=== uart_packet_controller ===
File: config.mk
export PLATFORM = sky130hd
export DESIGN_NAME = uart_packet_controller
export DESIGN_NICKNAME = d
export VERILOG_FILES = /design/src/rtl/uart_packet_controller.sv
export SDC_FILE = /design/constraint.sdc
export NUM_CORES = 1
export LEC_CHECK = 0
export CAP_MARGIN = 20
export CORE_UTILIZATION = 55
export CTS_CLUSTER_DIAMETER = 80
export DETAILED_ROUTE_END_ITERATION = 6
export GPL_ROUTABILITY_DRIVEN = 0
export GPL_TIMING_DRIVEN = 0
export PLACE_DENSITY_LB_ADDON = 0.25
export SYNTH_ARGS = -nofsm -noshare
export SYNTH_HDL_FRONTEND = slang
export SYNTH_SLANG_ARGS = --single-unit
File: constraint.sdc
create_clock -name clk -period 6.5 [get_ports clk]
set_input_delay 1.3 -clock clk [delete_from_list [all_inputs] [get_ports clk]]
set_output_delay 1.3 -clock clk [all_outputs]
set_load 0.05 [all_outputs]
File: src/rtl/uart_packet_controller.sv
// rtl/uart_packet_controller.sv - UART command decoder, accelerator supervisor and result packet framer
module uart_packet_controller #(
    parameter int          NUM_WORDS      = 2,
    parameter int          WORD_BYTES     = 4,
    parameter int          TIMEOUT_CYCLES = 50_000_000,
    parameter logic [7:0]  FRAME_HDR      = 8'h5A
) (
    input  logic                              clk,
    input  logic                              reset_n,
    input  logic [7:0]                        rx_data,
    input  logic                              rx_valid,
    input  logic                              rx_error,
    output logic [7:0]                        tx_data,
    output logic                              tx_send,
    input  logic                              tx_busy,
    input  logic                              tx_done,
    output logic                              proc_start,
    input  logic                              proc_busy,
    input  logic                              proc_done,
    input  logic [NUM_WORDS*WORD_BYTES*8-1:0] result_data,
    output logic [7:0]                        last_command,
    output logic [7:0]                        last_response,
    output logic                              timeout_flag,
    output logic [3:0]                        state_dbg
);

    localparam int         LEN  = NUM_WORDS * WORD_BYTES;
    localparam int         DW   = LEN * 8;
    localparam int         WD_W = (TIMEOUT_CYCLES > 1) ? $clog2(TIMEOUT_CYCLES) : 1;
    localparam logic [7:0] LEN8 = 8'(LEN);

    localparam logic [7:0] CMD_PING  = 8'h50;
    localparam logic [7:0] CMD_START = 8'h53;
    localparam logic [7:0] CMD_STAT  = 8'h3F;
    localparam logic [7:0] CMD_READ  = 8'h52;
    localparam logic [7:0] CMD_ABORT = 8'h58;
    localparam logic [7:0] RSP_OK    = 8'h4F;
    localparam logic [7:0] RSP_ACK   = 8'h41;
    localparam logic [7:0] RSP_BUSY  = 8'h42;
    localparam logic [7:0] RSP_DONE  = 8'h44;
    localparam logic [7:0] RSP_TMO   = 8'h54;
    localparam logic [7:0] RSP_ERR   = 8'h45;

    typedef enum logic [3:0] {
        IDLE        = 4'd0,
        DECODE      = 4'd1,
        SEND_RSP    = 4'd2,
        WAIT_TX     = 4'd3,
        START_PROC  = 4'd4,
        SEND_PKT    = 4'd5,
        WAIT_PKT_TX = 4'd6
    } state_t;

    state_t            state, state_next;
    logic [7:0]        tx_byte;
    logic [DW-1:0]     snap;
    logic [7:0]        chk;
    logic [8:0]        byte_idx;
    logic              start_pending;
    logic              running;
    logic [WD_W-1:0]   wdog;
    logic              done_q;
    logic              done_ok;
    logic              done_edge;
    logic              abort;
    logic [7:0]        dec_rsp;
    logic              dec_pkt;
    logic              dec_start;
    logic              pkt_last;

    // A completion only counts once the accelerator has also dropped busy.
    assign done_ok   = proc_done & ~proc_busy;
    assign done_edge = done_ok & ~done_q;
    assign abort     = (state == DECODE) && (last_command == CMD_ABORT);
    assign pkt_last  = (byte_idx == 9'(LEN + 2));

    always_comb begin
        dec_rsp   = RSP_ERR;
        dec_pkt   = 1'b0;
        dec_start = 1'b0;
        case (last_command)
            CMD_PING:  dec_rsp = RSP_OK;
            CMD_START: begin
                dec_rsp   = running ? RSP_BUSY : RSP_ACK;
                dec_start = ~running;
            end
            CMD_STAT: begin
                if (timeout_flag)   dec_rsp = RSP_TMO;
                else if (running)   dec_rsp = RSP_BUSY;
                else if (proc_done) dec_rsp = RSP_DONE;
                else                dec_rsp = RSP_ACK;
            end
            CMD_READ: begin
                dec_rsp = RSP_BUSY;
                dec_pkt = proc_done & ~running;
            end
            CMD_ABORT: dec_rsp = RSP_ACK;
            default:   dec_rsp = RSP_ERR;
        endcase
    end

    always_ff @(posedge clk or negedge reset_n) begin
        if (!reset_n) state <= IDLE;
        else          state <= state_next;
    end

    always_comb begin
        state_next = state;
        case (state)
            IDLE: begin
                if (rx_error)      state_next = SEND_RSP;
                else if (rx_valid) state_next = DECODE;
            end
            DECODE:      state_next = dec_pkt ? SEND_PKT : SEND_RSP;
            SEND_RSP:    if (!tx_busy) state_next = WAIT_TX;
            WAIT_TX:     if (tx_done) state_next = start_pending ? START_PROC : IDLE;
            START_PROC:  state_next = IDLE;
            SEND_PKT:    if (!tx_busy) state_next = WAIT_PKT_TX;
            WAIT_PKT_TX: if (tx_done) state_next = pkt_last ? IDLE : SEND_PKT;
            default:     state_next = IDLE;
        endcase
    end

    always_comb begin
        tx_send    = ((state == SEND_RSP) || (state == SEND_PKT)) && !tx_busy;
        proc_start = (state == START_PROC);
        tx_data    = tx_byte;
        state_dbg  = state;
    end

    // Packet bytes stream out of a snapshot shift register so later changes
    // on result_data cannot tear a packet in flight.
    always_ff @(posedge clk or negedge reset_n) begin
        if (!reset_n) begin
            tx_byte       <= '0;
            snap          <= '0;
            chk           <= '0;
            byte_idx      <= '0;
            start_pending <= 1'b0;
            last_command  <= '0;
            last_response <= '0;
        end else begin
            case (state)
                IDLE: begin
                    if (rx_error) begin
                        tx_byte       <= RSP_ERR;
                        start_pending <= 1'b0;
                    end else if (rx_valid) begin
                        last_command <= rx_data;
                    end
                end
                DECODE: begin
                    if (dec_pkt) begin
                        tx_byte  <= FRAME_HDR;
                        snap     <= result_data;
                        chk      <= LEN8;
                        byte_idx <= '0;
                    end else begin
                        tx_byte <= dec_rsp;
                    end
                    start_pending <= dec_start;
                end
                SEND_RSP, SEND_PKT: begin
                    if (!tx_busy) last_response <= tx_byte;
                end
                WAIT_PKT_TX: begin
                    if (tx_done && !pkt_last) begin
                        byte_idx <= byte_idx + 9'd1;
                        if (byte_idx == 9'd0) begin
                            tx_byte <= LEN8;
                        end else if (byte_idx == 9'(LEN + 1)) begin
                            tx_byte <= chk;
                        end else begin
                            tx_byte <= snap[7:0];
                            chk     <= chk ^ snap[7:0];
                            snap    <= snap >> 8;
                        end
                    end
                end
                default: ;
            endcase
        end
    end

    always_ff @(posedge clk or negedge reset_n) begin
        if (!reset_n) begin
            running      <= 1'b0;
            timeout_flag <= 1'b0;
            wdog         <= '0;
            done_q       <= 1'b0;
        end else begin
            done_q <= done_ok;
            if (state == START_PROC) begin
                running      <= 1'b1;
                timeout_flag <= 1'b0;
                wdog         <= '0;
            end else if (running) begin
                if (done_edge || abort) begin
                    running <= 1'b0;
                end else if (wdog == WD_W'(TIMEOUT_CYCLES - 1)) begin
                    timeout_flag <= 1'b1;
                    running      <= 1'b0;
                end else begin
                    wdog <= wdog + 1'b1;
                end
            end
        end
    end

endmodule
=== he_lut_remap_flat ===
==> config.mk <==
export PLATFORM = sky130hd
export DESIGN_NAME = he_lut_remap_flat
export DESIGN_NICKNAME = d
export VERILOG_FILES = /design/src/rtl/he_lut_remap_if.sv /design/src/rtl/he_lut_remap.sv /design/src/flat_wrapper.sv
export SDC_FILE = /design/constraint.sdc
export NUM_CORES = 2
export LEC_CHECK = 0
export CORE_UTILIZATION = 55
export DETAILED_ROUTE_END_ITERATION = 7
export GPL_TIMING_DRIVEN = 0
export PLACE_DENSITY = 0.71
export REMOVE_ABC_BUFFERS = 1
export SYNTH_ARGS = -nofsm -noshare
export SYNTH_HDL_FRONTEND = slang
export SYNTH_SLANG_ARGS = --single-unit
==> constraint.sdc <==
create_clock -name clk_i -period 4.9 [get_ports clk_i]
set_input_delay 1.225 -clock clk_i [delete_from_list [all_inputs] [get_ports clk_i]]
set_output_delay 1.225 -clock clk_i [all_outputs]
set_load 0.005 [all_outputs]
==> src/rtl/he_lut_remap_if.sv <==
// Bus bundle for he_lut_remap: table load path, pixel stream in/out and status.
interface he_lut_remap_if;
  logic        stal_i;
  logic        lut_gecerli_i;
  logic [23:0] lut_veri_i;
  logic        lut_temizle_i;
  logic        etkin_i;
  logic [7:0]  pixel_i;
  logic [7:0]  pixel_o;
  logic        gecerli_o;
  logic        atlandi_o;
  logic        lut_hazir_o;
  logic [16:0] sayac_o;

  modport slave (
    input  stal_i, lut_gecerli_i, lut_veri_i, lut_temizle_i, etkin_i, pixel_i,
    output pixel_o, gecerli_o, atlandi_o, lut_hazir_o, sayac_o
  );

  modport master (
    output stal_i, lut_gecerli_i, lut_veri_i, lut_temizle_i, etkin_i, pixel_i,
    input  pixel_o, gecerli_o, atlandi_o, lut_hazir_o, sayac_o
  );
endinterface

==> src/rtl/he_lut_remap.sv <==
// Histogram-equalisation LUT remapper: loads a 256x8 table, then remaps a
// pixel stream through it; pixels seen before the table is complete pass
// through unchanged and are flagged as bypassed.
//
// state | meaning
// BOS   | table empty/invalidated, waiting for entry 0
// YUKLE | loading entries 1..255 at the write pointer
// HAZIR | table complete, pixels are remapped
module he_lut_remap (
  input logic          clk_i,
  input logic          rstn_i,
  he_lut_remap_if.slave bus
);
  typedef enum logic [1:0] {BOS, YUKLE, HAZIR} state_t;

  localparam logic [16:0] SAYAC_MAX = 17'h1FFFF;

  state_t      state_q, state_d;
  logic [7:0]  ptr_q, ptr_d;
  logic [7:0]  lut_q [256];
  logic        wr_en;
  logic [7:0]  wr_addr;

  logic        s1_v_q, s1_v_d;
  logic [7:0]  s1_pix_q, s1_pix_d;
  logic        s1_rdy_q, s1_rdy_d;
  logic        gec_q, gec_d;
  logic        atl_q, atl_d;
  logic [7:0]  pix_q, pix_d;
  logic [16:0] sayac_q, sayac_d;

  logic        unused_veri_hi;
  assign unused_veri_hi = ^bus.lut_veri_i[23:8];

  // Load FSM next state and table write enable; clear beats any load request.
  always_comb begin
    state_d = state_q;
    ptr_d   = ptr_q;
    wr_en   = 1'b0;
    if (!bus.stal_i) begin
      if (bus.lut_temizle_i) begin
        state_d = BOS;
        ptr_d   = '0;
      end else begin
        case (state_q)
          BOS: begin
            if (bus.lut_gecerli_i) begin
              wr_en   = 1'b1;
              ptr_d   = 8'd1;
              state_d = YUKLE;
            end
          end
          YUKLE: begin
            if (bus.lut_gecerli_i) begin
              wr_en = 1'b1;
              ptr_d = ptr_q + 8'd1;
              if (ptr_q == 8'hFF) state_d = HAZIR;
            end
          end
          HAZIR: ;
          default: begin
            state_d = BOS;
            ptr_d   = '0;
          end
        endcase
      end
    end
  end

  // Entry 0 is written from BOS regardless of where the pointer sits.
  assign wr_addr = (state_q == BOS) ? 8'd0 : ptr_q;

  // Pixel pipeline and remap counter next state; stall freezes everything.
  always_comb begin
    s1_v_d   = s1_v_q;
    s1_pix_d = s1_pix_q;
    s1_rdy_d = s1_rdy_q;
    gec_d    = gec_q;
    atl_d    = atl_q;
    pix_d    = pix_q;
    sayac_d  = sayac_q;
    if (!bus.stal_i) begin
      s1_v_d   = bus.etkin_i;
      s1_pix_d = bus.pixel_i;
      s1_rdy_d = (state_q == HAZIR);
      gec_d    = s1_v_q;
      atl_d    = s1_v_q & ~s1_rdy_q;
      if (s1_v_q) pix_d = s1_rdy_q ? lut_q[s1_pix_q] : s1_pix_q;
      if (bus.lut_temizle_i) sayac_d = '0;
      else if (gec_q && !atl_q && (sayac_q != SAYAC_MAX)) sayac_d = sayac_q + 17'd1;
    end
  end

  // Control, pipeline and counter registers.
  always_ff @(posedge clk_i or negedge rstn_i) begin
    if (!rstn_i) begin
      state_q  <= BOS;
      ptr_q    <= '0;
      s1_v_q   <= 1'b0;
      s1_pix_q <= '0;
      s1_rdy_q <= 1'b0;
      gec_q    <= 1'b0;
      atl_q    <= 1'b0;
      pix_q    <= '0;
      sayac_q  <= '0;
    end else begin
      state_q  <= state_d;
      ptr_q    <= ptr_d;
      s1_v_q   <= s1_v_d;
      s1_pix_q <= s1_pix_d;
      s1_rdy_q <= s1_rdy_d;
      gec_q    <= gec_d;
      atl_q    <= atl_d;
      pix_q    <= pix_d;
      sayac_q  <= sayac_d;
    end
  end

  // Table storage; contents survive reset and clear, only reloads change them.
  always_ff @(posedge clk_i) begin
    if (wr_en) lut_q[wr_addr] <= bus.lut_veri_i[7:0];
  end

  assign bus.pixel_o     = pix_q;
  assign bus.gecerli_o   = gec_q;
  assign bus.atlandi_o   = atl_q;
  assign bus.lut_hazir_o = (state_q == HAZIR);
  assign bus.sayac_o     = sayac_q;
endmodule
==> src/flat_wrapper.sv <==
// flat-port wrapper written by rule: the top's interface ports become plain ports
module he_lut_remap_flat 
  (clk_i, rstn_i, bus_stal_i, bus_lut_gecerli_i, bus_lut_veri_i, bus_lut_temizle_i, bus_etkin_i, bus_pixel_i, bus_pixel_o, bus_gecerli_o, bus_atlandi_o, bus_lut_hazir_o, bus_sayac_o);
  he_lut_remap_if bus_i ();
  input logic clk_i;
  input logic rstn_i;
  input wire logic [$bits(bus_i.stal_i)-1:0] bus_stal_i;
  input wire logic [$bits(bus_i.lut_gecerli_i)-1:0] bus_lut_gecerli_i;
  input wire logic [$bits(bus_i.lut_veri_i)-1:0] bus_lut_veri_i;
  input wire logic [$bits(bus_i.lut_temizle_i)-1:0] bus_lut_temizle_i;
  input wire logic [$bits(bus_i.etkin_i)-1:0] bus_etkin_i;
  input wire logic [$bits(bus_i.pixel_i)-1:0] bus_pixel_i;
  output wire logic [$bits(bus_i.pixel_o)-1:0] bus_pixel_o;
  output wire logic [$bits(bus_i.gecerli_o)-1:0] bus_gecerli_o;
  output wire logic [$bits(bus_i.atlandi_o)-1:0] bus_atlandi_o;
  output wire logic [$bits(bus_i.lut_hazir_o)-1:0] bus_lut_hazir_o;
  output wire logic [$bits(bus_i.sayac_o)-1:0] bus_sayac_o;
  assign bus_i.stal_i = bus_stal_i;
  assign bus_i.lut_gecerli_i = bus_lut_gecerli_i;
  assign bus_i.lut_veri_i = bus_lut_veri_i;
  assign bus_i.lut_temizle_i = bus_lut_temizle_i;
  assign bus_i.etkin_i = bus_etkin_i;
  assign bus_i.pixel_i = bus_pixel_i;
  assign bus_pixel_o = bus_i.pixel_o;
  assign bus_gecerli_o = bus_i.gecerli_o;
  assign bus_atlandi_o = bus_i.atlandi_o;
  assign bus_lut_hazir_o = bus_i.lut_hazir_o;
  assign bus_sayac_o = bus_i.sayac_o;
  he_lut_remap u_core (.clk_i(clk_i), .rstn_i(rstn_i), .bus(bus_i));
endmodule

==> gallery <==
Cells coloured by class.
shot_01.png
Bar = 100 µm.
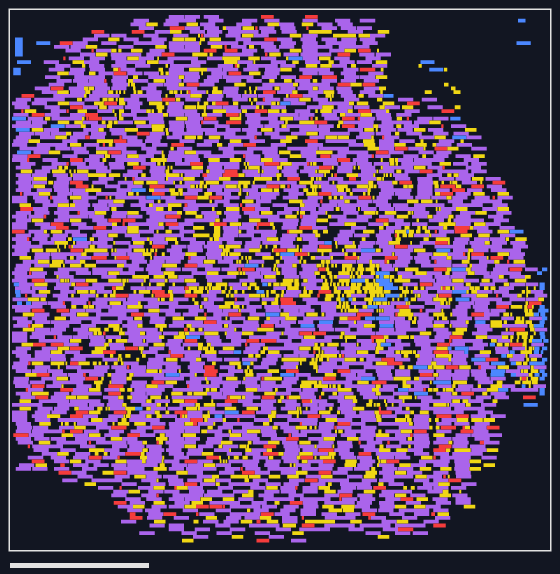
shot_02.png
Bar = 20 µm.
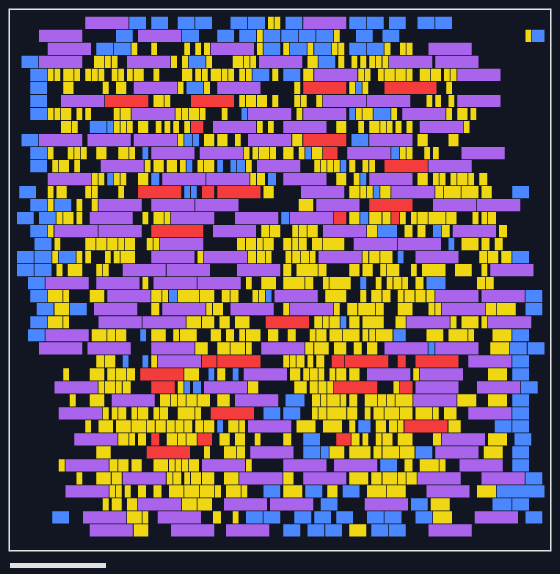
- he_lut_remap_flat = shot_01.png
- uart_packet_controller = shot_02.png
Of these, most sequential cells: shot_01.png
Of these, most cells: shot_01.png

Key to shot_02.png:
[red] clock drivers and dummy loads | cells: 32 | share of their area: 6.9%
[yellow] all other logic | cells: 558 | share of their area: 36%
[blue] other buffers and delay cells | cells: 156 | share of their area: 16%
[purple] flip-flops | cells: 138 | share of their area: 41%

==> uart_packet_controller/final_placement.png <==
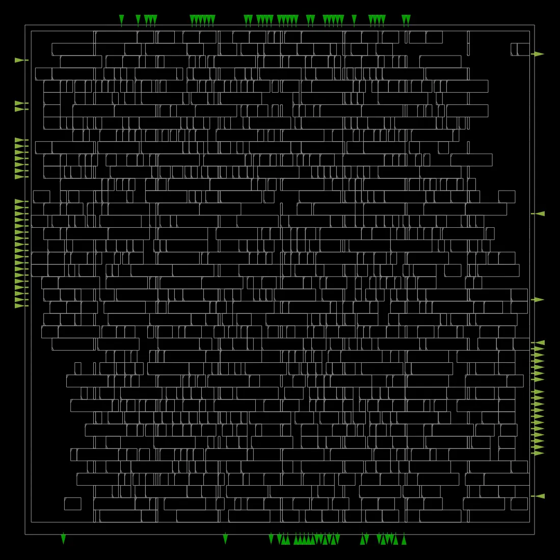
count of placed standard cells in the final layout, fillers left out: 1031
Post-Route Utilization: 72.0%

==> results.cfg, uart_packet_controller <==
; physical design summary
[finish]
post_route_cells_drive_above_1_share_pct = 8.71
ff_count = 138
antennaDiodeCount = 0
n_all_inverters = 8
layout.clock.cell_area_share_pct = 6.78

[final_timing]
hold_ws_ns = 0.505
finalHoldViolCount = 0
maxClockFrequency_mhz = 212

[placed_design]
numPlacedInstances = 999

[die]
nWellTaps = 147
chip_area_mm2 = 0.0127

[synthesis]
yosysTopAreaCellShare_pct = 51.1
simple_gate_share_pct = 24.0
synthDominantAreaCellType = dfrtp_1
synthesis.nets = 827
adder_cell_share_of_the_synthesized_area_pct = 0.926

[routing]
detail_route.wirelength.met1_um = 7400
dr_total_vias = 6167
antenna_left = 0

[clock_tree]
cts_root_buf = clkbuf_16
cts-resized-gates = 0
cts_buffers = 17

[setup_path]
worst_path_dominant_cell_family = buffers and inverters
critical_path_cell_count = 3
critical_path.startpoint = tx_busy

[run]
maxCapViolCount = 0

[outcome]
outcome = completed

[global_route]
grt_start_max_net_pins = 83
globalRoute.busiestLayer = met2
## uart_packet_controller: through the flow
stage	instance area (µm²)	utilization [%]	setup WS, ns	TNS [ns]
3_5_place_dp	8060	67.1	1.78	0
5_1_grt	8650	72.0	1.64	0
2_1_floorplan	6760	-	2.76	0
4_1_cts	8650	72.0	1.78	0
6_report	8650	72.0	1.77	0
3_3_place_gp	8030	66.9	-1.09	-149.38
## uart_packet_controller: registers in the layout (all words and copies together), names as in the netlist
name	flops
state_dbg	3
byte_idx	9
last_command	8
start_pending	1
wdog	26
done_q	1
chk	8
timeout_flag	1
tx_data	8
snap	64
running	1
last_response	8
## uart_packet_controller: where the power goes
part           leakage, nW  internal (mW)  switching, mW
sequential            1.80           1.11          0.194
combinational         1.66          0.401          0.561
clock                0.275          0.575          0.382
## uart_packet_controller: cell usage after synthesis, types with 11 or more instances
| library cell | instances |
|---|---|
| a21oi_1 | 27 |
| clkbuf_1 | 28 |
| or3_1 | 18 |
| nand4_1 | 11 |
| buf_2 | 11 |
| o21ai_0 | 27 |
| nand2_1 | 150 |
| dfrtp_1 | 138 |
| nor3_1 | 14 |
| mux2_2 | 18 |
| a31oi_1 | 58 |
| xnor2_1 | 19 |
| nor2_1 | 100 |
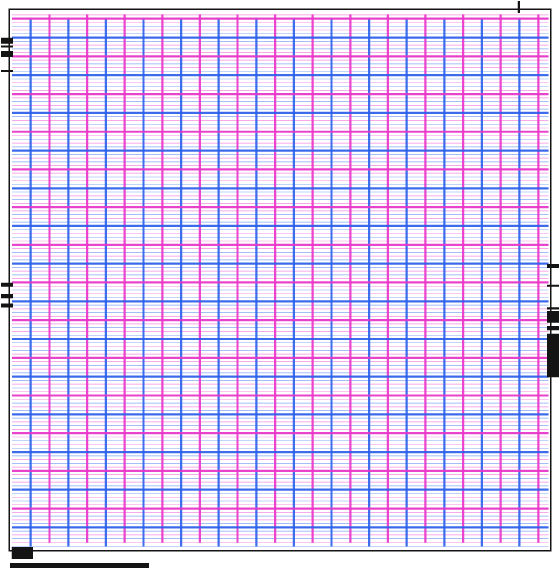
(he_lut_remap_flat/pdn.png)
Bar = 100 µm. Pins as bars on the die edge.
[blue] VSS
[magenta] VDD
met4 straps: 28
met5 straps: 28

==> results.cfg, he_lut_remap_flat <==
; physical design summary
[run]
count_of_tool_warnings = 87
maxCapViolCount = 1

[outcome]
failing_checks = capacitance limit
outcome = finished, violations left

[final_timing]
finalCritPeriodShare_pct = 95.1
final_setup_fails = 0

[pwr]
share_seq_of_total_power_pct = 51.3
power.clock.fraction_pct = 40.1
power.share.switching_pct = 23.0
clk-power_mw = 15.5
powerDensity_mw_per_mm2 = 419

[synthesis]
dominant_comb_cell = multiplexers
netlist_top_cells_area = edfxtp_1 (74%), mux4_2 (12%), mux2i_1 (2.3%)
yosys-stat-cells = 4079
synth_async_sr_flop_share_pct = 2.24
xor_share_pct = 0.116

[setup_path]
critical-path-top-cell-by-count = nor2_1
worst-setup-path-type = reg -> reg
regToRegStartpoint = u_core.s1_pix_q[4]
cpPeakStageDelay_ns = 1.14
critical_path.startpoint = u_core.s1_pix_q[4]
crit_path_max_fanout = 27
critical_path_sink = u_core.bus.pixel_o[6]
worst_path_dominant_cell_family = AND-OR/OR-AND gates

[global_route]
met1_layer_usage_reported_by_global_route_pct = 40.5
grt_antenna_before_repair = 10
global_route_wire_length_before_repair_um = 309000
global_routing_met3_resource_utilization_pct = 8.16

[routing]
detailroute.wirelength.met2_um = 102000
antenna_left = 0
dr_total_vias = 42800

[finish]
largest_register_ff_count = 2048
layout.clock.cell_area_share_pct = 7.11
layout_clock_buffer_count = 243
finalInstanceArea_mm2 = 0.0923
comb_total_area_pct = 19.8

[clock_tree]
cts-resized-gates = 4
clkSinkCount = 2095
[he_lut_remap_flat: per-stage QoR]
| step | setup TNS [ns] | instances | hold WS, ns |
|---|---|---|---|
| 2_1_floorplan | -164.74 | 3829 | 0.484 |
| 3_3_place_gp | - | 5880 | 0.505 |
| 3_5_place_dp | -1542.16 | 5944 | 0.514 |
| 4_1_cts | 0 | 6318 | 0.241 |
| 5_1_grt | 0 | 6322 | 0.288 |
| 6_report | 0 | 6323 | 0.285 |
[he_lut_remap_flat: cell usage after synthesis (10+ instances only)]
library cell / n
a211oi_1: 27
a21oi_1: 63
a221o_1: 10
a221oi_1: 44
a22oi_1: 48
and2_1: 18
buf_2: 54
buf_4: 27
buf_6: 46
buf_8: 15
clkbuf_1: 78
clkbuf_8: 14
dfrtp_1: 47
edfxtp_1: 2048
mux2_2: 20
mux2i_1: 190
mux4_1: 16
mux4_2: 431
nand2_1: 124
nand2b_1: 13
nand3_1: 58
nand4_1: 17
nor2_1: 318
nor2b_1: 23
nor3_1: 28
nor4_1: 12
o211ai_1: 13
o21ai_0: 66
o221ai_1: 17
o22ai_1: 29
o31ai_1: 14

=== serial_adder ===
==> serial_adder/pdn.png <==
Bar = 20 µm. Pins as bars on the die edge.
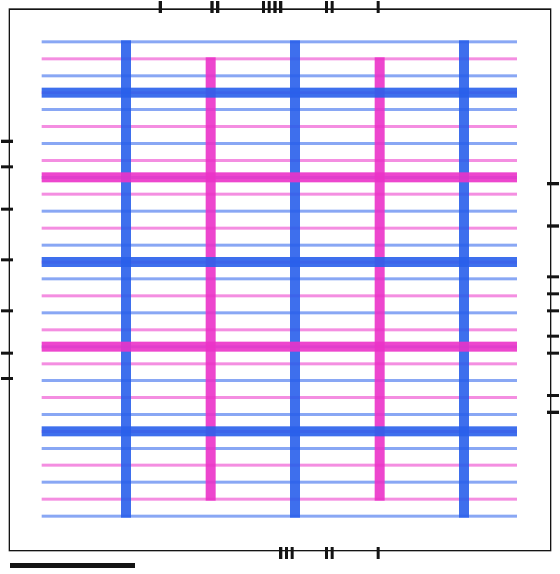

[config.mk]
export PLATFORM = sky130hd
export DESIGN_NAME = serial_adder
export DESIGN_NICKNAME = d
export VERILOG_FILES = /design/src/rtl/serial_adder_pkg.sv /design/src/rtl/full_add_cell.sv /design/src/rtl/hfa.sv /design/src/rtl/serial_adder.sv
export SDC_FILE = /design/constraint.sdc
export NUM_CORES = 1
export LEC_CHECK = 0
export CAP_MARGIN = 30
export CORE_MARGIN = 5
export CORE_UTILIZATION = 25
export CTS_BUF_LIST = sky130_fd_sc_hd__clkbuf_16
export DETAILED_ROUTE_END_ITERATION = 6
export GPL_TIMING_DRIVEN = 0
export PLACE_DENSITY = 0.57
export REMOVE_ABC_BUFFERS = 1
export SETUP_SLACK_MARGIN = 0.15
export SLEW_MARGIN = 10
export SYNTH_ARGS = -nofsm -noshare
export SYNTH_HDL_FRONTEND = slang
export SYNTH_SLANG_ARGS = --single-unit
[constraint.sdc]
create_clock -name clk -period 1.1 [get_ports clk]
set_input_delay 0.165 -clock clk [delete_from_list [all_inputs] [get_ports clk]]
set_output_delay 0.165 -clock clk [all_outputs]
set_load 0.01 [all_outputs]
[src/rtl/serial_adder_pkg.sv]
// Shared types and sizing helpers for the bit-serial adder.
package serial_adder_pkg;

  typedef enum logic [1:0] {
    IDLE = 2'd0,
    RUN  = 2'd1,
    DONE = 2'd2
  } state_t;

  // Bit-counter width; WIDTH is at least 2, so this is never zero.
  function automatic int cnt_width(input int width);
    return $clog2(width);
  endfunction

endpackage

[src/rtl/full_add_cell.sv]
// One-bit full adder built from two half-adder cells and an OR gate.
module full_add_cell (
  input  logic a,
  input  logic b,
  input  logic cin,
  output logic bit_sum,
  output logic carry_next
);

  logic s0_s;
  logic c0_s;
  logic c1_s;

  hfa u_hfa0 (.a(a),    .b(b),   .s(s0_s),    .c(c0_s));
  hfa u_hfa1 (.a(s0_s), .b(cin), .s(bit_sum), .c(c1_s));

  assign carry_next = c0_s | c1_s;

endmodule

[src/rtl/hfa.sv]
// Half-adder cell shared across the codebase.
module hfa (
  input  logic a,
  input  logic b,
  output logic s,
  output logic c
);

  assign s = a ^ b;
  assign c = a & b;

endmodule

[src/rtl/serial_adder.sv]
// Bit-serial WIDTH-bit adder: operands in via start handshake, one bit per clock
// LSB-first, sum and carry-out presented via done handshake.
module serial_adder
  import serial_adder_pkg::*;
#(
  parameter int WIDTH = 8
) (
  input  logic             clk,
  input  logic             rst,
  input  logic             start_valid,
  output logic             start_ready,
  input  logic [WIDTH-1:0] a,
  input  logic [WIDTH-1:0] b,
  input  logic             cin,
  output logic             done_valid,
  input  logic             done_ready,
  output logic [WIDTH-1:0] sum_out,
  output logic             cout
);

  localparam int CNT_W = cnt_width(WIDTH);

  state_t           state_r;
  state_t           state_s;
  logic [WIDTH-1:0] a_r;
  logic [WIDTH-1:0] b_r;
  logic [WIDTH-1:0] result_r;
  logic             carry_r;
  logic [CNT_W-1:0] cnt_r;
  logic             start_ready_r;
  logic             done_valid_r;
  logic             bit_sum_s;
  logic             carry_next_s;
  logic             accept_s;
  logic             release_s;
  logic             last_s;

  full_add_cell u_fa (
    .a          (a_r[0]),
    .b          (b_r[0]),
    .cin        (carry_r),
    .bit_sum    (bit_sum_s),
    .carry_next (carry_next_s)
  );

  assign accept_s  = start_valid & start_ready_r;
  assign release_s = done_valid_r & done_ready;
  assign last_s    = (cnt_r == CNT_W'(WIDTH - 1));

  // Next-state decode; unused encodings fall back to IDLE.
  always_comb begin
    state_s = IDLE;
    case (state_r)
      IDLE: begin
        if (accept_s) state_s = RUN;
        else          state_s = IDLE;
      end
      RUN: begin
        if (last_s) state_s = DONE;
        else        state_s = RUN;
      end
      DONE: begin
        if (release_s) state_s = IDLE;
        else           state_s = DONE;
      end
      default: state_s = IDLE;
    endcase
  end

  // State plus handshake flags; the flags are registered copies of the state decode
  // so start_ready stays low until the first edge after rst is released.
  always_ff @(posedge clk or posedge rst) begin
    if (rst) begin
      state_r       <= IDLE;
      start_ready_r <= 1'b0;
      done_valid_r  <= 1'b0;
    end else begin
      state_r       <= state_s;
      start_ready_r <= (state_s == IDLE);
      done_valid_r  <= (state_s == DONE);
    end
  end

  // Datapath: load on accept, then shift one bit per RUN cycle into the result MSB.
  always_ff @(posedge clk or posedge rst) begin
    if (rst) begin
      a_r      <= {WIDTH{1'b0}};
      b_r      <= {WIDTH{1'b0}};
      result_r <= {WIDTH{1'b0}};
      carry_r  <= 1'b0;
      cnt_r    <= {CNT_W{1'b0}};
    end else begin
      case (state_r)
        IDLE: begin
          if (accept_s) begin
            a_r      <= a;
            b_r      <= b;
            carry_r  <= cin;
            cnt_r    <= {CNT_W{1'b0}};
            result_r <= {WIDTH{1'b0}};
          end
        end
        RUN: begin
          result_r <= {bit_sum_s, result_r[WIDTH-1:1]};
          carry_r  <= carry_next_s;
          a_r      <= {1'b0, a_r[WIDTH-1:1]};
          b_r      <= {1'b0, b_r[WIDTH-1:1]};
          cnt_r    <= last_s ? {CNT_W{1'b0}} : cnt_r + CNT_W'(1);
        end
        default: begin
          a_r <= a_r;
        end
      endcase
    end
  end

  assign start_ready = start_ready_r;
  assign done_valid  = done_valid_r;
  assign sum_out     = result_r;
  assign cout        = carry_r;

endmodule

=== shift_arbiter ===
File: config.mk
export PLATFORM = sky130hd
export DESIGN_NAME = shift_arbiter
export DESIGN_NICKNAME = d
export VERILOG_FILES = /design/src/rtl/shift_arbiter.sv
export SDC_FILE = /design/constraint.sdc
export NUM_CORES = 1
export LEC_CHECK = 0
export CORE_MARGIN = 2
export CORE_UTILIZATION = 43
export DETAILED_ROUTE_END_ITERATION = 10
export PLACE_DENSITY = 0.83
export SKIP_CTS_REPAIR_TIMING = 1
export SYNTH_ARGS = -nofsm -noshare
export SYNTH_HDL_FRONTEND = slang
export SYNTH_SLANG_ARGS = --single-unit
export TNS_END_PERCENT = 100
File: constraint.sdc
create_clock -name clk -period 2.75 [get_ports clk]
set_clock_uncertainty 0.05 [all_clocks]
set_input_delay 0.4125 -clock clk [delete_from_list [all_inputs] [get_ports clk]]
set_output_delay 0.4125 -clock clk [all_outputs]
set_load 0.02 [all_outputs]
File: src/rtl/shift_arbiter.sv
// Round-robin arbiter sharing one 1-bit-per-cycle shift engine between two requesters.
// Optional feature: define ROTATE_EN to honour reqK_rot (rotate instead of logical shift).
module shift_arbiter #(
  parameter int W  = 8,
  parameter int NW = 3
) (
  input  logic          clk,
  input  logic          rst_n,
  input  logic          req0_valid,
  output logic          req0_ready,
  input  logic [W-1:0]  req0_a,
  input  logic          req0_d,
  input  logic [NW-1:0] req0_n,
  input  logic          req0_rot,
  input  logic          req1_valid,
  output logic          req1_ready,
  input  logic [W-1:0]  req1_a,
  input  logic          req1_d,
  input  logic [NW-1:0] req1_n,
  input  logic          req1_rot,
  output logic          res_valid,
  input  logic          res_ready,
  output logic [W-1:0]  res_x,
  output logic          res_id
);

  typedef enum logic [1:0] {IDLE, RUN, DONE} state_t;

  state_t        state, state_nxt;
  logic [W-1:0]  sh;
  logic [NW-1:0] cnt;
  logic          dir;
  logic          id;
  logic          last;
  logic          g0, g1, acc;
  logic [W-1:0]  sel_a;
  logic          sel_d;
  logic [NW-1:0] sel_n;
  logic [W-1:0]  step;
  logic          fill_l, fill_r;

`ifdef ROTATE_EN
  logic rot;
  logic sel_rot;
  assign sel_rot = g1 ? req1_rot : req0_rot;
  assign fill_l  = rot & sh[W-1];
  assign fill_r  = rot & sh[0];
`else
  logic unused_rot;
  assign unused_rot = req0_rot ^ req1_rot;
  assign fill_l     = 1'b0;
  assign fill_r     = 1'b0;
`endif

  // last==1 means req1 won most recently, so req0 gets priority on a tie
  always_comb begin
    g0 = 1'b0;
    g1 = 1'b0;
    if (rst_n && state == IDLE) begin
      if (req0_valid && (!req1_valid || last))
        g0 = 1'b1;
      else if (req1_valid)
        g1 = 1'b1;
    end
  end

  assign acc   = g0 | g1;
  assign sel_a = g1 ? req1_a : req0_a;
  assign sel_d = g1 ? req1_d : req0_d;
  assign sel_n = g1 ? req1_n : req0_n;

  always_comb begin
    if (dir)
      step = {sh[W-2:0], fill_l};
    else
      step = {fill_r, sh[W-1:1]};
  end

  always_ff @(posedge clk) begin
    if (!rst_n)
      state <= IDLE;
    else
      state <= state_nxt;
  end

  always_comb begin
    state_nxt = state;
    case (state)
      IDLE: if (acc) state_nxt = (sel_n == '0) ? DONE : RUN;
      RUN:  if (cnt == NW'(1)) state_nxt = DONE;
      DONE: if (res_ready) state_nxt = IDLE;
      default: state_nxt = IDLE;
    endcase
  end

  always_comb begin
    req0_ready = g0;
    req1_ready = g1;
    res_valid  = (state == DONE);
    res_x      = sh;
    res_id     = id;
  end

  // Operand capture on accept, then one shift per RUN cycle
  always_ff @(posedge clk) begin
    if (!rst_n) begin
      sh   <= '0;
      cnt  <= '0;
      dir  <= 1'b0;
      id   <= 1'b0;
      last <= 1'b1;
`ifdef ROTATE_EN
      rot  <= 1'b0;
`endif
    end else begin
      case (state)
        IDLE: begin
          if (acc) begin
            sh   <= sel_a;
            cnt  <= sel_n;
            dir  <= sel_d;
            id   <= g1;
            last <= g1;
`ifdef ROTATE_EN
            rot  <= sel_rot;
`endif
          end
        end
        RUN: begin
          sh  <= step;
          cnt <= cnt - NW'(1);
        end
        default: ;
      endcase
    end
  end

endmodule
=== result_display_flat ===
[src/rtl/result_display_if.sv]
// Result hand-off from the integrator FSM to the display: value, error flag,
// load strobe, plus the converter's busy flag and its FSM state for observation.
interface result_display_if #(
    parameter int WIDTH = 16
);
    logic [WIDTH-1:0] result;
    logic             load;
    logic             err;
    logic             busy;
    logic [1:0]       state;

    // load is a one-cycle strobe with no ready: it is always accepted in IDLE or
    // SHIFT (a load in SHIFT restarts the conversion) and dropped in DONE;
    // busy is high from the edge that takes a load until the display updates.
    modport master (output result, load, err, input busy, state);
    modport slave  (input result, load, err, output busy, state);
endinterface

[src/rtl/result_display.sv]
// Latches a binary result, converts it to BCD by sequential double-dabble and
// drives a 4-digit active-low multiplexed 7-segment display.
module result_display #(
    parameter int WIDTH       = 16,
    parameter int REFRESH_DIV = 100000
) (
    input  logic                 clk,
    input  logic                 rst_n,
    result_display_if.slave      bus,
    output logic                 ovf,
    output logic [3:0]           an,
    output logic [6:0]           seg,
    output logic                 dp
);
    localparam int NDIG = (WIDTH <= 16) ? 5 : (WIDTH * 302 + 999) / 1000 + 1;
    localparam int BW   = 4 * NDIG;
    localparam int CW   = $clog2(WIDTH + 1);
    localparam int RW   = $clog2(REFRESH_DIV);

    typedef enum logic [1:0] {
        IDLE  = 2'd0,
        SHIFT = 2'd1,
        DONE  = 2'd2
    } state_t;

    state_t            state;
    logic [WIDTH-1:0]  bin;
    logic [BW-1:0]     bcd;
    logic [BW-1:0]     bcd_adj;
    logic [CW-1:0]     cnt;
    logic              err_l;
    logic              busy;
    logic [15:0]       disp;
    logic              err_d;

    logic [RW-1:0]     rcnt;
    logic              tick;
    logic [1:0]        idx;
    logic [3:0]        digit;
    logic              blank;
    logic [6:0]        seg_nxt;
    logic              dp_nxt;

    assign bus.busy  = busy;
    assign bus.state = state;

    function automatic logic [6:0] seg_code(input logic [3:0] d);
        case (d)
            4'd0:    seg_code = 7'h40;
            4'd1:    seg_code = 7'h79;
            4'd2:    seg_code = 7'h24;
            4'd3:    seg_code = 7'h30;
            4'd4:    seg_code = 7'h19;
            4'd5:    seg_code = 7'h12;
            4'd6:    seg_code = 7'h02;
            4'd7:    seg_code = 7'h78;
            4'd8:    seg_code = 7'h00;
            4'd9:    seg_code = 7'h10;
            default: seg_code = 7'h7F;
        endcase
    endfunction

    always_comb begin
        bcd_adj = bcd;
        for (int i = 0; i < NDIG; i++) begin
            if (bcd[4*i +: 4] >= 4'd5) bcd_adj[4*i +: 4] = bcd[4*i +: 4] + 4'd3;
        end
    end

    // Conversion FSM; the display registers change only in DONE so updates are atomic.
    always_ff @(posedge clk or negedge rst_n) begin
        if (!rst_n) begin
            state <= IDLE;
            bin   <= '0;
            bcd   <= '0;
            cnt   <= '0;
            err_l <= 1'b0;
            busy  <= 1'b0;
            disp  <= '0;
            err_d <= 1'b0;
            ovf   <= 1'b0;
        end else begin
            case (state)
                IDLE, SHIFT: begin
                    if (bus.load) begin
                        bin   <= bus.result;
                        err_l <= bus.err;
                        bcd   <= '0;
                        cnt   <= CW'(WIDTH);
                        busy  <= 1'b1;
                        state <= SHIFT;
                    end else if (state == SHIFT) begin
                        {bcd, bin} <= {bcd_adj[BW-2:0], bin, 1'b0};
                        cnt        <= cnt - 1'b1;
                        if (cnt == CW'(1)) state <= DONE;
                    end
                end
                DONE: begin
                    disp  <= bcd[15:0];
                    ovf   <= (bcd[BW-1:16] != '0) && !err_l;
                    err_d <= err_l;
                    busy  <= 1'b0;
                    state <= IDLE;
                end
                default: state <= IDLE;
            endcase
        end
    end

    assign digit = disp[{idx, 2'b00} +: 4];
    assign blank = (idx != 2'd0) && ((disp >> {idx, 2'b00}) == 16'd0);

    always_comb begin
        seg_nxt = 7'h7F;
        dp_nxt  = 1'b1;
        if (err_d) begin
            case (idx)
                2'd3:       seg_nxt = 7'h06;
                2'd2, 2'd1: seg_nxt = 7'h2F;
                default:    seg_nxt = 7'h7F;
            endcase
        end else if (ovf) begin
            seg_nxt = seg_code(digit);
            dp_nxt  = 1'b0;
        end else if (!blank) begin
            seg_nxt = seg_code(digit);
        end
    end

    // tick marks a refresh wrap; the outputs load for the current index on the
    // following edge, which puts the first anode REFRESH_DIV+1 cycles after reset.
    always_ff @(posedge clk or negedge rst_n) begin
        if (!rst_n) begin
            rcnt <= '0;
            tick <= 1'b0;
            idx  <= 2'd0;
            an   <= 4'b1111;
            seg  <= 7'h7F;
            dp   <= 1'b1;
        end else begin
            tick <= 1'b0;
            if (rcnt == RW'(REFRESH_DIV - 1)) begin
                rcnt <= '0;
                tick <= 1'b1;
            end else begin
                rcnt <= rcnt + 1'b1;
            end
            if (tick) begin
                an  <= ~(4'b0001 << idx);
                seg <= seg_nxt;
                dp  <= dp_nxt;
                idx <= idx + 2'd1;
            end
        end
    end
endmodule

[src/flat_wrapper.sv]
// flat-port wrapper written by rule: the top's interface ports become plain ports
module result_display_flat 
#(
    parameter int WIDTH       = 16,
    parameter int REFRESH_DIV = 100000
)
  (clk, rst_n, ovf, an, seg, dp, bus_result, bus_load, bus_err, bus_busy, bus_state);
  result_display_if #(.WIDTH(WIDTH)) bus_i ();
  input  logic clk;
  input  logic rst_n;
  output logic ovf;
  output logic [3:0] an;
  output logic [6:0] seg;
  output logic dp;
  input wire logic [$bits(bus_i.result)-1:0] bus_result;
  input wire logic [$bits(bus_i.load)-1:0] bus_load;
  input wire logic [$bits(bus_i.err)-1:0] bus_err;
  output wire logic [$bits(bus_i.busy)-1:0] bus_busy;
  output wire logic [$bits(bus_i.state)-1:0] bus_state;
  assign bus_i.result = bus_result;
  assign bus_i.load = bus_load;
  assign bus_i.err = bus_err;
  assign bus_busy = bus_i.busy;
  assign bus_state = bus_i.state;
  result_display #(.WIDTH(WIDTH), .REFRESH_DIV(REFRESH_DIV)) u_core (.clk(clk), .rst_n(rst_n), .bus(bus_i), .ovf(ovf), .an(an), .seg(seg), .dp(dp));
endmodule
[config.mk]
export PLATFORM = sky130hd
export DESIGN_NAME = result_display_flat
export DESIGN_NICKNAME = d
export VERILOG_FILES = /design/src/rtl/result_display_if.sv /design/src/rtl/result_display.sv /design/src/flat_wrapper.sv
export SDC_FILE = /design/constraint.sdc
export NUM_CORES = 1
export LEC_CHECK = 0
export ABC_AREA = 1
export CAP_MARGIN = 20
export CORE_MARGIN = 8
export CORE_UTILIZATION = 63
export CTS_CLUSTER_SIZE = 30
export DETAILED_ROUTE_END_ITERATION = 8
export PLACE_DENSITY = 0.85
export SLEW_MARGIN = 20
export SYNTH_ARGS = -nofsm -noshare
export SYNTH_HDL_FRONTEND = slang
export SYNTH_SLANG_ARGS = --single-unit
[constraint.sdc]
create_clock -name clk -period 5.1 [get_ports clk]
set_clock_uncertainty 0.1 [all_clocks]
set_input_delay 1.02 -clock clk [delete_from_list [all_inputs] [get_ports clk]]
set_output_delay 1.02 -clock clk [all_outputs]
set_load 0.005 [all_outputs]
==> serial_adder/clock_map.png <==
Bar = 20 µm.
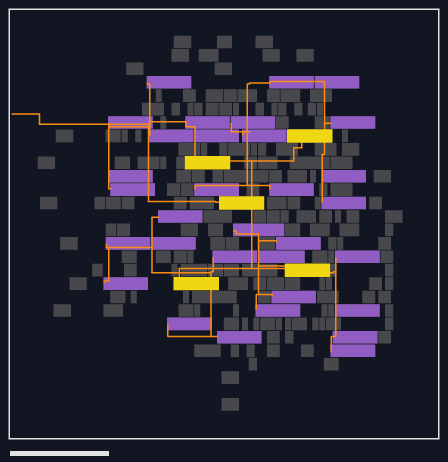
[yellow] cells driving clock nets | count: 5
[purple] flip-flops | count: 32
[orange] clock wires | length: 415 µm
routed clock nets: 6
clock network power share: 19.4%
skew final: 0.00619 ns
clock network power: 1.25 mW
clk ins delay skew pair: 0.27 ns

## Picture notes: serial_adder/pdn.png
[blue] VSS
[magenta] VDD
signal pins: 32
met1 rails: 29
met4 straps: 5
rows: 28
met5 straps: 5

==> results.cfg, serial_adder <==
; physical design summary
[outcome]
outcome = finished, violations left
failing_checks = setup timing

[global_route]
grt_antenna_before_repair = 0
globalRoute.busiestLayer = met2
global_route_overflow = 0
met2_usage_pct = 19.7
grt_start_max_net_pins = 33
gr-usage-all-layers_pct = 11.8

[clock_tree]
cts_buffers = 5
cts_post_setup_buffers_inserted = 21
cts-resized-gates = 82

[pwr]
share_seq_of_total_power_pct = 29.8
max-vdd-ir-drop_mv = 1.08
logic_pwr_share_pct = 50.9

[final_timing]
hold_ws_ns = 0.272
finalWorstSetupSlack_ns = -0.212
finalCritPeriodShare_pct = 119
final-max-slew-violation-count = 0
tns_ns = -5.26
rsz0062_at_grt = true
final_setup_fails = 32
maxClockFrequency_mhz = 762

[die]
die_x_um = 86.7

[placed_design]
gp_congestion = 0.701
pre_cts_slack_ns = -0.781

[setup_path]
worst-endpoint-required_ns = 1.29
timing.critical_path.cells = nor4bb_4 -> buf_4 -> buf_6 -> a22oi_2 -> o21ai_1
crit_path_max_fanout = 6
critical_path_sink = b_r[0]
regToRegStartpoint = state_r[1]
crit_arrival_ns = 1.50
worst-setup-path-type = reg -> reg

[finish]
final_nets = 229
final-instance-count-excl-fill = 280
antennaDiodeCount = 0

[synthesis]
yosysTopAreaCellShare_pct = 54.4
ys_dominant_reg_cell = dfrtp_1
yosys.stat.chipArea_mm2 = 0.00147
syn_inst = 141
synthesis.area_mm2 = 0.00147
synth_async_sr_flop_share_pct = 100
netlist_top_cells_area = dfrtp_1 (54%), nand2_1 (7.9%), a22oi_1 (5.1%)
yosys-mux-area-fraction_pct = 0

[routing]
pre_repair_dr_iteration_count = 4
met3RoutedLength_um = 195
routed.top_layer = met4

[run]
count_of_tool_warnings = 27
serial_adder: final cells by class:
cell class	count	area [µm²]
fill	581	3460
sequential	32	806
multi-input combinational	97	747
timing repair buffer	65	564
clock buffer	5	125
tap	75	93.8
inverter	4	16.3
clock inverter	2	7.51
serial_adder: power groups by stage:
stage	Combinational [mW]	Clock, mW	Sequential, mW
floorplan	1.20	0	2.02
global placement	1.92	0	2.03
detailed placement	2.01	0	2.06
CTS	2.73	1.28	1.92
global route	3.57	1.35	1.97
finish	3.29	1.25	1.92
serial_adder: layout by cell type, fill, tap and decap left out, types with 2 or more instances in the layout:
cell | Yosys | final
nand2_1 | 31 | 30
dfrtp_1 | 32 | 30
buf_4 | 3 | 26
clkdlybuf4s50_1 | 0 | 19
o21ai_2 | 2 | 10
a22oi_2 | 5 | 9
o21ai_0 | 15 | 9
buf_2 | 3 | 9
buf_6 | 1 | 8
a22oi_1 | 10 | 6
clkbuf_16 | 0 | 5
o21ai_1 | 5 | 3
nor2b_1 | 3 | 3
o2bb2ai_1 | 3 | 3
and2b_4 | 0 | 2
nor2_4 | 0 | 2
a21oi_2 | 0 | 2
a22o_1 | 2 | 2
inv_2 | 0 | 2
clkinv_1 | 0 | 2
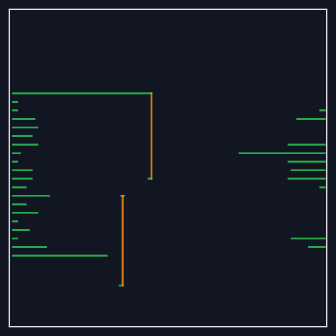
(shift_arbiter/metal_stack.png)
Only two layers are drawn.
[orange] met4 | wire length: 27.9 µm
[green] met3 | wire length: 134 µm
vias after detailed routing: 901
per-cell routed wire length: 12.9 µm
total wirelength of the detailed-routed design: 2160 µm

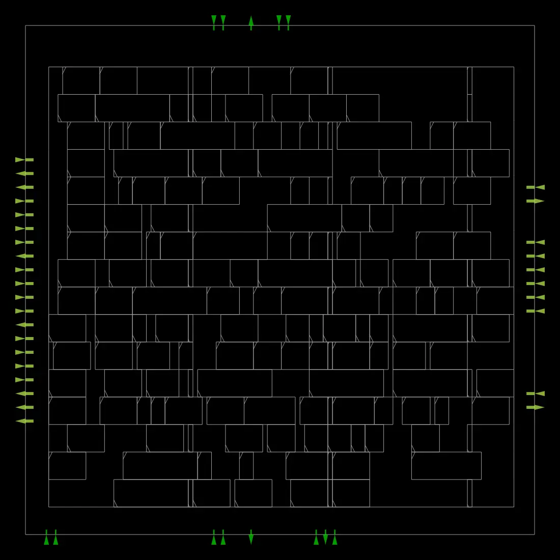
(shift_arbiter/final_placement.png)
standard-cell row count: 16
Seq/total area: 23.1%
layout sequential cell count: 16
placeable core region: 0.00200 mm²
count of placed standard cells in the final layout, fillers left out: 168

==> results.cfg, shift_arbiter <==
; physical design summary
[synthesis]
yosysSeqAreaShare_pct = 34.7
netlist_top_cells_area = dfxtp_1 (35%), mux2i_1 (21%), o221ai_1 (7.6%)
ys_dominant_reg_cell = dfxtp_1
yosysTopAreaCellShare_pct = 34.7
dominant_comb_cell = multiplexers

[pwr]
powerDensity_mw_per_mm2 = 581

[die]
chip_area_mm2 = 0.00253
io_count = 43

[setup_path]
critical_path_cell_count = 4
r2r_setup_slack_ns = 1.16
cpPeakStageDelay_ns = 0.60
r2r_cells = 4
critical_path.slowest_cell = clkdlybuf4s50_1

[final_timing]
worst_relative_slew_slack_pct = 58.1
finalHoldViolCount = 0
tns_ns = 0
worst_pin_slew_ns = 0.621

[finish]
finalInstanceArea_mm2 = 0.00139
buffers = 43
filler_cell_count = 156
nonClkBufAreaFrac_pct = 30.5

[routing]
detailroute.wirelength.met2_um = 1060
detail_route.iter0.violations = 8
pre_repair_dr_iteration_count = 4

[placed_design]
gp_congestion = 0.822

[run]
count_of_tool_warnings = 29

[global_route]
global_route_wire_length_before_repair_um = 3680

[clock_tree]
cts_buffers = 3
clkTransAtPathRegs_ns = 0.09
clk-insertion-delay-late_ns = 0.28
clkSinkCount = 16

[outcome]
outcome = completed
shift_arbiter: registers in the layout, indices dropped and copies added (netlist names):
signal and flops:
state 2, last 1, dir 1, res_x 8, cnt 3, res_id 1
shift_arbiter: power groups by stage:
stage	combinational (mW)	clock (mW)	sequential, mW
global placement	0.313	0	0.340
global route	0.356	0.164	0.345
floorplan	0.171	0	0.352
finish	0.319	0.151	0.337
CTS	0.322	0.155	0.336
detailed placement	0.321	0	0.341
shift_arbiter: cells in the final DEF (no fill, tap or decap):
cell	synthesis	final
nand2_1	10	10
nor2b_1	4	4
clkbuf_8	0	1
a31oi_1	1	1
clkbuf_4	0	3
and2_1	1	1
nand3b_1	2	2
mux2i_1	19	19
nand2_4	1	1
nor3b_4	1	1
nor3b_1	1	1
xnor2_1	1	1
o2bb2ai_1	2	2
ha_1	2	2
o221ai_1	8	8
and3_1	1	1
o21ai_0	9	9
nor3_1	3	3
a21oi_1	3	3
buf_4	1	3
a21boi_0	1	1
a21boi_2	1	1
clkdlybuf4s50_1	0	40
dfxtp_1	16	16
o21a_1	2	2
nand2b_1	1	1
inv_1	4	4
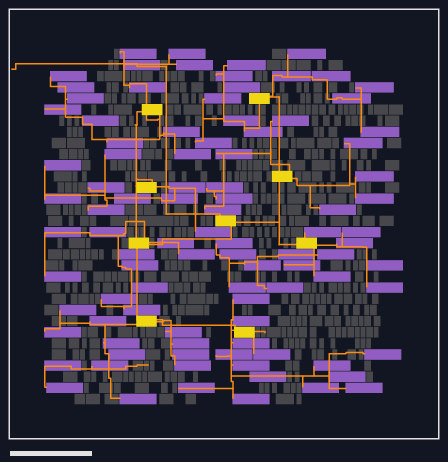
(result_display_flat/clock_map.png)
Bar = 20 µm.
[orange] clock wires | length: 1070 µm
[purple] flip-flops | count: 95
[yellow] cells driving clock nets | count: 9
flops lie: spread over the die
routed clock nets: 10

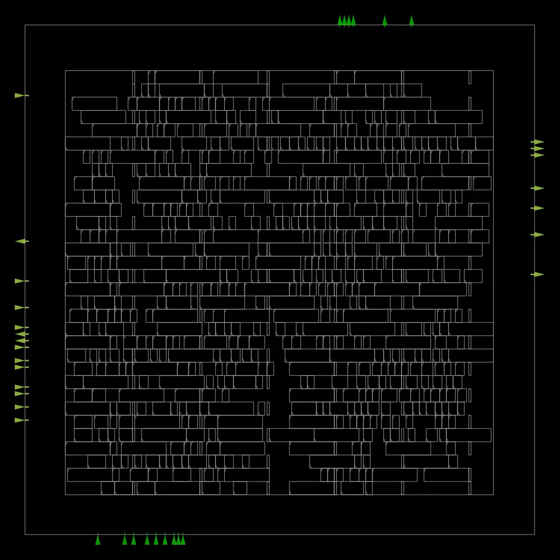
(result_display_flat/final_placement.png)
layout sequential cell count: 95
Seq/total area: 43.3%
count of placed standard cells in the final layout, fillers left out: 736
placeable core region: 0.00765 mm²
standard-cell row count: 32

==> results.cfg, result_display_flat <==
; physical design summary
[pwr]
p_comb_mw = 0.279
p_leak_nw = 2.63

[clock_tree]
ctsHoldBuffers = 0
clkSinkCount = 95

[die]
die_x_um = 105

[synthesis]
post_synth_tally_of_flip_flops_with_integrated_enable = 0
dominant_comb_cell = simple AND/OR/NAND/NOR gates
synth-seq-cells = 95

[outcome]
outcome = completed

[final_timing]
finalHoldViolCount = 0
tns_ns = 0

[setup_path]
r2r_setup_slack_ns = 2.96
crit_arrival_ns = 3.19
critical-path-top-cell-by-count = inv_2
cpPeakStageDelay_ns = 0.58

[global_route]
gr-usage-all-layers_pct = 18.9

[run]
count_of_tool_warnings = 40

[routing]
drt-vias-per-instance = 5.56
==> result_display_flat: state kept, by name (all words and copies together), names as in the netlist, 2 cells and up <==
register / flops
u_core.bcd: 20
u_core.rcnt: 17
u_core.bin: 16
u_core.disp: 16
u_core.seg: 7
u_core.cnt: 5
u_core.an: 4
u_core.bus.state: 2
u_core.idx: 2
==> result_display_flat: through the flow <==
step	worst slack [ns]	area, µm²	total power, mW
after floorplan	3.03	4940	1.06
after detailed placement	1.70	5340	1.14
final	2.05	5520	1.61
after global placement	1.80	5340	1.12
after CTS	2.10	5520	1.62
after global routing	1.86	5520	1.70
==> result_display_flat: metal layers <==
| layer | vias to the layer above | routed length, µm |
|---|---|---|
| met2 | 102 | 4900 |
| met3 | 19 | 404 |
| met5 | - | 0 |
| li1 | 2015 | - |
| met4 | 0 | 195 |
| met1 | 1955 | 4450 |
==> result_display_flat: layout make-up <==
| class | count | share of cell area [%] |
|---|---|---|
| flip-flops and latches | 95 | 43.3 |
| multi-input cells | 397 | 38.5 |
| repair buffers | 36 | 6.44 |
| inverters | 90 | 6.12 |
| clock buffers | 13 | 2.52 |
| well taps | 102 | 2.31 |
| clock inverters | 3 | 0.816 |

=== id_ex_stage ===
==> id_ex_stage/final_placement.png <==
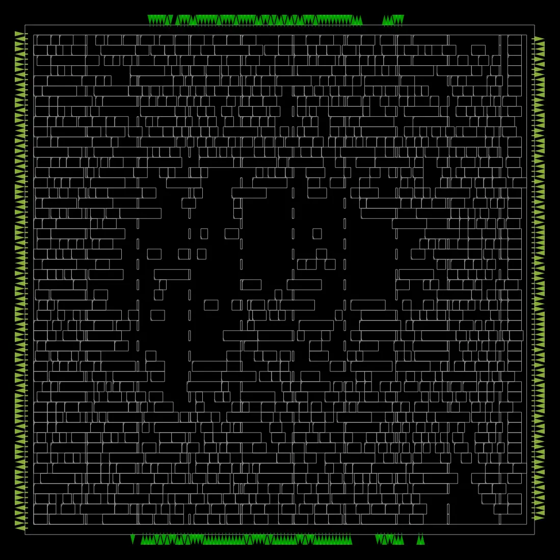

[src/rtl/id_ex_stage_pkg.sv]
// ----------------------------------------------------------------------------
// id_ex_stage_pkg
//
// Purpose:
//   Shared constants for the ID/EX pipeline stage and its operand
//   forwarding sub-module:
//     - forward-select encodings
//     - the hard-wired zero register number
//     - default data and control-bundle widths
//   A small helper also decides whether a downstream writer targets a given
//   source register.
//
// Ports: none (package).
// ----------------------------------------------------------------------------
package id_ex_stage_pkg;

    // Forward-select encodings driven on ex_fwd_a / ex_fwd_b.
    localparam logic [1:0] FWD_REG = 2'd0;
    localparam logic [1:0] FWD_MEM = 2'd1;
    localparam logic [1:0] FWD_WB  = 2'd2;

    // Register $0 reads as zero, so it never forwards and never stalls.
    localparam logic [4:0] REG_ZERO = 5'd0;

    // Default widths for the stage.
    localparam int DATA_W_DEFAULT = 32;
    localparam int CTRL_W_DEFAULT = 8;

    // True when a writer with enable 'we' and destination 'dst' produces the
    // value that source register 'src' is asking for. Writes to $0 are
    // discarded by the register file, so they never count as a match.
    function automatic logic dst_matches(input logic       we,
                                         input logic [4:0] dst,
                                         input logic [4:0] src);
        return we && (dst != REG_ZERO) && (dst == src);
    endfunction

endpackage

[src/rtl/id_ex_stage_operand_forward.sv]
// ----------------------------------------------------------------------------
// operand_forward
//
// Purpose:
//   Bypass multiplexer for a single EX-stage source operand. It picks the
//   newest copy of the register:
//     1. the MEM-stage ALU result, if MEM writes this register;
//     2. otherwise the WB-stage write data, if WB writes this register;
//     3. otherwise the value read from the register file in ID.
//   The top instantiates one copy for rs and one for rt.
//
// Parameters:
//   DATA_W         operand width
//
// Ports:
//   reg_num        in   5       source register number held in ID/EX
//   reg_data       in   DATA_W  register-file value captured in ID/EX
//   mem_reg_write  in   1       MEM-stage writeback enable
//   mem_dst        in   5       MEM-stage destination register
//   mem_result     in   DATA_W  MEM-stage ALU result
//   wb_reg_write   in   1       WB-stage writeback enable
//   wb_dst         in   5       WB-stage destination register
//   wb_data        in   DATA_W  WB-stage write data
//   data           out  DATA_W  selected operand
//   sel            out  2       FWD_REG / FWD_MEM / FWD_WB
// ----------------------------------------------------------------------------
module operand_forward
    import id_ex_stage_pkg::*;
#(
    parameter int DATA_W = DATA_W_DEFAULT
) (
    input  logic [4:0]        reg_num,
    input  logic [DATA_W-1:0] reg_data,
    input  logic              mem_reg_write,
    input  logic [4:0]        mem_dst,
    input  logic [DATA_W-1:0] mem_result,
    input  logic              wb_reg_write,
    input  logic [4:0]        wb_dst,
    input  logic [DATA_W-1:0] wb_data,
    output logic [DATA_W-1:0] data,
    output logic [1:0]        sel
);

    logic mem_hit;
    logic wb_hit;

    assign mem_hit = dst_matches(mem_reg_write, mem_dst, reg_num);
    assign wb_hit  = dst_matches(wb_reg_write, wb_dst, reg_num);

    // MEM is checked first because it holds the younger instruction. When
    // MEM and WB both write the same register, MEM's value is the one the
    // program order expects.
    always_comb begin
        sel  = FWD_REG;
        data = reg_data;
        if (mem_hit) begin
            sel  = FWD_MEM;
            data = mem_result;
        end else if (wb_hit) begin
            sel  = FWD_WB;
            data = wb_data;
        end
    end

endmodule

[src/rtl/id_ex_stage.sv]
// ----------------------------------------------------------------------------
// id_ex_stage
//
// Purpose:
//   ID/EX pipeline register that sits directly after the register file.
//   Each cycle it captures:
//     - the decoded instruction
//     - both register-file read operands
//   It also handles hazards and bypassing:
//     - Load-use hazard: when the instruction in EX is a load whose result
//       the ID instruction needs, the stage loads a bubble and raises 'stall'
//       so that PC and IF/ID hold. On the next cycle the dependent
//       instruction enters again and picks up the loaded value through
//       forwarding.
//     - Forwarding: the final ALU/store operands are built from the MEM and
//       WB bypass paths.
//
// Optional build macro:
//   ID_EX_STALL_COUNT_EN  adds a free-running 32-bit count of stall cycles
//                         (output stall_count).
//
// Parameters:
//   DATA_W   operand/immediate width
//   CTRL_W   opaque EX/MEM/WB control bundle width (passed through)
//
// Ports:
//   clk, reset                       clock, async active-high reset
//   id_valid                         ID holds a real instruction
//   id_rs, id_rt, id_dst             source/destination register numbers
//   id_uses_rs, id_uses_rt           instruction really reads rs/rt
//   id_reg_write/mem_read/mem_write  decoded controls
//   id_rs_data, id_rt_data           register-file read data
//   id_imm, id_ctrl                  immediate, remaining controls
//   flush                            taken branch/jump in EX kills ID
//   mem_reg_write, mem_dst, mem_result  MEM-stage bypass source
//   wb_reg_write, wb_dst, wb_data       WB-stage bypass source
//   stall                            hold PC and IF/ID this cycle
//   ex_*                             registered EX-stage fields
//   ex_op_a, ex_op_b                 forwarded rs/rt operands
//   ex_fwd_a, ex_fwd_b               forward selects (0 reg, 1 MEM, 2 WB)
//   stall_count                      stall cycle counter (optional)
// ----------------------------------------------------------------------------
module id_ex_stage
    import id_ex_stage_pkg::*;
#(
    parameter int DATA_W = DATA_W_DEFAULT,
    parameter int CTRL_W = CTRL_W_DEFAULT
) (
    input  logic              clk,
    input  logic              reset,
    input  logic              id_valid,
    input  logic [4:0]        id_rs,
    input  logic [4:0]        id_rt,
    input  logic [4:0]        id_dst,
    input  logic              id_uses_rs,
    input  logic              id_uses_rt,
    input  logic              id_reg_write,
    input  logic              id_mem_read,
    input  logic              id_mem_write,
    input  logic [DATA_W-1:0] id_rs_data,
    input  logic [DATA_W-1:0] id_rt_data,
    input  logic [DATA_W-1:0] id_imm,
    input  logic [CTRL_W-1:0] id_ctrl,
    input  logic              flush,
    input  logic              mem_reg_write,
    input  logic [4:0]        mem_dst,
    input  logic [DATA_W-1:0] mem_result,
    input  logic              wb_reg_write,
    input  logic [4:0]        wb_dst,
    input  logic [DATA_W-1:0] wb_data,
    output logic              stall,
    output logic              ex_valid,
    output logic              ex_reg_write,
    output logic              ex_mem_read,
    output logic              ex_mem_write,
    output logic [4:0]        ex_rs,
    output logic [4:0]        ex_rt,
    output logic [4:0]        ex_dst,
    output logic [DATA_W-1:0] ex_imm,
    output logic [CTRL_W-1:0] ex_ctrl,
    output logic [DATA_W-1:0] ex_op_a,
    output logic [DATA_W-1:0] ex_op_b,
    output logic [1:0]        ex_fwd_a,
    output logic [1:0]        ex_fwd_b
`ifdef ID_EX_STALL_COUNT_EN
    ,
    output logic [31:0]       stall_count
`endif
);

    logic              hz;
    logic              rs_conflict;
    logic              rt_conflict;
    logic              bubble;
    logic [DATA_W-1:0] ex_rs_data;
    logic [DATA_W-1:0] ex_rt_data;

    // Load-use detection. The EX instruction is a real load to a nonzero
    // register, and the ID instruction really reads that register through
    // rs or rt. Register numbers that the ID instruction does not use are
    // ignored, so stale encoding bits cannot cause stalls.
    assign rs_conflict = id_uses_rs && (id_rs == ex_dst);
    assign rt_conflict = id_uses_rt && (id_rt == ex_dst);
    assign hz = ex_valid && ex_mem_read && (ex_dst != REG_ZERO) && id_valid
                && (rs_conflict || rt_conflict);

    // A flushed instruction is discarded anyway, so stalling for it would
    // only waste a cycle. Flush therefore masks the stall.
    assign stall  = hz && !flush;
    assign bubble = flush || hz;

    // ID/EX register. The stage never holds its contents. A hazard pushes
    // a bubble and lets the load move on to MEM, and IF/ID re-presents the
    // dependent instruction on the next cycle. Bubbles clear every field so
    // that the stage contents are always deterministic. An invalid ID slot
    // is captured, but its side-effecting controls are masked off.
    always_ff @(posedge clk or posedge reset) begin
        if (reset) begin
            ex_valid     <= 1'b0;
            ex_reg_write <= 1'b0;
            ex_mem_read  <= 1'b0;
            ex_mem_write <= 1'b0;
            ex_rs        <= REG_ZERO;
            ex_rt        <= REG_ZERO;
            ex_dst       <= REG_ZERO;
            ex_imm       <= '0;
            ex_ctrl      <= '0;
            ex_rs_data   <= '0;
            ex_rt_data   <= '0;
        end else if (bubble) begin
            ex_valid     <= 1'b0;
            ex_reg_write <= 1'b0;
            ex_mem_read  <= 1'b0;
            ex_mem_write <= 1'b0;
            ex_rs        <= REG_ZERO;
            ex_rt        <= REG_ZERO;
            ex_dst       <= REG_ZERO;
            ex_imm       <= '0;
            ex_ctrl      <= '0;
            ex_rs_data   <= '0;
            ex_rt_data   <= '0;
        end else begin
            ex_valid     <= id_valid;
            ex_reg_write <= id_valid && id_reg_write;
            ex_mem_read  <= id_valid && id_mem_read;
            ex_mem_write <= id_valid && id_mem_write;
            ex_rs        <= id_rs;
            ex_rt        <= id_rt;
            ex_dst       <= id_dst;
            ex_imm       <= id_imm;
            ex_ctrl      <= id_ctrl;
            ex_rs_data   <= id_rs_data;
            ex_rt_data   <= id_rt_data;
        end
    end

    // Forwarding runs combinationally after the register, so the operands
    // are valid in the same cycle as ex_valid.
    operand_forward #(
        .DATA_W (DATA_W)
    ) u_fwd_a (
        .reg_num       (ex_rs),
        .reg_data      (ex_rs_data),
        .mem_reg_write (mem_reg_write),
        .mem_dst       (mem_dst),
        .mem_result    (mem_result),
        .wb_reg_write  (wb_reg_write),
        .wb_dst        (wb_dst),
        .wb_data       (wb_data),
        .data          (ex_op_a),
        .sel           (ex_fwd_a)
    );

    operand_forward #(
        .DATA_W (DATA_W)
    ) u_fwd_b (
        .reg_num       (ex_rt),
        .reg_data      (ex_rt_data),
        .mem_reg_write (mem_reg_write),
        .mem_dst       (mem_dst),
        .mem_result    (mem_result),
        .wb_reg_write  (wb_reg_write),
        .wb_dst        (wb_dst),
        .wb_data       (wb_data),
        .data          (ex_op_b),
        .sel           (ex_fwd_b)
    );

`ifdef ID_EX_STALL_COUNT_EN
    // Stall cycle counter. Flushed hazards are already excluded because
    // 'stall' is masked by flush. The counter wraps naturally at 2^32.
    always_ff @(posedge clk or posedge reset) begin
        if (reset) begin
            stall_count <= 32'd0;
        end else if (stall) begin
            stall_count <= stall_count + 32'd1;
        end
    end
`endif

endmodule
[config.mk]
export PLATFORM = sky130hd
export DESIGN_NAME = id_ex_stage
export DESIGN_NICKNAME = d
export VERILOG_FILES = /design/src/rtl/id_ex_stage_pkg.sv /design/src/rtl/id_ex_stage_operand_forward.sv /design/src/rtl/id_ex_stage.sv
export SDC_FILE = /design/constraint.sdc
export NUM_CORES = 1
export LEC_CHECK = 0
export CORE_MARGIN = 2
export CORE_UTILIZATION = 40
export CTS_BUF_LIST = sky130_fd_sc_hd__clkbuf_8
export CTS_CLUSTER_DIAMETER = 60
export CTS_CLUSTER_SIZE = 12
export DETAILED_ROUTE_END_ITERATION = 8
export PLACE_DENSITY = 0.86
export SLEW_MARGIN = 30
export SYNTH_ARGS = -nofsm -noshare
export SYNTH_HDL_FRONTEND = slang
export SYNTH_SLANG_ARGS = --single-unit
[constraint.sdc]
create_clock -name clk -period 6.1 [get_ports clk]
set_input_delay 0.61 -clock clk [delete_from_list [all_inputs] [get_ports clk]]
set_output_delay 0.61 -clock clk [all_outputs]
set_load 0.01 [all_outputs]
=== controle_acumulador ===
**src/rtl/controle_acumulador.sv**
```systemverilog
// controle_acumulador: command sequencer for the 5-bit accumulator register.
// Expands one high-level command (load, clear, shift-right by N) into the
// per-cycle T codes the register expects and pulses done on completion.
// Optional feature macro: CONTROLE_SERIAL_EN. When it is defined, a shadow
// copy of the accumulator is kept and the shifted-out bits are streamed on
// serial_out_o, LSB first. When it is undefined, both serial outputs are
// tied to 0.
module controle_acumulador #(
  parameter int WIDTH = 5,
  parameter int CNT_W = 3
) (
  input  logic             clk,
  input  logic             rst_n,
  input  logic             start_i,
  input  logic [1:0]       op_i,
  input  logic [CNT_W-1:0] n_shift_i,
  input  logic [WIDTH-1:0] dado_i,
  output logic [4:0]       T_o,
  output logic [WIDTH-1:0] entrada_o,
  output logic             busy_o,
  output logic             done_o,
  output logic             serial_out_o,
  output logic             serial_valid_o
);

  // Register command codes
  localparam logic [4:0] T_HOLD  = 5'd0;
  localparam logic [4:0] T_LOAD  = 5'd1;
  localparam logic [4:0] T_RESET = 5'd2;
  localparam logic [4:0] T_SHIFT = 5'd3;

  // Command opcodes
  localparam logic [1:0] OP_NOP   = 2'b00;
  localparam logic [1:0] OP_LOAD  = 2'b01;
  localparam logic [1:0] OP_CLEAR = 2'b10;
  localparam logic [1:0] OP_SHIFT = 2'b11;

  typedef enum logic [2:0] {
    S_IDLE  = 3'd0,
    S_LOAD  = 3'd1,
    S_CLEAR = 3'd2,
    S_SHIFT = 3'd3,
    S_DONE  = 3'd4
  } state_t;

  state_t           state_q;
  logic [CNT_W-1:0] cnt_q;
  logic [4:0]       t_q;
  logic [WIDTH-1:0] entrada_q;
  logic             busy_q;
  logic             done_q;

  // Sequencer: state, shift counter and all registered outputs. The output
  // registers are loaded on the same edge as the state transition so that a
  // command accepted at edge k shows its T code in cycle k+1.
  always_ff @(posedge clk or negedge rst_n) begin
    if (!rst_n) begin
      state_q   <= S_IDLE;
      cnt_q     <= '0;
      t_q       <= T_HOLD;
      entrada_q <= '0;
      busy_q    <= 1'b0;
      done_q    <= 1'b0;
    end else begin
      unique case (state_q)
        S_IDLE: begin
          done_q <= 1'b0;
          t_q    <= T_HOLD;
          busy_q <= 1'b0;
          if (start_i) begin
            entrada_q <= dado_i;
            cnt_q     <= n_shift_i;
            case (op_i)
              OP_LOAD: begin
                state_q <= S_LOAD;
                t_q     <= T_LOAD;
                busy_q  <= 1'b1;
              end
              OP_CLEAR: begin
                state_q <= S_CLEAR;
                t_q     <= T_RESET;
                busy_q  <= 1'b1;
              end
              OP_SHIFT: begin
                if (n_shift_i != '0) begin
                  state_q <= S_SHIFT;
                  t_q     <= T_SHIFT;
                  busy_q  <= 1'b1;
                end else begin
                  // Zero-length shift completes like a nop.
                  state_q <= S_DONE;
                  done_q  <= 1'b1;
                end
              end
              default: begin
                state_q <= S_DONE;
                done_q  <= 1'b1;
              end
            endcase
          end
        end
        S_LOAD, S_CLEAR: begin
          state_q <= S_DONE;
          t_q     <= T_HOLD;
          busy_q  <= 1'b0;
          done_q  <= 1'b1;
        end
        S_SHIFT: begin
          // cnt_q holds the number of shift cycles still to be shown,
          // including the current one.
          if (cnt_q == {{(CNT_W-1){1'b0}}, 1'b1}) begin
            state_q <= S_DONE;
            t_q     <= T_HOLD;
            busy_q  <= 1'b0;
            done_q  <= 1'b1;
            cnt_q   <= '0;
          end else begin
            cnt_q <= cnt_q - 1'b1;
          end
        end
        S_DONE: begin
          state_q <= S_IDLE;
          done_q  <= 1'b0;
          t_q     <= T_HOLD;
          busy_q  <= 1'b0;
        end
        default: begin
          state_q <= S_IDLE;
          t_q     <= T_HOLD;
          busy_q  <= 1'b0;
          done_q  <= 1'b0;
        end
      endcase
    end
  end

  assign T_o       = t_q;
  assign entrada_o = entrada_q;
  assign busy_o    = busy_q;
  assign done_o    = done_q;

`ifdef CONTROLE_SERIAL_EN
  logic [WIDTH-1:0] shadow_q;
  logic             serial_out_q;
  logic             serial_valid_q;
  logic             shift_issue;

  // A shift cycle is being scheduled for the next cycle: either a non-zero
  // shift is accepted, or a running shift has more than one cycle left.
  assign shift_issue = ((state_q == S_IDLE) && start_i && (op_i == OP_SHIFT) &&
                        (n_shift_i != '0)) ||
                       ((state_q == S_SHIFT) &&
                        (cnt_q != {{(CNT_W-1){1'b0}}, 1'b1}));

  // Shadow tracks what the accumulator will hold once the scheduled T code
  // has executed; the bit presented on serial_out is the LSB before the shift.
  always_ff @(posedge clk or negedge rst_n) begin
    if (!rst_n) begin
      shadow_q       <= '0;
      serial_out_q   <= 1'b0;
      serial_valid_q <= 1'b0;
    end else begin
      serial_valid_q <= 1'b0;
      if (shift_issue) begin
        serial_out_q   <= shadow_q[0];
        serial_valid_q <= 1'b1;
        shadow_q       <= shadow_q >> 1;
      end else if ((state_q == S_IDLE) && start_i && (op_i == OP_LOAD)) begin
        shadow_q <= dado_i;
      end else if ((state_q == S_IDLE) && start_i && (op_i == OP_CLEAR)) begin
        shadow_q <= '0;
      end
    end
  end

  assign serial_out_o   = serial_out_q;
  assign serial_valid_o = serial_valid_q;
`else
  assign serial_out_o   = 1'b0;
  assign serial_valid_o = 1'b0;
`endif

endmodule

```
**config.mk**
```make
export PLATFORM = sky130hd
export DESIGN_NAME = controle_acumulador
export DESIGN_NICKNAME = d
export VERILOG_FILES = /design/src/rtl/controle_acumulador.sv
export SDC_FILE = /design/constraint.sdc
export NUM_CORES = 1
export LEC_CHECK = 0
export CAP_MARGIN = 20
export CORE_MARGIN = 2
export CORE_UTILIZATION = 47
export DETAILED_ROUTE_END_ITERATION = 12
export GPL_ROUTABILITY_DRIVEN = 0
export GPL_TIMING_DRIVEN = 0
export PLACE_DENSITY = 0.83
export REMOVE_ABC_BUFFERS = 1
export SYNTH_ARGS = -nofsm -noshare
export SYNTH_HDL_FRONTEND = slang
export SYNTH_SLANG_ARGS = --single-unit
```
**constraint.sdc**
```tcl
create_clock -name clk -period 4.1 [get_ports clk]
set_input_delay 0.82 -clock clk [delete_from_list [all_inputs] [get_ports clk]]
set_output_delay 0.82 -clock clk [all_outputs]
set_load 0.01 [all_outputs]
```
=== mano_bus_load_ctrl ===
File: src/rtl/mano_bus_load_ctrl_pkg.sv
// Shared timing, ALU opcode and instruction-field definitions for the
// basic-computer bus load controller.
package mano_bus_load_ctrl_pkg;

  typedef enum logic [2:0] {
    T0 = 3'd0,
    T1 = 3'd1,
    T2 = 3'd2,
    T3 = 3'd3,
    T4 = 3'd4,
    T5 = 3'd5,
    T6 = 3'd6,
    T7 = 3'd7
  } tstate_e;

  typedef enum logic [2:0] {
    ALU_NONE = 3'd0,
    ALU_AND  = 3'd1,
    ALU_ADD  = 3'd2,
    ALU_LDA  = 3'd3,
    ALU_CMA  = 3'd4,
    ALU_CIR  = 3'd5,
    ALU_CIL  = 3'd6,
    ALU_RSVD = 3'd7
  } alu_op_e;

  localparam int unsigned D_AND = 0;
  localparam int unsigned D_ADD = 1;
  localparam int unsigned D_LDA = 2;
  localparam int unsigned D_STA = 3;
  localparam int unsigned D_BUN = 4;
  localparam int unsigned D_BSA = 5;
  localparam int unsigned D_ISZ = 6;
  localparam int unsigned D_IOR = 7;

  localparam int unsigned RR_CLA = 11;
  localparam int unsigned RR_CLE = 10;
  localparam int unsigned RR_CMA = 9;
  localparam int unsigned RR_CME = 8;
  localparam int unsigned RR_CIR = 7;
  localparam int unsigned RR_CIL = 6;
  localparam int unsigned RR_INC = 5;
  localparam int unsigned RR_SPA = 4;
  localparam int unsigned RR_SNA = 3;
  localparam int unsigned RR_SZA = 2;
  localparam int unsigned RR_SZE = 1;
  localparam int unsigned RR_HLT = 0;

  function automatic logic [7:0] decode_d(input logic [2:0] opcode);
    return 8'b0000_0001 << opcode;
  endfunction

endpackage

File: src/rtl/mano_seq_counter.sv
// 3-bit sequence counter SC: increments while enabled, returns to 0 on clr,
// holds while the run flip-flop is off.
module mano_seq_counter (
  input  logic       clk,
  input  logic       rst_n,
  input  logic       en,
  input  logic       clr,
  output logic [2:0] sc
);

  logic [2:0] sc_d, sc_q;

  always_comb begin
    sc_d = sc_q;
    if (en) begin
      sc_d = clr ? '0 : sc_q + 3'd1;
    end
  end

  always_ff @(posedge clk or negedge rst_n) begin
    if (!rst_n) begin
      sc_q <= '0;
    end else begin
      sc_q <= sc_d;
    end
  end

  assign sc = sc_q;

endmodule

File: src/rtl/mano_bus_load_ctrl.sv
// Destination-side controller for the basic-computer common bus: owns SC, I
// and S, and decodes every register strobe and the ALU opcode per timing state.
module mano_bus_load_ctrl
  import mano_bus_load_ctrl_pkg::*;
#(
  parameter int unsigned AW = 12,
  parameter int unsigned DW = 16
) (
  input  logic          clk,
  input  logic          rst_n,
  input  logic          start,
  input  logic [DW-1:0] ir,
  input  logic          ac_msb,
  input  logic          ac_zero,
  input  logic          dr_zero,
  input  logic          e_val,
  output logic [2:0]    t,
  output logic          running,
  output logic          i_flag,
  output logic          ar_ld,
  output logic          ar_inr,
  output logic          pc_ld,
  output logic          pc_inr,
  output logic          dr_ld,
  output logic          dr_inr,
  output logic          ac_ld,
  output logic          ac_inr,
  output logic          ac_clr,
  output logic          ir_ld,
  output logic          mem_wr,
  output logic          e_clr,
  output logic          e_cmp,
  output logic [2:0]    alu_op,
  output logic          sc_clr
);

  logic          s_d, s_q;
  logic          i_d, i_q;
  logic [2:0]    sc;
  tstate_e       t_st;
  alu_op_e       alu_sel;
  logic [7:0]    d;
  logic [AW-1:0] rr;

  mano_seq_counter u_sc (
    .clk   (clk),
    .rst_n (rst_n),
    .en    (s_q),
    .clr   (sc_clr),
    .sc    (sc)
  );

  assign t_st = tstate_e'(sc);
  assign d    = decode_d(ir[DW-2 -: 3]);
  assign rr   = ir[AW-1:0];

  always_comb begin
    s_d     = s_q;
    i_d     = i_q;
    ar_ld   = 1'b0;
    ar_inr  = 1'b0;
    pc_ld   = 1'b0;
    pc_inr  = 1'b0;
    dr_ld   = 1'b0;
    dr_inr  = 1'b0;
    ac_ld   = 1'b0;
    ac_inr  = 1'b0;
    ac_clr  = 1'b0;
    ir_ld   = 1'b0;
    mem_wr  = 1'b0;
    e_clr   = 1'b0;
    e_cmp   = 1'b0;
    sc_clr  = 1'b0;
    alu_sel = ALU_NONE;

    if (!s_q) begin
      if (start) s_d = 1'b1;
    end else begin
      unique case (t_st)
        T0: ar_ld = 1'b1;
        T1: begin
          ir_ld  = 1'b1;
          pc_inr = 1'b1;
        end
        T2: begin
          ar_ld = 1'b1;
          i_d   = ir[DW-1];
        end
        T3: begin
          if (!d[D_IOR]) begin
            ar_ld = i_q;
          end else begin
            sc_clr = 1'b1;
            if (!i_q) begin
              // Only one AC action per cycle: CLA > CMA > CIR > CIL > INC.
              if (rr[RR_CLA]) begin
                ac_clr = 1'b1;
              end else if (rr[RR_CMA]) begin
                ac_ld   = 1'b1;
                alu_sel = ALU_CMA;
              end else if (rr[RR_CIR]) begin
                ac_ld   = 1'b1;
                alu_sel = ALU_CIR;
              end else if (rr[RR_CIL]) begin
                ac_ld   = 1'b1;
                alu_sel = ALU_CIL;
              end else if (rr[RR_INC]) begin
                ac_inr = 1'b1;
              end
              e_clr  = rr[RR_CLE];
              e_cmp  = rr[RR_CME];
              pc_inr = (rr[RR_SPA] & ~ac_msb) | (rr[RR_SNA] & ac_msb) |
                       (rr[RR_SZA] & ac_zero) | (rr[RR_SZE] & ~e_val);
              if (rr[RR_HLT]) s_d = 1'b0;
            end
          end
        end
        T4: begin
          if (d[D_AND] | d[D_ADD] | d[D_LDA] | d[D_ISZ]) begin
            dr_ld = 1'b1;
          end else if (d[D_STA]) begin
            mem_wr = 1'b1;
            sc_clr = 1'b1;
          end else if (d[D_BUN]) begin
            pc_ld  = 1'b1;
            sc_clr = 1'b1;
          end else if (d[D_BSA]) begin
            mem_wr = 1'b1;
            ar_inr = 1'b1;
          end else begin
            sc_clr = 1'b1;
          end
        end
        T5: begin
          if (d[D_AND] | d[D_ADD] | d[D_LDA]) begin
            ac_ld   = 1'b1;
            alu_sel = d[D_AND] ? ALU_AND : (d[D_ADD] ? ALU_ADD : ALU_LDA);
            sc_clr  = 1'b1;
          end else if (d[D_BSA]) begin
            pc_ld  = 1'b1;
            sc_clr = 1'b1;
          end else if (d[D_ISZ]) begin
            dr_inr = 1'b1;
          end else begin
            sc_clr = 1'b1;
          end
        end
        T6: begin
          sc_clr = 1'b1;
          if (d[D_ISZ]) begin
            mem_wr = 1'b1;
            pc_inr = dr_zero;
          end
        end
        default: sc_clr = 1'b1;
      endcase
    end
  end

  always_ff @(posedge clk or negedge rst_n) begin
    if (!rst_n) begin
      s_q <= 1'b0;
      i_q <= 1'b0;
    end else begin
      s_q <= s_d;
      i_q <= i_d;
    end
  end

  assign t       = sc;
  assign running = s_q;
  assign i_flag  = i_q;
  assign alu_op  = alu_sel;

endmodule

File: config.mk
export PLATFORM = sky130hd
export DESIGN_NAME = mano_bus_load_ctrl
export DESIGN_NICKNAME = d
export VERILOG_FILES = /design/src/rtl/mano_bus_load_ctrl_pkg.sv /design/src/rtl/mano_seq_counter.sv /design/src/rtl/mano_bus_load_ctrl.sv
export SDC_FILE = /design/constraint.sdc
export NUM_CORES = 1
export LEC_CHECK = 0
export CAP_MARGIN = 20
export CORE_UTILIZATION = 41
export CTS_BUF_LIST = sky130_fd_sc_hd__clkbuf_8
export CTS_CLUSTER_DIAMETER = 30
export DETAILED_ROUTE_END_ITERATION = 8
export GPL_TIMING_DRIVEN = 0
export PLACE_DENSITY = 0.91
export SYNTH_ARGS = -nofsm -noshare
export SYNTH_HDL_FRONTEND = slang
export SYNTH_SLANG_ARGS = --single-unit
export TNS_END_PERCENT = 30
File: constraint.sdc
create_clock -name clk -period 2.9 [get_ports clk]
set_input_delay 0.29 -clock clk [delete_from_list [all_inputs] [get_ports clk]]
set_output_delay 0.29 -clock clk [all_outputs]
set_load 0.02 [all_outputs]

==> layout pictures side by side <==
Routed metal, one colour a layer.
Only two layers are drawn.
picture 1
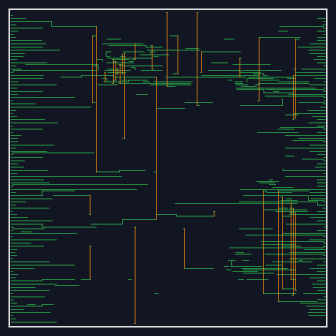
picture 2
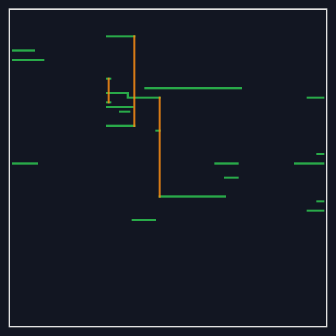
picture 3
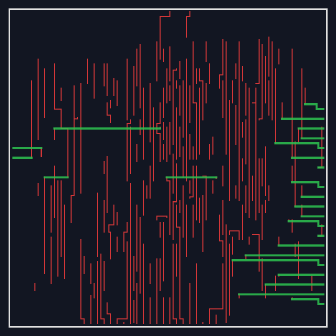
id_ex_stage -> picture 1
controle_acumulador -> picture 2
mano_bus_load_ctrl -> picture 3

==> controle_acumulador/pdn.png <==
Bar = 10 µm. Pins as bars on the die edge.
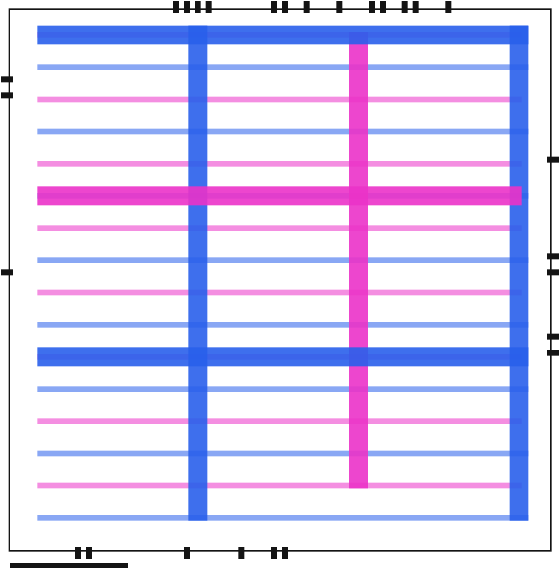
[magenta] VDD
[blue] VSS
met1 rails: 16
met4 straps: 3
rows: 15

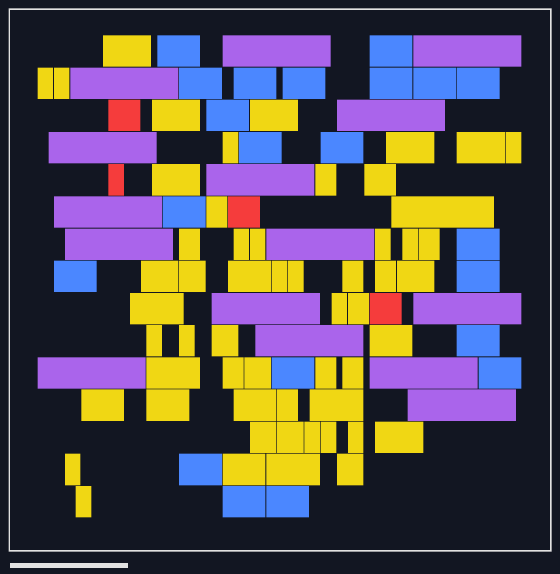
(controle_acumulador/cell_classes.png)
Bar = 10 µm.
[purple] flip-flops | cells: 15 | share of their area: 37%
[blue] other buffers and delay cells | cells: 21 | share of their area: 21%
[yellow] all other logic | cells: 56 | share of their area: 39%
[red] clock drivers and dummy loads | cells: 4 | share of their area: 2.6%
standard-cell row count: 15
post-route cell area: 0.00103 mm²

==> results.cfg, controle_acumulador <==
; physical design summary
[global_route]
met2_usage_pct = 27.9
globalRoute.busiestLayer = met2
global_routing_met3_resource_utilization_pct = 7.14

[placed_design]
dpl_cell_area_mm2 = 0.00100
buffer_ports.inserted = 21

[final_timing]
finalWorstSetupSlack_ns = 1.82
timing.clock.skew_ns = 0.00487

[synthesis]
yosys-stat-cells = 74
post_synth_tally_of_flip_flops_with_integrated_enable = 0
netlist_top_cells_area = dfrtp_1 (46%), mux2_2 (6.9%), ha_1 (6.1%)

[die]
placeableCoreArea_mm2 = 0.00167
io_count = 27

[setup_path]
regToRegEndpoint = cnt_q[2]
r2r_setup_slack_ns = 2.27
critical_path_sink = cnt_q[2]

[outcome]
outcome = completed

[finish]
final_nets = 114

[min_path]
holdPathStages = 1

[pwr]
fin_total_pwr_mw = 0.437
-- controle_acumulador: layout make-up --
cell class	instances	area, µm²
clock buffer	4	26.3
fill	139	639
inverter	5	18.8
multi-input combinational	51	379
sequential	15	375
tap	17	21.3
timing repair buffer	21	210
-- controle_acumulador: worst max-delay path: cells and delay by family --
family / cells / cell delay [ns]
buffers and inverters: 1 / 0.48
AND-OR/OR-AND: 2 / 0.51
AND/OR/NAND/NOR: 1 / 0.63
-- controle_acumulador: flip-flops by register name, summed over array words and instances, names as in the netlist --
register   count
cnt_q          3
state_q        3
entrada_o      5
done_o         1
T_o            2
busy_o         1
-- controle_acumulador: kinds of logic after synthesis --
| family | Yosys count | synth area share (%) |
|---|---|---|
| buffers and inverters | 12 | 9.22 |
| AND-OR/OR-AND | 12 | 10.9 |
| other | 1 | 0.460 |
| flip-flops | 15 | 46.1 |
| AND/OR/NAND/NOR | 22 | 16.6 |
| multiplexers | 8 | 10.6 |
| adder cells (fa/ha/maj) | 4 | 6.14 |
-- controle_acumulador: where the power goes --
part	switching [mW]	total, mW	internal [mW]
Sequential	0.0232	0.203	0.180
Combinational	0.0619	0.147	0.0849
Clock	0.0487	0.0866	0.0379
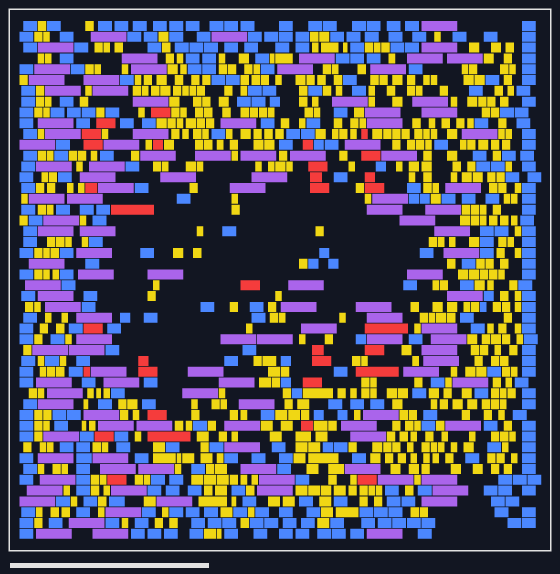
(id_ex_stage/cell_classes.png)
Bar = 50 µm.
[blue] other buffers and delay cells | cells: 350 | share of their area: 33%
[yellow] all other logic | cells: 565 | share of their area: 34%
[purple] flip-flops | cells: 123 | share of their area: 29%
[red] clock drivers and dummy loads | cells: 32 | share of their area: 4.2%

## Picture notes: id_ex_stage/final_placement.png
filler instances: 1461
placeable core region: 0.0172 mm²

==> results.cfg, id_ex_stage <==
; physical design summary
[setup_path]
endpoint_kind = primary output

[synthesis]
yosysSeqAreaShare_pct = 44.2
avgSynthCellArea_um2 = 8.80
adder_cell_share_of_the_synthesized_area_pct = 0
post_synth_tally_of_flip_flops_with_integrated_enable = 0
yosys.stat.chipArea_mm2 = 0.00696

[routing]
drt-vias-per-instance = 5.90
detail_route.iter0.violations = 774
routed.top_layer = met4
pre_repair_dr_iteration_count = 6

[placed_design]
numPlacedInstances = 1263

[final_timing]
timing.clock.skew_ns = 0.00885
final-max-slew-violation-count = 0

[pwr]
net-switching-power_mw = 0.656
clk-power_mw = 0.814
power.clock.fraction_pct = 36.2
seq_cell_power_mw = 0.874
power_top_consumer = registers

[finish]
nonClkBufAreaFrac_pct = 32.0
area_dominant_class = logic gates
layout_clock_buffer_count = 18

[global_route]
gr-usage-all-layers_pct = 28.8

[clock_tree]
cts-resized-gates = 0
clk-insertion-delay-late_ns = 0.44
ctsHoldBuffers = 0

[die]
nWellTaps = 225

[outcome]
outcome = completed
==> id_ex_stage: cell usage after synthesis, types with 3 or more instances <==
cell	n	area (µm²)
nand4_1	68	425
clkbuf_1	78	293
nand2b_1	119	744
o31ai_1	64	480
nor2_1	3	11.3
a31oi_1	64	400
nor3_1	67	335
buf_4	6	45.0
buf_1	4	15.0
xnor2_1	20	175
buf_2	15	75.1
dfrtp_1	123	3080
a21oi_1	123	616
xor2_1	10	87.6
nand2_1	5	18.8
==> id_ex_stage: worst paths after layout <==
check                                   from             end  slack, ns  cells after the start
worst max-delay path               wb_dst[0]      ex_op_a[1]       1.62                      7
worst min-delay path                   reset       ex_dst[3]       0.67                      2
worst max register to register     ex_dst[4]  ex_rs_data[17]       3.74                      5
worst min register to register   ex_mem_read      ex_imm[26]       0.78                      3
max in group asynchronous              reset        ex_rt[1]       4.35                      3
min in group clk                id_mem_write    ex_mem_write       0.69                      3
==> id_ex_stage: flip-flops by register name, indices dropped and copies added, names as in the netlist, 5 cells and up <==
signal / count
ex_ctrl: 8
ex_rs: 5
ex_rt: 5
ex_imm: 32
ex_rs_data: 32
ex_dst: 5
ex_rt_data: 32
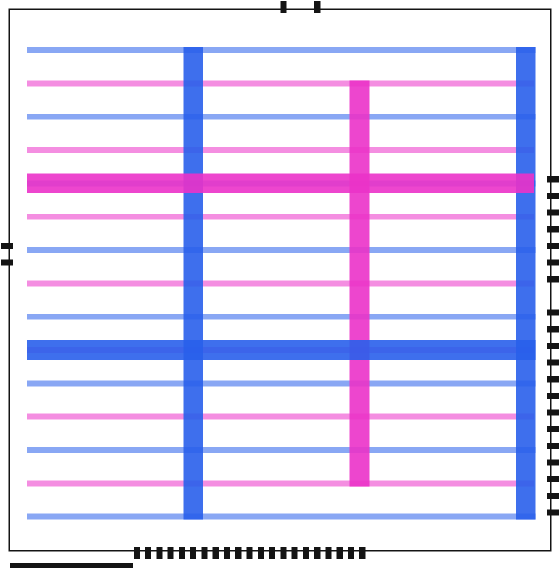
(mano_bus_load_ctrl/pdn.png)
Bar = 10 µm. Pins as bars on the die edge.
[magenta] VDD
[blue] VSS
rows: 14
met4 straps: 3

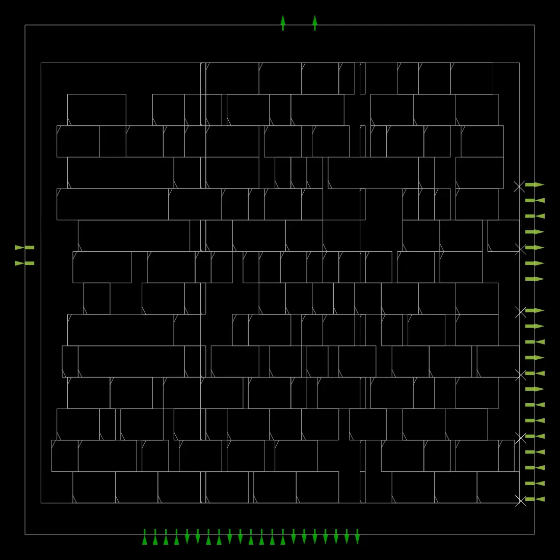
(mano_bus_load_ctrl/final_placement.png)
filler instances: 121
placeable core region: 0.00158 mm²
layout sequential cell count: 5
Seq/total area: 10.6%

==> results.cfg, mano_bus_load_ctrl <==
; physical design summary
[outcome]
outcome = finished, violations left
failing_checks = DRC

[final_timing]
finalHoldViolCount = 0
timing.clock.skew_ns = 0.00212
final_setup_fails = 0

[routing]
drc = 6

[placed_design]
pre_cts_slack_ns = 0.193

[synthesis]
synth.distinct_cells = 40
synthDominantAreaCellType = dfrtp_1
yosys-stat-cells = 93

[pwr]
power.share.switching_pct = 45.0
powerDensity_mw_per_mm2 = 688

[setup_path]
bufs_and_invs_on_worst_path = 1

[global_route]
grt_start_max_net_pins = 11
grt_antenna_before_repair = 0

[clock_tree]
clock_path_buffers = 2
mano_bus_load_ctrl: cells in the final DEF, fill, tap and decap left out, drive strengths merged, types with 2 or more instances in the layout:
cell / netlist / final
and4: 2 / 2
and2: 2 / 2
xor2: 2 / 2
inv: 3 / 4
dlygate4sd2: 0 / 3
nor2b: 5 / 5
nand2: 10 / 10
a21oi: 4 / 4
nand2b: 3 / 3
nand3: 4 / 4
or4: 3 / 3
clkbuf: 3 / 5
mux2i: 2 / 2
dfrtp: 5 / 5
o32ai: 2 / 2
and3b: 3 / 3
or3b: 2 / 2
ha: 5 / 5
nand4: 2 / 2
and3: 3 / 3
nor2: 7 / 7
o21ai: 6 / 6
clkdlybuf4s50: 0 / 39
buf: 3 / 3
mano_bus_load_ctrl: timing repair:
item                                    4_1_cts  5_1_grt
gates resized                                 3        2
endpoints found under the setup margin        3        5
pin swaps                                     0        0
endpoints found under the hold margin         0        0
mano_bus_load_ctrl: power groups by stage:
stage               registers [mW]  clock network (mW)  logic (mW)
finish                       0.159               0.124       0.547
CTS                          0.142               0.127       0.565
detailed placement           0.143                   0       0.565
floorplan                    0.169                   0       0.305
global route                 0.169               0.133       0.602
global placement             0.144                   0       0.551

=== pll_reset_sequencer ===
==> pll_reset_sequencer/clock_map.png <==
Bar = 20 µm.
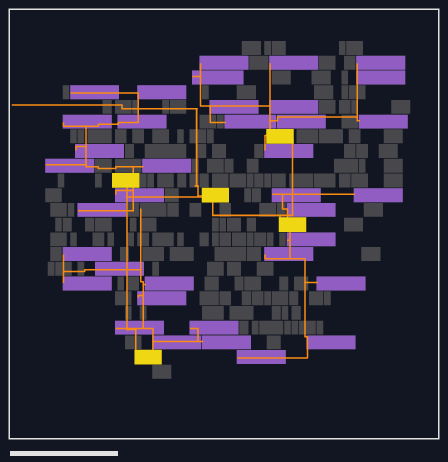

===== src/rtl/pll_reset_sequencer.sv =====
// pll_reset_sequencer: PLL reset/lock-qualify/release sequencer (clk_25MHz, async rst; pll_locked, fault_clear in; pll_rst, sys_rst, ready, fault, relock_count out)
module pll_reset_sequencer #(
  parameter int RST_CYCLES    = 16,
  parameter int LOCK_TIMEOUT  = 25000,
  parameter int STABLE_CYCLES = 256,
  parameter int MAX_RETRIES   = 3
) (
  input  logic       clk_25MHz,
  input  logic       rst,
  input  logic       pll_locked,
  input  logic       fault_clear,
  output logic       pll_rst,
  output logic       sys_rst,
  output logic       ready,
  output logic       fault,
  output logic [7:0] relock_count
);
  typedef enum logic [2:0] {PLLRST, WAITLOCK, STABLE, RUN, FAULT} state_t;
  localparam logic [15:0] RST_END    = 16'(RST_CYCLES - 1);
  localparam logic [15:0] LOCK_END   = 16'(LOCK_TIMEOUT - 1);
  localparam logic [15:0] STABLE_END = 16'(STABLE_CYCLES - 1);
  localparam logic [3:0]  MAX_R      = 4'(MAX_RETRIES);
  state_t      state, nxt;
  logic        sync1, lock_s;
  logic [15:0] cnt;
  logic [3:0]  retries, retries_nxt;
  logic [7:0]  relock_nxt;
  always_comb begin
    nxt         = state;
    retries_nxt = retries;
    relock_nxt  = relock_count;
    case (state)
      PLLRST:   nxt = (cnt == RST_END) ? WAITLOCK : PLLRST;
      WAITLOCK: if (lock_s) nxt = STABLE;
                else if (cnt == LOCK_END) begin
                  retries_nxt = retries + 4'd1;
                  nxt         = (retries_nxt == MAX_R) ? FAULT : PLLRST;
                end
      STABLE:   if (!lock_s) nxt = PLLRST;
                else if (cnt == STABLE_END) begin
                  nxt         = RUN;
                  retries_nxt = '0;
                end
      RUN:      if (!lock_s) begin
                  nxt        = PLLRST;
                  relock_nxt = relock_count + {7'd0, relock_count != 8'hff};
                end
      FAULT:    if (fault_clear) begin
                  nxt         = PLLRST;
                  retries_nxt = '0;
                end
      default:  nxt = PLLRST;
    endcase
  end
  always_ff @(posedge clk_25MHz or posedge rst)
    if (rst) begin
      sync1        <= 1'b0;
      lock_s       <= 1'b0;
      state        <= PLLRST;
      cnt          <= '0;
      retries      <= '0;
      relock_count <= '0;
      pll_rst      <= 1'b1;
      sys_rst      <= 1'b1;
      ready        <= 1'b0;
      fault        <= 1'b0;
    end else begin
      sync1        <= pll_locked;
      lock_s       <= sync1;
      state        <= nxt;
      cnt          <= (nxt != state) ? '0 : cnt + 16'd1;
      retries      <= retries_nxt;
      relock_count <= relock_nxt;
      pll_rst      <= (nxt == PLLRST) || (nxt == FAULT);
      sys_rst      <= nxt != RUN;
      ready        <= nxt == RUN;
      fault        <= nxt == FAULT;
    end
endmodule


===== config.mk =====
export PLATFORM = sky130hd
export DESIGN_NAME = pll_reset_sequencer
export DESIGN_NICKNAME = d
export VERILOG_FILES = /design/src/rtl/pll_reset_sequencer.sv
export SDC_FILE = /design/constraint.sdc
export NUM_CORES = 1
export LEC_CHECK = 0
export ABC_CLOCK_PERIOD_IN_PS = 3180
export CORE_MARGIN = 5
export CORE_UTILIZATION = 40
export CTS_CLUSTER_SIZE = 8
export DETAILED_ROUTE_END_ITERATION = 10
export PLACE_DENSITY = 0.69
export SYNTH_ARGS = -nofsm -noshare
export SYNTH_HDL_FRONTEND = slang
export SYNTH_SLANG_ARGS = --single-unit

===== constraint.sdc =====
create_clock -name clk_25MHz -period 3.18 [get_ports clk_25MHz]
set_input_delay 0.318 -clock clk_25MHz [delete_from_list [all_inputs] [get_ports clk_25MHz]]
set_output_delay 0.318 -clock clk_25MHz [all_outputs]
set_load 0.05 [all_outputs]

=== enemy_laser ===
--- config.mk ---
export PLATFORM = sky130hd
export DESIGN_NAME = enemy_laser
export DESIGN_NICKNAME = d
export VERILOG_FILES = /design/src/rtl/enemy_laser.sv
export SDC_FILE = /design/constraint.sdc
export NUM_CORES = 1
export LEC_CHECK = 0
export ABC_AREA = 1
export CORE_AREA = 2 2 82 84
export CTS_CLUSTER_SIZE = 25
export DETAILED_ROUTE_END_ITERATION = 12
export DIE_AREA = 0 0 84 86
export PLACE_DENSITY = 0.85
export SETUP_SLACK_MARGIN = 0.3
export SLEW_MARGIN = 20
export SYNTH_ARGS = -nofsm -noshare
export SYNTH_HDL_FRONTEND = slang
export SYNTH_SLANG_ARGS = --single-unit
--- constraint.sdc ---
create_clock -name clk_i -period 6.8 [get_ports clk_i]
set_input_delay 1.36 -clock clk_i [delete_from_list [all_inputs] [get_ports clk_i]]
set_output_delay 1.36 -clock clk_i [all_outputs]
set_load 0.02 [all_outputs]
--- src/rtl/enemy_laser.sv ---
// Single falling enemy projectile: launches from an enemy gun, descends one step
// per frame, and signals a frame-aligned hit pulse when it overlaps the player ship.
module enemy_laser #(
  parameter logic [11:0] color_p         = {4'hF, 4'h2, 4'h2},
  parameter logic [9:0]  width_p         = 10'd4,
  parameter logic [9:0]  height_p        = 10'd12,
  parameter logic [9:0]  speed_p         = 10'd4,
  parameter logic [9:0]  player_top_p    = 10'd440,
  parameter logic [9:0]  bottom_border_p = 10'd479,
  parameter logic [5:0]  cooldown_p      = 6'd30
) (
  input  logic       clk_i,
  input  logic       reset_i,
  input  logic       frame_i,
  input  logic       pause_i,
  input  logic       fire_i,
  input  logic [9:0] fire_x_i,
  input  logic [9:0] fire_y_i,
  input  logic [9:0] player_left_i,
  input  logic [9:0] player_right_i,
  input  logic       player_alive_i,
  output logic       hit_o,
  output logic       active_o,
  output logic       ready_o,
  output logic [9:0] laser_left_o,
  output logic [9:0] laser_right_o,
  output logic [9:0] laser_top_o,
  output logic [9:0] laser_bottom_o,
  output logic [3:0] laser_red_o,
  output logic [3:0] laser_green_o,
  output logic [3:0] laser_blue_o,
  output logic [2:0] pres_state_o
);

  typedef enum logic [2:0] {
    IDLE     = 3'b001,
    FALLING  = 3'b010,
    COOLDOWN = 3'b100
  } state_t;

  localparam logic [9:0] half_w      = width_p >> 1;
  localparam logic [9:0] right_limit = 10'd639;
  localparam logic [9:0] max_left    = 10'd640 - width_p;

  state_t     pres_state, next_state;
  logic [9:0] left, top, right, bottom, spawn_left;
  logic [5:0] cnt;
  logic       step, launch, overlap, bottom_exit;

  assign step        = frame_i & ~pause_i;
  assign launch      = fire_i & player_alive_i & ~pause_i;
  assign right       = left + width_p - 10'd1;
  assign bottom      = top + height_p - 10'd1;
  assign overlap     = (left <= player_right_i) && (right >= player_left_i) &&
                       (bottom >= player_top_p);
  assign bottom_exit = (top + height_p + speed_p) > bottom_border_p;

  // Keep the whole laser on the 640-pixel-wide screen at spawn.
  always_comb begin
    if (fire_x_i < half_w)
      spawn_left = '0;
    else if (fire_x_i + half_w > right_limit)
      spawn_left = max_left;
    else
      spawn_left = fire_x_i - half_w;
  end

  always_ff @(posedge clk_i) begin
    if (reset_i) pres_state <= IDLE;
    else         pres_state <= next_state;
  end

  always_comb begin
    // NOTE: default assignment first so every path drives next_state and no latch is inferred.
    next_state = pres_state;
    case (pres_state)
      IDLE:     if (launch) next_state = FALLING;
      // Losing the player aborts the shot even while paused.
      FALLING:  if (!player_alive_i)                    next_state = IDLE;
                else if (step && (overlap || bottom_exit)) next_state = COOLDOWN;
      COOLDOWN: if (step && cnt == 6'd0) next_state = IDLE;
      default:  next_state = IDLE;
    endcase
  end

  always_comb begin
    hit_o    = 1'b0;
    active_o = 1'b0;
    ready_o  = 1'b0;
    case (pres_state)
      IDLE:    ready_o = 1'b1;
      FALLING: begin
        active_o = 1'b1;
        hit_o    = step & player_alive_i & overlap & ~reset_i;
      end
      default: ;
    endcase
  end

  always_ff @(posedge clk_i) begin
    // NOTE: non-blocking assignments so every register samples pre-edge values.
    if (reset_i) begin
      left <= '0;
      top  <= '0;
      cnt  <= '0;
    end else begin
      case (pres_state)
        IDLE: if (launch) begin
          left <= spawn_left;
          top  <= fire_y_i;
        end
        FALLING: if (player_alive_i && step) begin
          if (overlap || bottom_exit) cnt <= cooldown_p;
          else                        top <= top + speed_p;
        end
        COOLDOWN: if (step && cnt != 6'd0) cnt <= cnt - 6'd1;
        default: ;
      endcase
    end
  end

  assign laser_left_o   = left;
  assign laser_right_o  = right;
  assign laser_top_o    = top;
  assign laser_bottom_o = bottom;
  assign laser_red_o    = color_p[11:8];
  assign laser_green_o  = color_p[7:4];
  assign laser_blue_o   = color_p[3:0];
  assign pres_state_o   = pres_state;

endmodule

=== adder_seq_ctrl ===
**config.mk**
```make
export PLATFORM = sky130hd
export DESIGN_NAME = adder_seq_ctrl
export DESIGN_NICKNAME = d
export VERILOG_FILES = /design/src/rtl/adder_seq_ctrl.sv
export SDC_FILE = /design/constraint.sdc
export NUM_CORES = 1
export LEC_CHECK = 0
export ABC_AREA = 1
export CAP_MARGIN = 20
export CORE_AREA = 2 2 74 76
export DETAILED_ROUTE_END_ITERATION = 8
export DIE_AREA = 0 0 76 78
export HOLD_SLACK_MARGIN = 0.02
export PLACE_DENSITY = 0.86
export SLEW_MARGIN = 15
export SYNTH_ARGS = -nofsm -noshare
export SYNTH_HDL_FRONTEND = slang
export SYNTH_SLANG_ARGS = --single-unit
```
**constraint.sdc**
```tcl
create_clock -name clk -period 2.6 [get_ports clk]
set_input_delay 0.26 -clock clk [delete_from_list [all_inputs] [get_ports clk]]
set_output_delay 0.26 -clock clk [all_outputs]
set_load 0.05 [all_outputs]
```
**src/rtl/adder_seq_ctrl.sv**
```systemverilog
// Nibble-serial WIDTH-bit adder: one shared 4-bit slice, LSB nibble first, carry chained through a register.
// Optional signed-overflow output enabled by defining ADDER_SEQ_OVF_EN.
module adder (
    input  logic [3:0] a,
    input  logic [3:0] b,
    input  logic       c_in,
    output logic [3:0] sum,
    output logic       c_out
);
    assign {c_out, sum} = {1'b0, a} + {1'b0, b} + {4'b0, c_in};
endmodule

module adder_seq_ctrl #(
    parameter int WIDTH = 16
) (
    input  logic             clk,
    input  logic             rst_n,
    input  logic             in_valid,
    output logic             in_ready,
    input  logic [WIDTH-1:0] in_a,
    input  logic [WIDTH-1:0] in_b,
    input  logic             in_cin,
    output logic             out_valid,
    input  logic             out_ready,
    output logic [WIDTH-1:0] out_sum,
    output logic             out_cout,
    output logic             busy
`ifdef ADDER_SEQ_OVF_EN
    ,
    output logic             out_ovf
`endif
);
    localparam int NIB  = WIDTH / 4;
    localparam int IDXW = (NIB > 1) ? $clog2(NIB) : 1;

    typedef enum logic [1:0] {IDLE, RUN, DONE} state_t;

    state_t            state_q, state_d;
    logic [IDXW-1:0]   idx_q, idx_d;
    logic [WIDTH-1:0]  a_q, a_d, b_q, b_d, result_q, result_d;
    logic              carry_q, carry_d;
    logic              out_valid_q, out_valid_d;
    logic              out_cout_q, out_cout_d;
    logic [3:0]        slice_a, slice_b, slice_sum;
    logic              slice_cout;
`ifdef ADDER_SEQ_OVF_EN
    logic              out_ovf_q, out_ovf_d;
`endif

    // carry_q is preloaded with in_cin at acceptance, so it is the slice carry-in for every nibble
    adder u_adder (
        .a     (slice_a),
        .b     (slice_b),
        .c_in  (carry_q),
        .sum   (slice_sum),
        .c_out (slice_cout)
    );

    always_comb begin
        state_d     = state_q;
        idx_d       = idx_q;
        a_d         = a_q;
        b_d         = b_q;
        result_d    = result_q;
        carry_d     = carry_q;
        out_valid_d = out_valid_q;
        out_cout_d  = out_cout_q;
`ifdef ADDER_SEQ_OVF_EN
        out_ovf_d   = out_ovf_q;
`endif
        slice_a     = a_q[4*idx_q +: 4];
        slice_b     = b_q[4*idx_q +: 4];
        case (state_q)
            IDLE: begin
                if (in_valid) begin
                    a_d     = in_a;
                    b_d     = in_b;
                    carry_d = in_cin;
                    idx_d   = '0;
                    state_d = RUN;
                end
            end
            RUN: begin
                result_d[4*idx_q +: 4] = slice_sum;
                carry_d                = slice_cout;
                idx_d                  = idx_q + IDXW'(1);
                if (idx_q == IDXW'(NIB - 1)) begin
                    idx_d       = '0;
                    state_d     = DONE;
                    out_valid_d = 1'b1;
                    out_cout_d  = slice_cout;
`ifdef ADDER_SEQ_OVF_EN
                    out_ovf_d   = (a_q[WIDTH-1] == b_q[WIDTH-1]) && (slice_sum[3] != a_q[WIDTH-1]);
`endif
                end
            end
            DONE: begin
                if (out_ready) begin
                    state_d     = IDLE;
                    out_valid_d = 1'b0;
                end
            end
            default: state_d = IDLE;
        endcase
    end

    always_ff @(posedge clk) begin
        if (!rst_n) begin
            state_q     <= IDLE;
            idx_q       <= '0;
            a_q         <= '0;
            b_q         <= '0;
            result_q    <= '0;
            carry_q     <= 1'b0;
            out_valid_q <= 1'b0;
            out_cout_q  <= 1'b0;
`ifdef ADDER_SEQ_OVF_EN
            out_ovf_q   <= 1'b0;
`endif
        end else begin
            state_q     <= state_d;
            idx_q       <= idx_d;
            a_q         <= a_d;
            b_q         <= b_d;
            result_q    <= result_d;
            carry_q     <= carry_d;
            out_valid_q <= out_valid_d;
            out_cout_q  <= out_cout_d;
`ifdef ADDER_SEQ_OVF_EN
            out_ovf_q   <= out_ovf_d;
`endif
        end
    end

    assign in_ready  = (state_q == IDLE);
    assign busy      = (state_q != IDLE);
    assign out_valid = out_valid_q;
    assign out_sum   = result_q;
    assign out_cout  = out_cout_q;
`ifdef ADDER_SEQ_OVF_EN
    assign out_ovf   = out_ovf_q;
`endif
endmodule

```
==> pll_reset_sequencer/metal_stack.png <==
Only two layers are drawn.
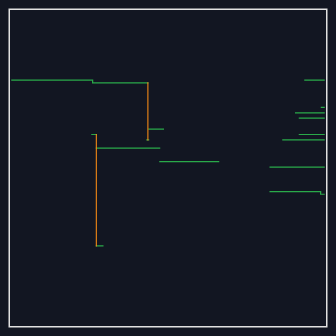
[orange] met4 | wire length: 42.2 µm
[green] met3 | wire length: 135 µm
total wirelength of the detailed-routed design: 3450 µm
combined global-route utilization of all metal layers: 12.3%
per-cell routed wire length: 13.1 µm
vias after detailed routing: 1386

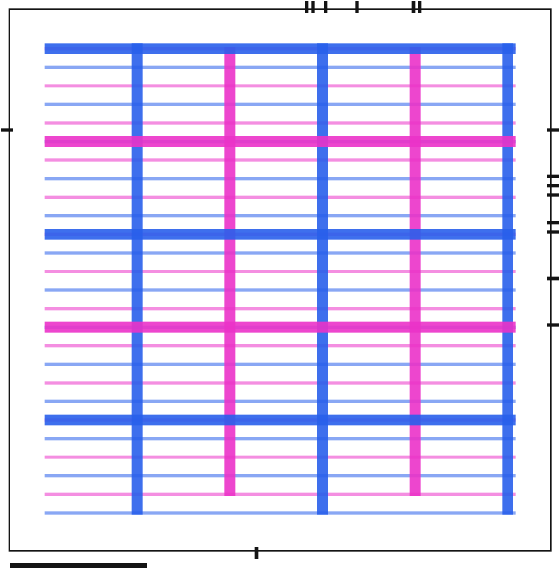
(pll_reset_sequencer/pdn.png)
Bar = 20 µm. Pins as bars on the die edge.
[blue] VSS
[magenta] VDD
signal pins: 16
rows: 25
met5 straps: 5
met1 rails: 26
met4 straps: 5

About pll_reset_sequencer/clock_map.png:
[yellow] cells driving clock nets | count: 5
[purple] flip-flops | count: 37
[orange] clock wires | length: 447 µm
routed clock nets: 6
clk ins delay skew pair: 0.29 ns
clock network power share: 23.4%

==> results.cfg, pll_reset_sequencer <==
; physical design summary
[outcome]
outcome = completed

[final_timing]
hold_ws_ns = 0.349
worst_relative_slew_slack_pct = 63.0

[setup_path]
critical_path_sink = retries[1]
crit_arrival_ns = 2.37
timing.critical_path.cells = or4_1 -> nor4_4 -> nor4b_1 -> nor3_2 -> mux2_1
endpoint_kind = flip-flop

[finish]
layout.clock.cell_area_share_pct = 4.57
finalInstanceArea_mm2 = 0.00222

[clock_tree]
clock_tree.htree_level_count = 2
cts_buffers = 5
clock_path_buffers = 2

[die]
row_count = 25
placeableCoreArea_mm2 = 0.00469

[global_route]
number_of_global_route_vias_before_repair = 1339
globalRoute.busiestLayer = met2
grt_start_max_net_pins = 38
global_route_overflow = 0
global_routing_met3_resource_utilization_pct = 3.74

[synthesis]
yosysSeqAreaShare_pct = 48.6
yosys-stat-cells = 190
synth_compound_gate_area_share_pct = 8.19
avgSynthCellArea_um2 = 10.1
post_synth_most_frequent_cells = dfrtp_1 (35), nor2_1 (28), nand2_1 (13), nand3_1 (13), xor2_1 (11)
synthesis.area_mm2 = 0.00191
synth_async_sr_flop_share_pct = 100
post_synth_tally_of_flip_flops_with_integrated_enable = 0

[routing]
met3RoutedLength_um = 135
detail_route.iter0.violations = 67
pre_repair_dr_iteration_count = 4
detail_route.wirelength.met1_um = 1630
pll_reset_sequencer: where the power goes:
group / internal (mW) / total (mW) / leakage (nW) / switching, mW
sequential: 0.563 / 0.684 / 0.482 / 0.121
clock: 0.196 / 0.354 / 0.0542 / 0.159
combinational: 0.222 / 0.474 / 0.474 / 0.252
total: 0.980 / 1.51 / 1.01 / 0.531
pll_reset_sequencer: layout by cell type, fill, tap and decap left out, drive strengths merged, types with 3 or more instances in the layout:
| master | instances |
|---|---|
| o21ai | 5 |
| or2 | 3 |
| ha | 5 |
| xnor2 | 9 |
| mux2 | 3 |
| inv | 8 |
| xor2 | 11 |
| clkdlybuf4s50 | 15 |
| nand3 | 13 |
| clkbuf | 7 |
| a21oi | 3 |
| nor3 | 3 |
| nand4 | 9 |
| nor4 | 3 |
| nor2 | 28 |
| or4 | 3 |
| and3 | 3 |
| nand2 | 13 |
| dfrtp | 35 |
pll_reset_sequencer: flip-flops by register name (all words and copies together) (netlist names):
signal	flops
sync1	1
state	3
ready	1
sys_rst	1
cnt	16
fault	1
relock_count	8
lock_s	1
retries	4
pll_rst	1
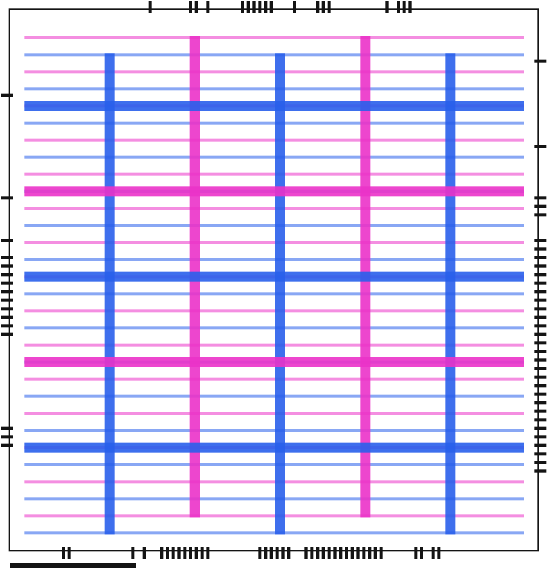
(enemy_laser/pdn.png)
Bar = 20 µm. Pins as bars on the die edge.
[magenta] VDD
[blue] VSS
met5 straps: 5
met4 straps: 5
rows: 29
signal pins: 104

==> results.cfg, enemy_laser <==
; physical design summary
[outcome]
outcome = completed

[setup_path]
crit_arrival_ns = 3.79
critical_path_sink = hit_o
bufs_and_invs_on_worst_path = 4
critical_path_cell_count = 14

[final_timing]
worst_relative_slew_slack_pct = 50.1

[die]
die_x_um = 84
placeableCoreArea_mm2 = 0.00628

[pwr]
share_seq_of_total_power_pct = 37.2
max-vdd-ir-drop_mv = 0.104
powerDensity_mw_per_mm2 = 122
power_top_consumer = registers
seq_cell_power_mw = 0.188

[synthesis]
synthesis.area_mm2 = 0.00315
avgSynthCellArea_um2 = 6.19
yosysSeqAreaShare_pct = 18.4
yosysTopAreaCellShare_pct = 18.4
yosys_warnings = 0

[global_route]
globalRoute.busiestLayer = met2
met2_usage_pct = 40.6
number_of_global_route_vias_before_repair = 3199

[finish]
final_nets = 671
final-instance-count-excl-fill = 674

[clock_tree]
cts-resized-gates = 0

[routing]
drc = 0

[placed_design]
numPlacedInstances = 666
-- enemy_laser: layout make-up --
| class | count | area (µm²) | area share [%] |
|---|---|---|---|
| Timing Repair Buffer | 91 | 911 | 22.0 |
| Tap cell | 77 | 96.3 | 2.33 |
| Sequential cell | 29 | 581 | 14.0 |
| Clock buffer | 5 | 68.8 | 1.66 |
| Multi-Input combinational cell | 386 | 2150 | 52.0 |
| Inverter | 83 | 312 | 7.53 |
| Clock inverter | 3 | 17.5 | 0.423 |
-- enemy_laser: cells by family (layout without fill, tap and decap cells) --
| kind of cell | count (synthesis) | count (layout) | share of synthesized area (%) |
|---|---|---|---|
| buffers and inverters | 103 | 182 | 14.3 |
| AOI/OAI and AO/OA | 67 | 67 | 12.1 |
| adders and majority gates | 29 | 29 | 11.5 |
| other | 2 | 12 | 0.239 |
| DFF | 29 | 29 | 18.4 |
| xor gates and xnor gates | 22 | 22 | 6.12 |
| and+or+nand+nor | 256 | 256 | 37.3 |
-- enemy_laser: state kept, by name (all words and copies together), names as in the netlist --
register      cells
cnt               6
laser_left_o     10
laser_top_o      10
pres_state_o      3
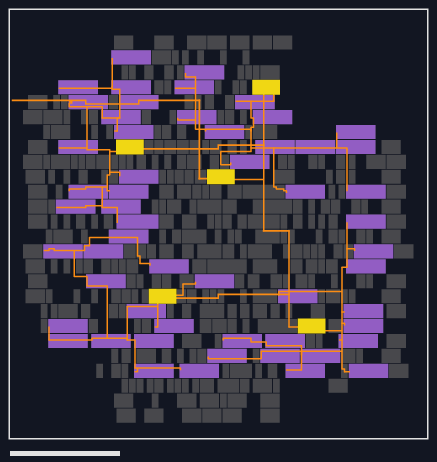
(adder_seq_ctrl/clock_map.png)
Bar = 20 µm.
[yellow] cells driving clock nets | count: 5
[orange] clock wires | length: 571 µm
[purple] flip-flops | count: 55
routed clock nets: 6
clk ins delay skew pair: 0.31 ns
skew final: 0.00544 ns

==> results.cfg, adder_seq_ctrl <==
; physical design summary
[final_timing]
fin_crit_ns = 2.40
finalHoldViolCount = 0
maxClockFrequency_mhz = 416

[synthesis]
synth.distinct_cells = 30
netlist_top_cells_area = dfxtp_1 (45%), nor2_1 (14%), o21ai_0 (9.9%)
syn_inst = 323
yosys_warnings = 0
synthesis.area_mm2 = 0.00247
yosysSeqAreaShare_pct = 44.5
synth-seq-cells = 55
adder_cell_share_of_the_synthesized_area_pct = 6.17

[run]
maxCapViolCount = 0

[routing]
routed_wire_length_per_instance_um = 12.6
detail_route.iter0.violations = 121

[pwr]
share_seq_of_total_power_pct = 51.9
cellInternalPower_mw = 1.25
power.share.switching_pct = 29.9
seq_cell_power_mw = 0.928
clk-power_mw = 0.431
p_leak_nw = 1.25

[setup_path]
critical_path_sink = out_sum[13]
worst-setup-path-type = reg -> reg
crit_start_category = flip-flop
critical_path.slowest_cell = fa_1

[placed_design]
gp_congestion = 0.922
dp_hpwl_um = 4170
numPlacedInstances = 441
pre_cts_slack_ns = 0.139

[min_path]
hold_path_startpoint = out_sum[9]

[die]
init_core_util_pct = 49.0
chip_area_mm2 = 0.00593

[global_route]
global_route_overflow = 0

[finish]
final-instance-count-excl-fill = 450
final_nets = 429
antennaDiodeCount = 0

[clock_tree]
cts_buffers = 5
clock_tree.htree_level_count = 2
clkTransAtPathRegs_ns = 0.09

[outcome]
outcome = completed
adder_seq_ctrl: layout make-up:
cell class,count,area (µm²)
Tap cell,70,87.6
Multi-Input combinational cell,239,1240
Clock buffer,6,72.6
Fill cell,434,1840
Inverter,13,52.6
Sequential cell,55,1100
Timing Repair Buffer,67,643
adder_seq_ctrl: metrics by stage:
stage	cell area, µm²	hold slack (ns)
after global routing	3200	0.491
after global placement	3090	0.452
final	3200	0.467
after floorplan	2470	0.395
after CTS	3160	0.468
after detailed placement	3090	0.455
adder_seq_ctrl: worst register-to-register path: stages, from the launching register on:
cell and delay (ns):
dfxtp_2 0.39, clkinvlp_4 0.15, o21ai_0 0.19, o22ai_1 0.12
fa_1 0.46, fa_1 0.55, nand2_1 0.07, nor2_1 0.18
nand2_1 0.09, a21oi_1 0.14
adder_seq_ctrl: per-layer routing:
layer	track usage (%)	part of all wire [%]	vias to the layer above	wire, µm
met5	0	0	-	0
met1	24.7	45	1081	2540
met4	6.00	0.63	0	36
li1	-	-	1176	-
met2	32.1	49	80	2790
met3	4.65	5.6	4	318

==> screenshots <==
Placed standard cells.
(a)
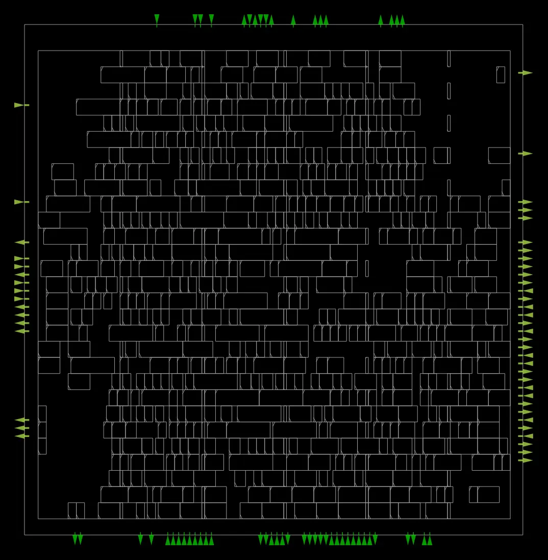
(b)
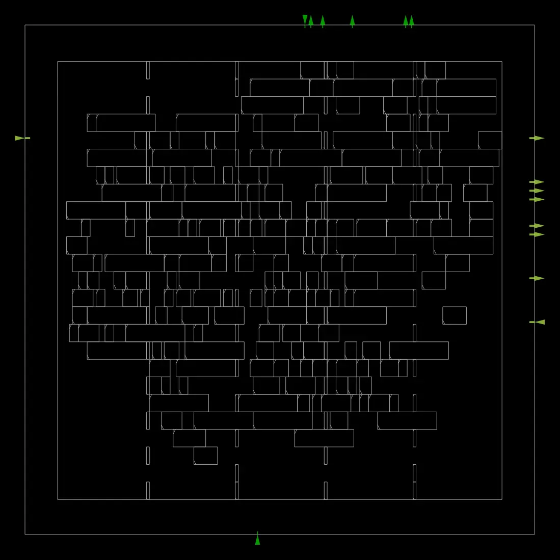
(c)
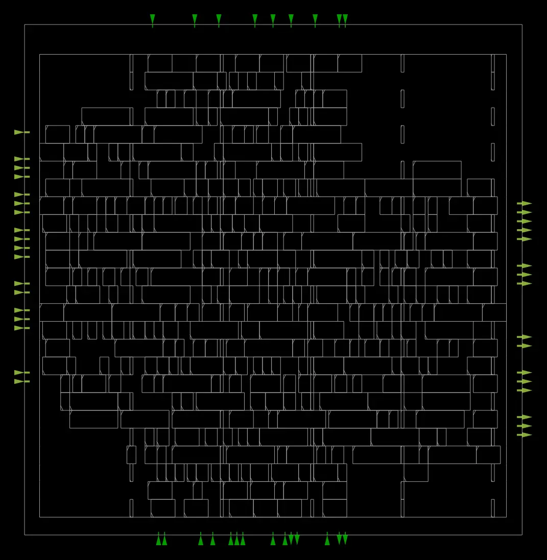
- most cells: (a)
- fewest sequential cells: (a)
enemy_laser -> (a)
adder_seq_ctrl -> (c)
pll_reset_sequencer -> (b)



==> notes/layouts.md <==
Pictures saved along the way, in no particular order.

Cells coloured by class.
panel A
Bar = 20 µm.
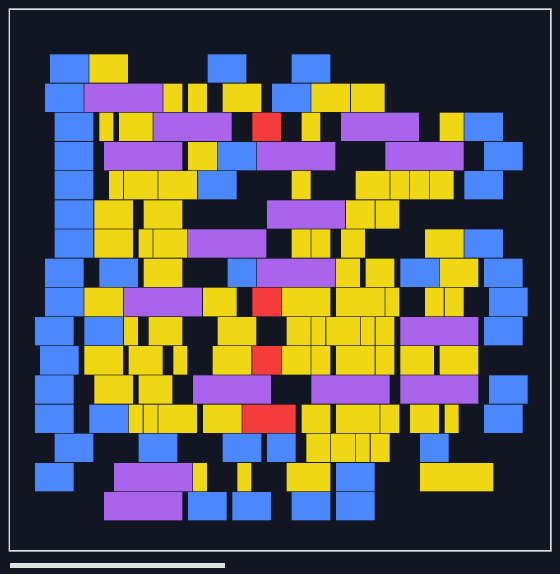
panel B
Bar = 20 µm.
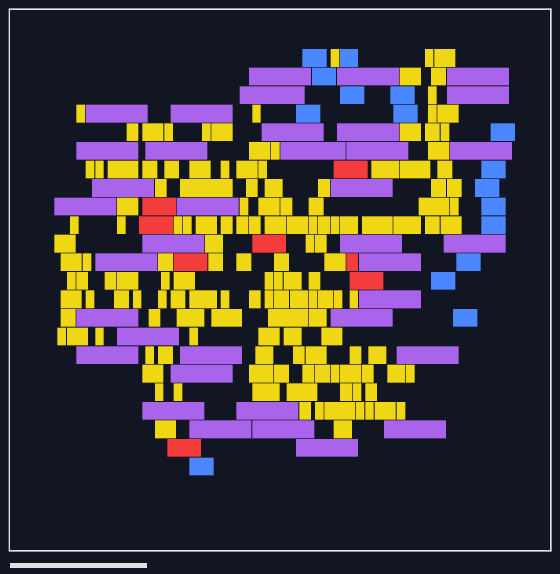
panel C
Bar = 10 µm.
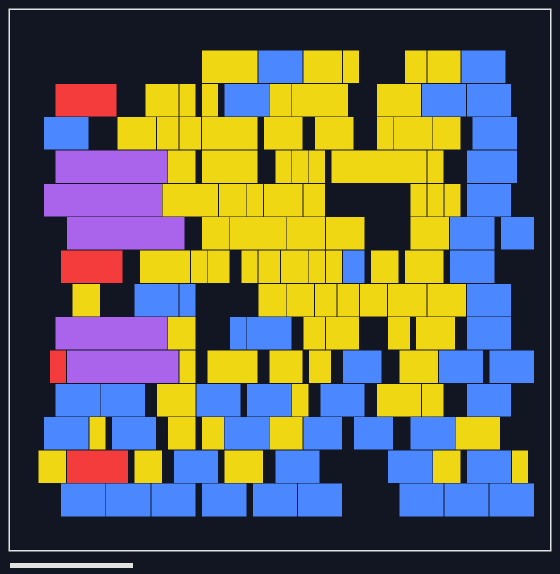
panel D
Bar = 20 µm.
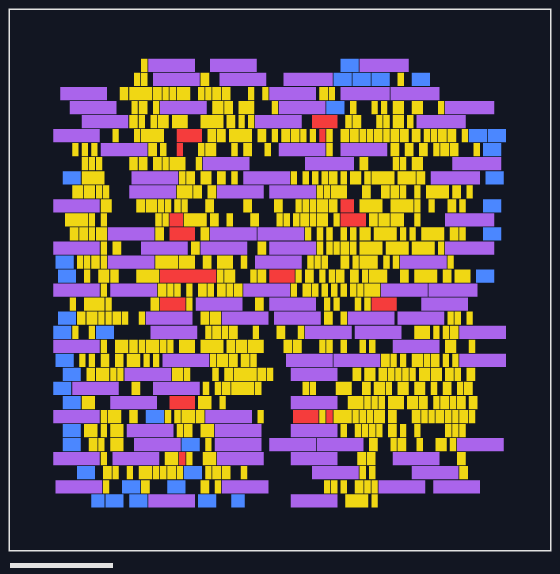
panel E
Bar = 20 µm.
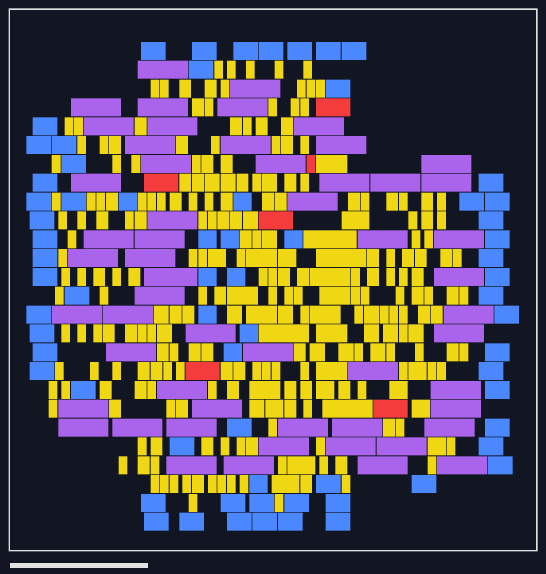
panel F
Bar = 20 µm.
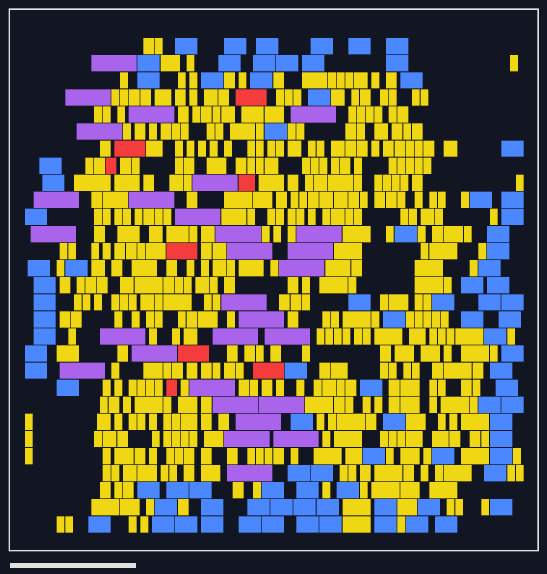
- most sequential cells: panel D
For result_display_flat, see panel D.
For shift_arbiter, see panel A.
For adder_seq_ctrl, see panel E.
For pll_reset_sequencer, see panel B.
For mano_bus_load_ctrl, see panel C.
For enemy_laser, see panel F.

Key to panel A:
[yellow] all other logic | cells: 78 | share of their area: 42%
[red] clock drivers and dummy loads | cells: 4 | share of their area: 2.7%
[blue] other buffers and delay cells | cells: 43 | share of their area: 31%
[purple] flip-flops | cells: 16 | share of their area: 24%


==> gallery <==
Routed clock nets over the placement.
Plate I
Bar = 10 µm.
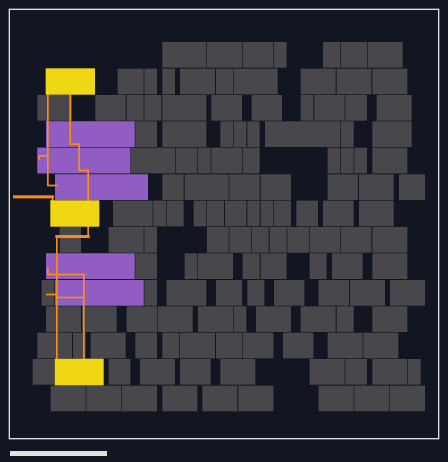
Plate II
Bar = 10 µm.
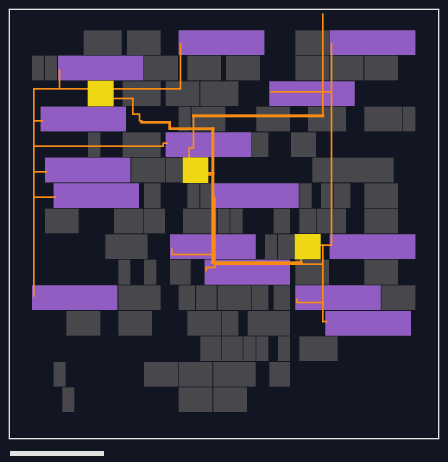
Plate III
Bar = 20 µm.
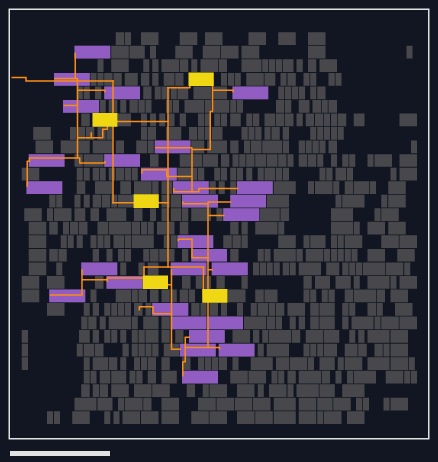
Plate IV
Bar = 20 µm.
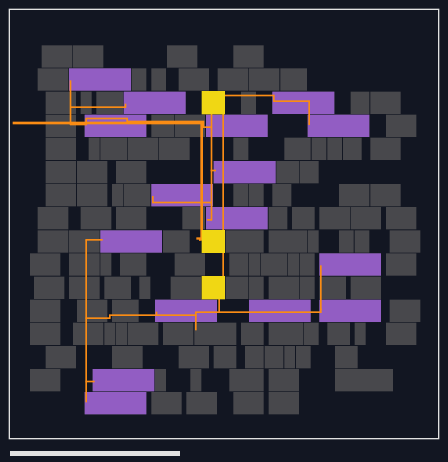
Plate V
Bar = 100 µm.
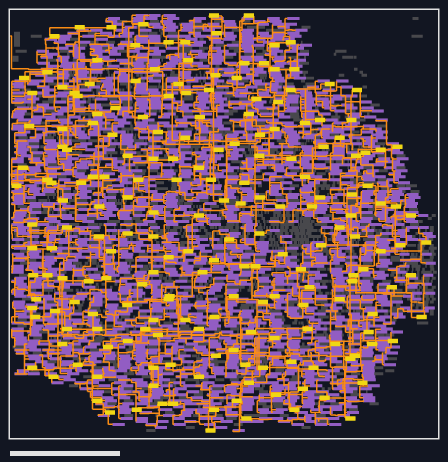
Plate VI
Bar = 20 µm.
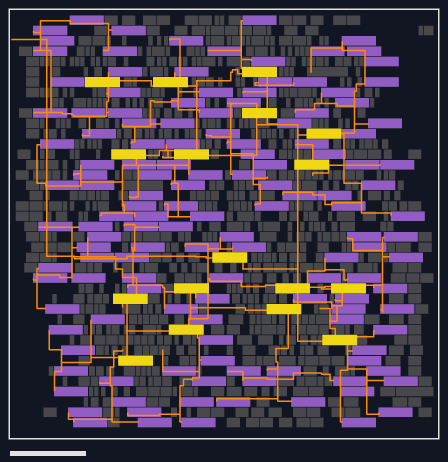
- most sequential cells: Plate V
- largest die: Plate V
| picture | from |
|---|---|
| Plate VI | uart_packet_controller |
| Plate V | he_lut_remap_flat |
| Plate II | controle_acumulador |
| Plate IV | shift_arbiter |
| Plate III | enemy_laser |
| Plate I | mano_bus_load_ctrl |

Key to Plate VI:
[orange] clock wires | length: 1700 µm
[yellow] cells driving clock nets | count: 17
[purple] flip-flops | count: 138
routed clock nets: 18
flops lie: spread over the die

Power is estimated from default activity; no workload was simulated.
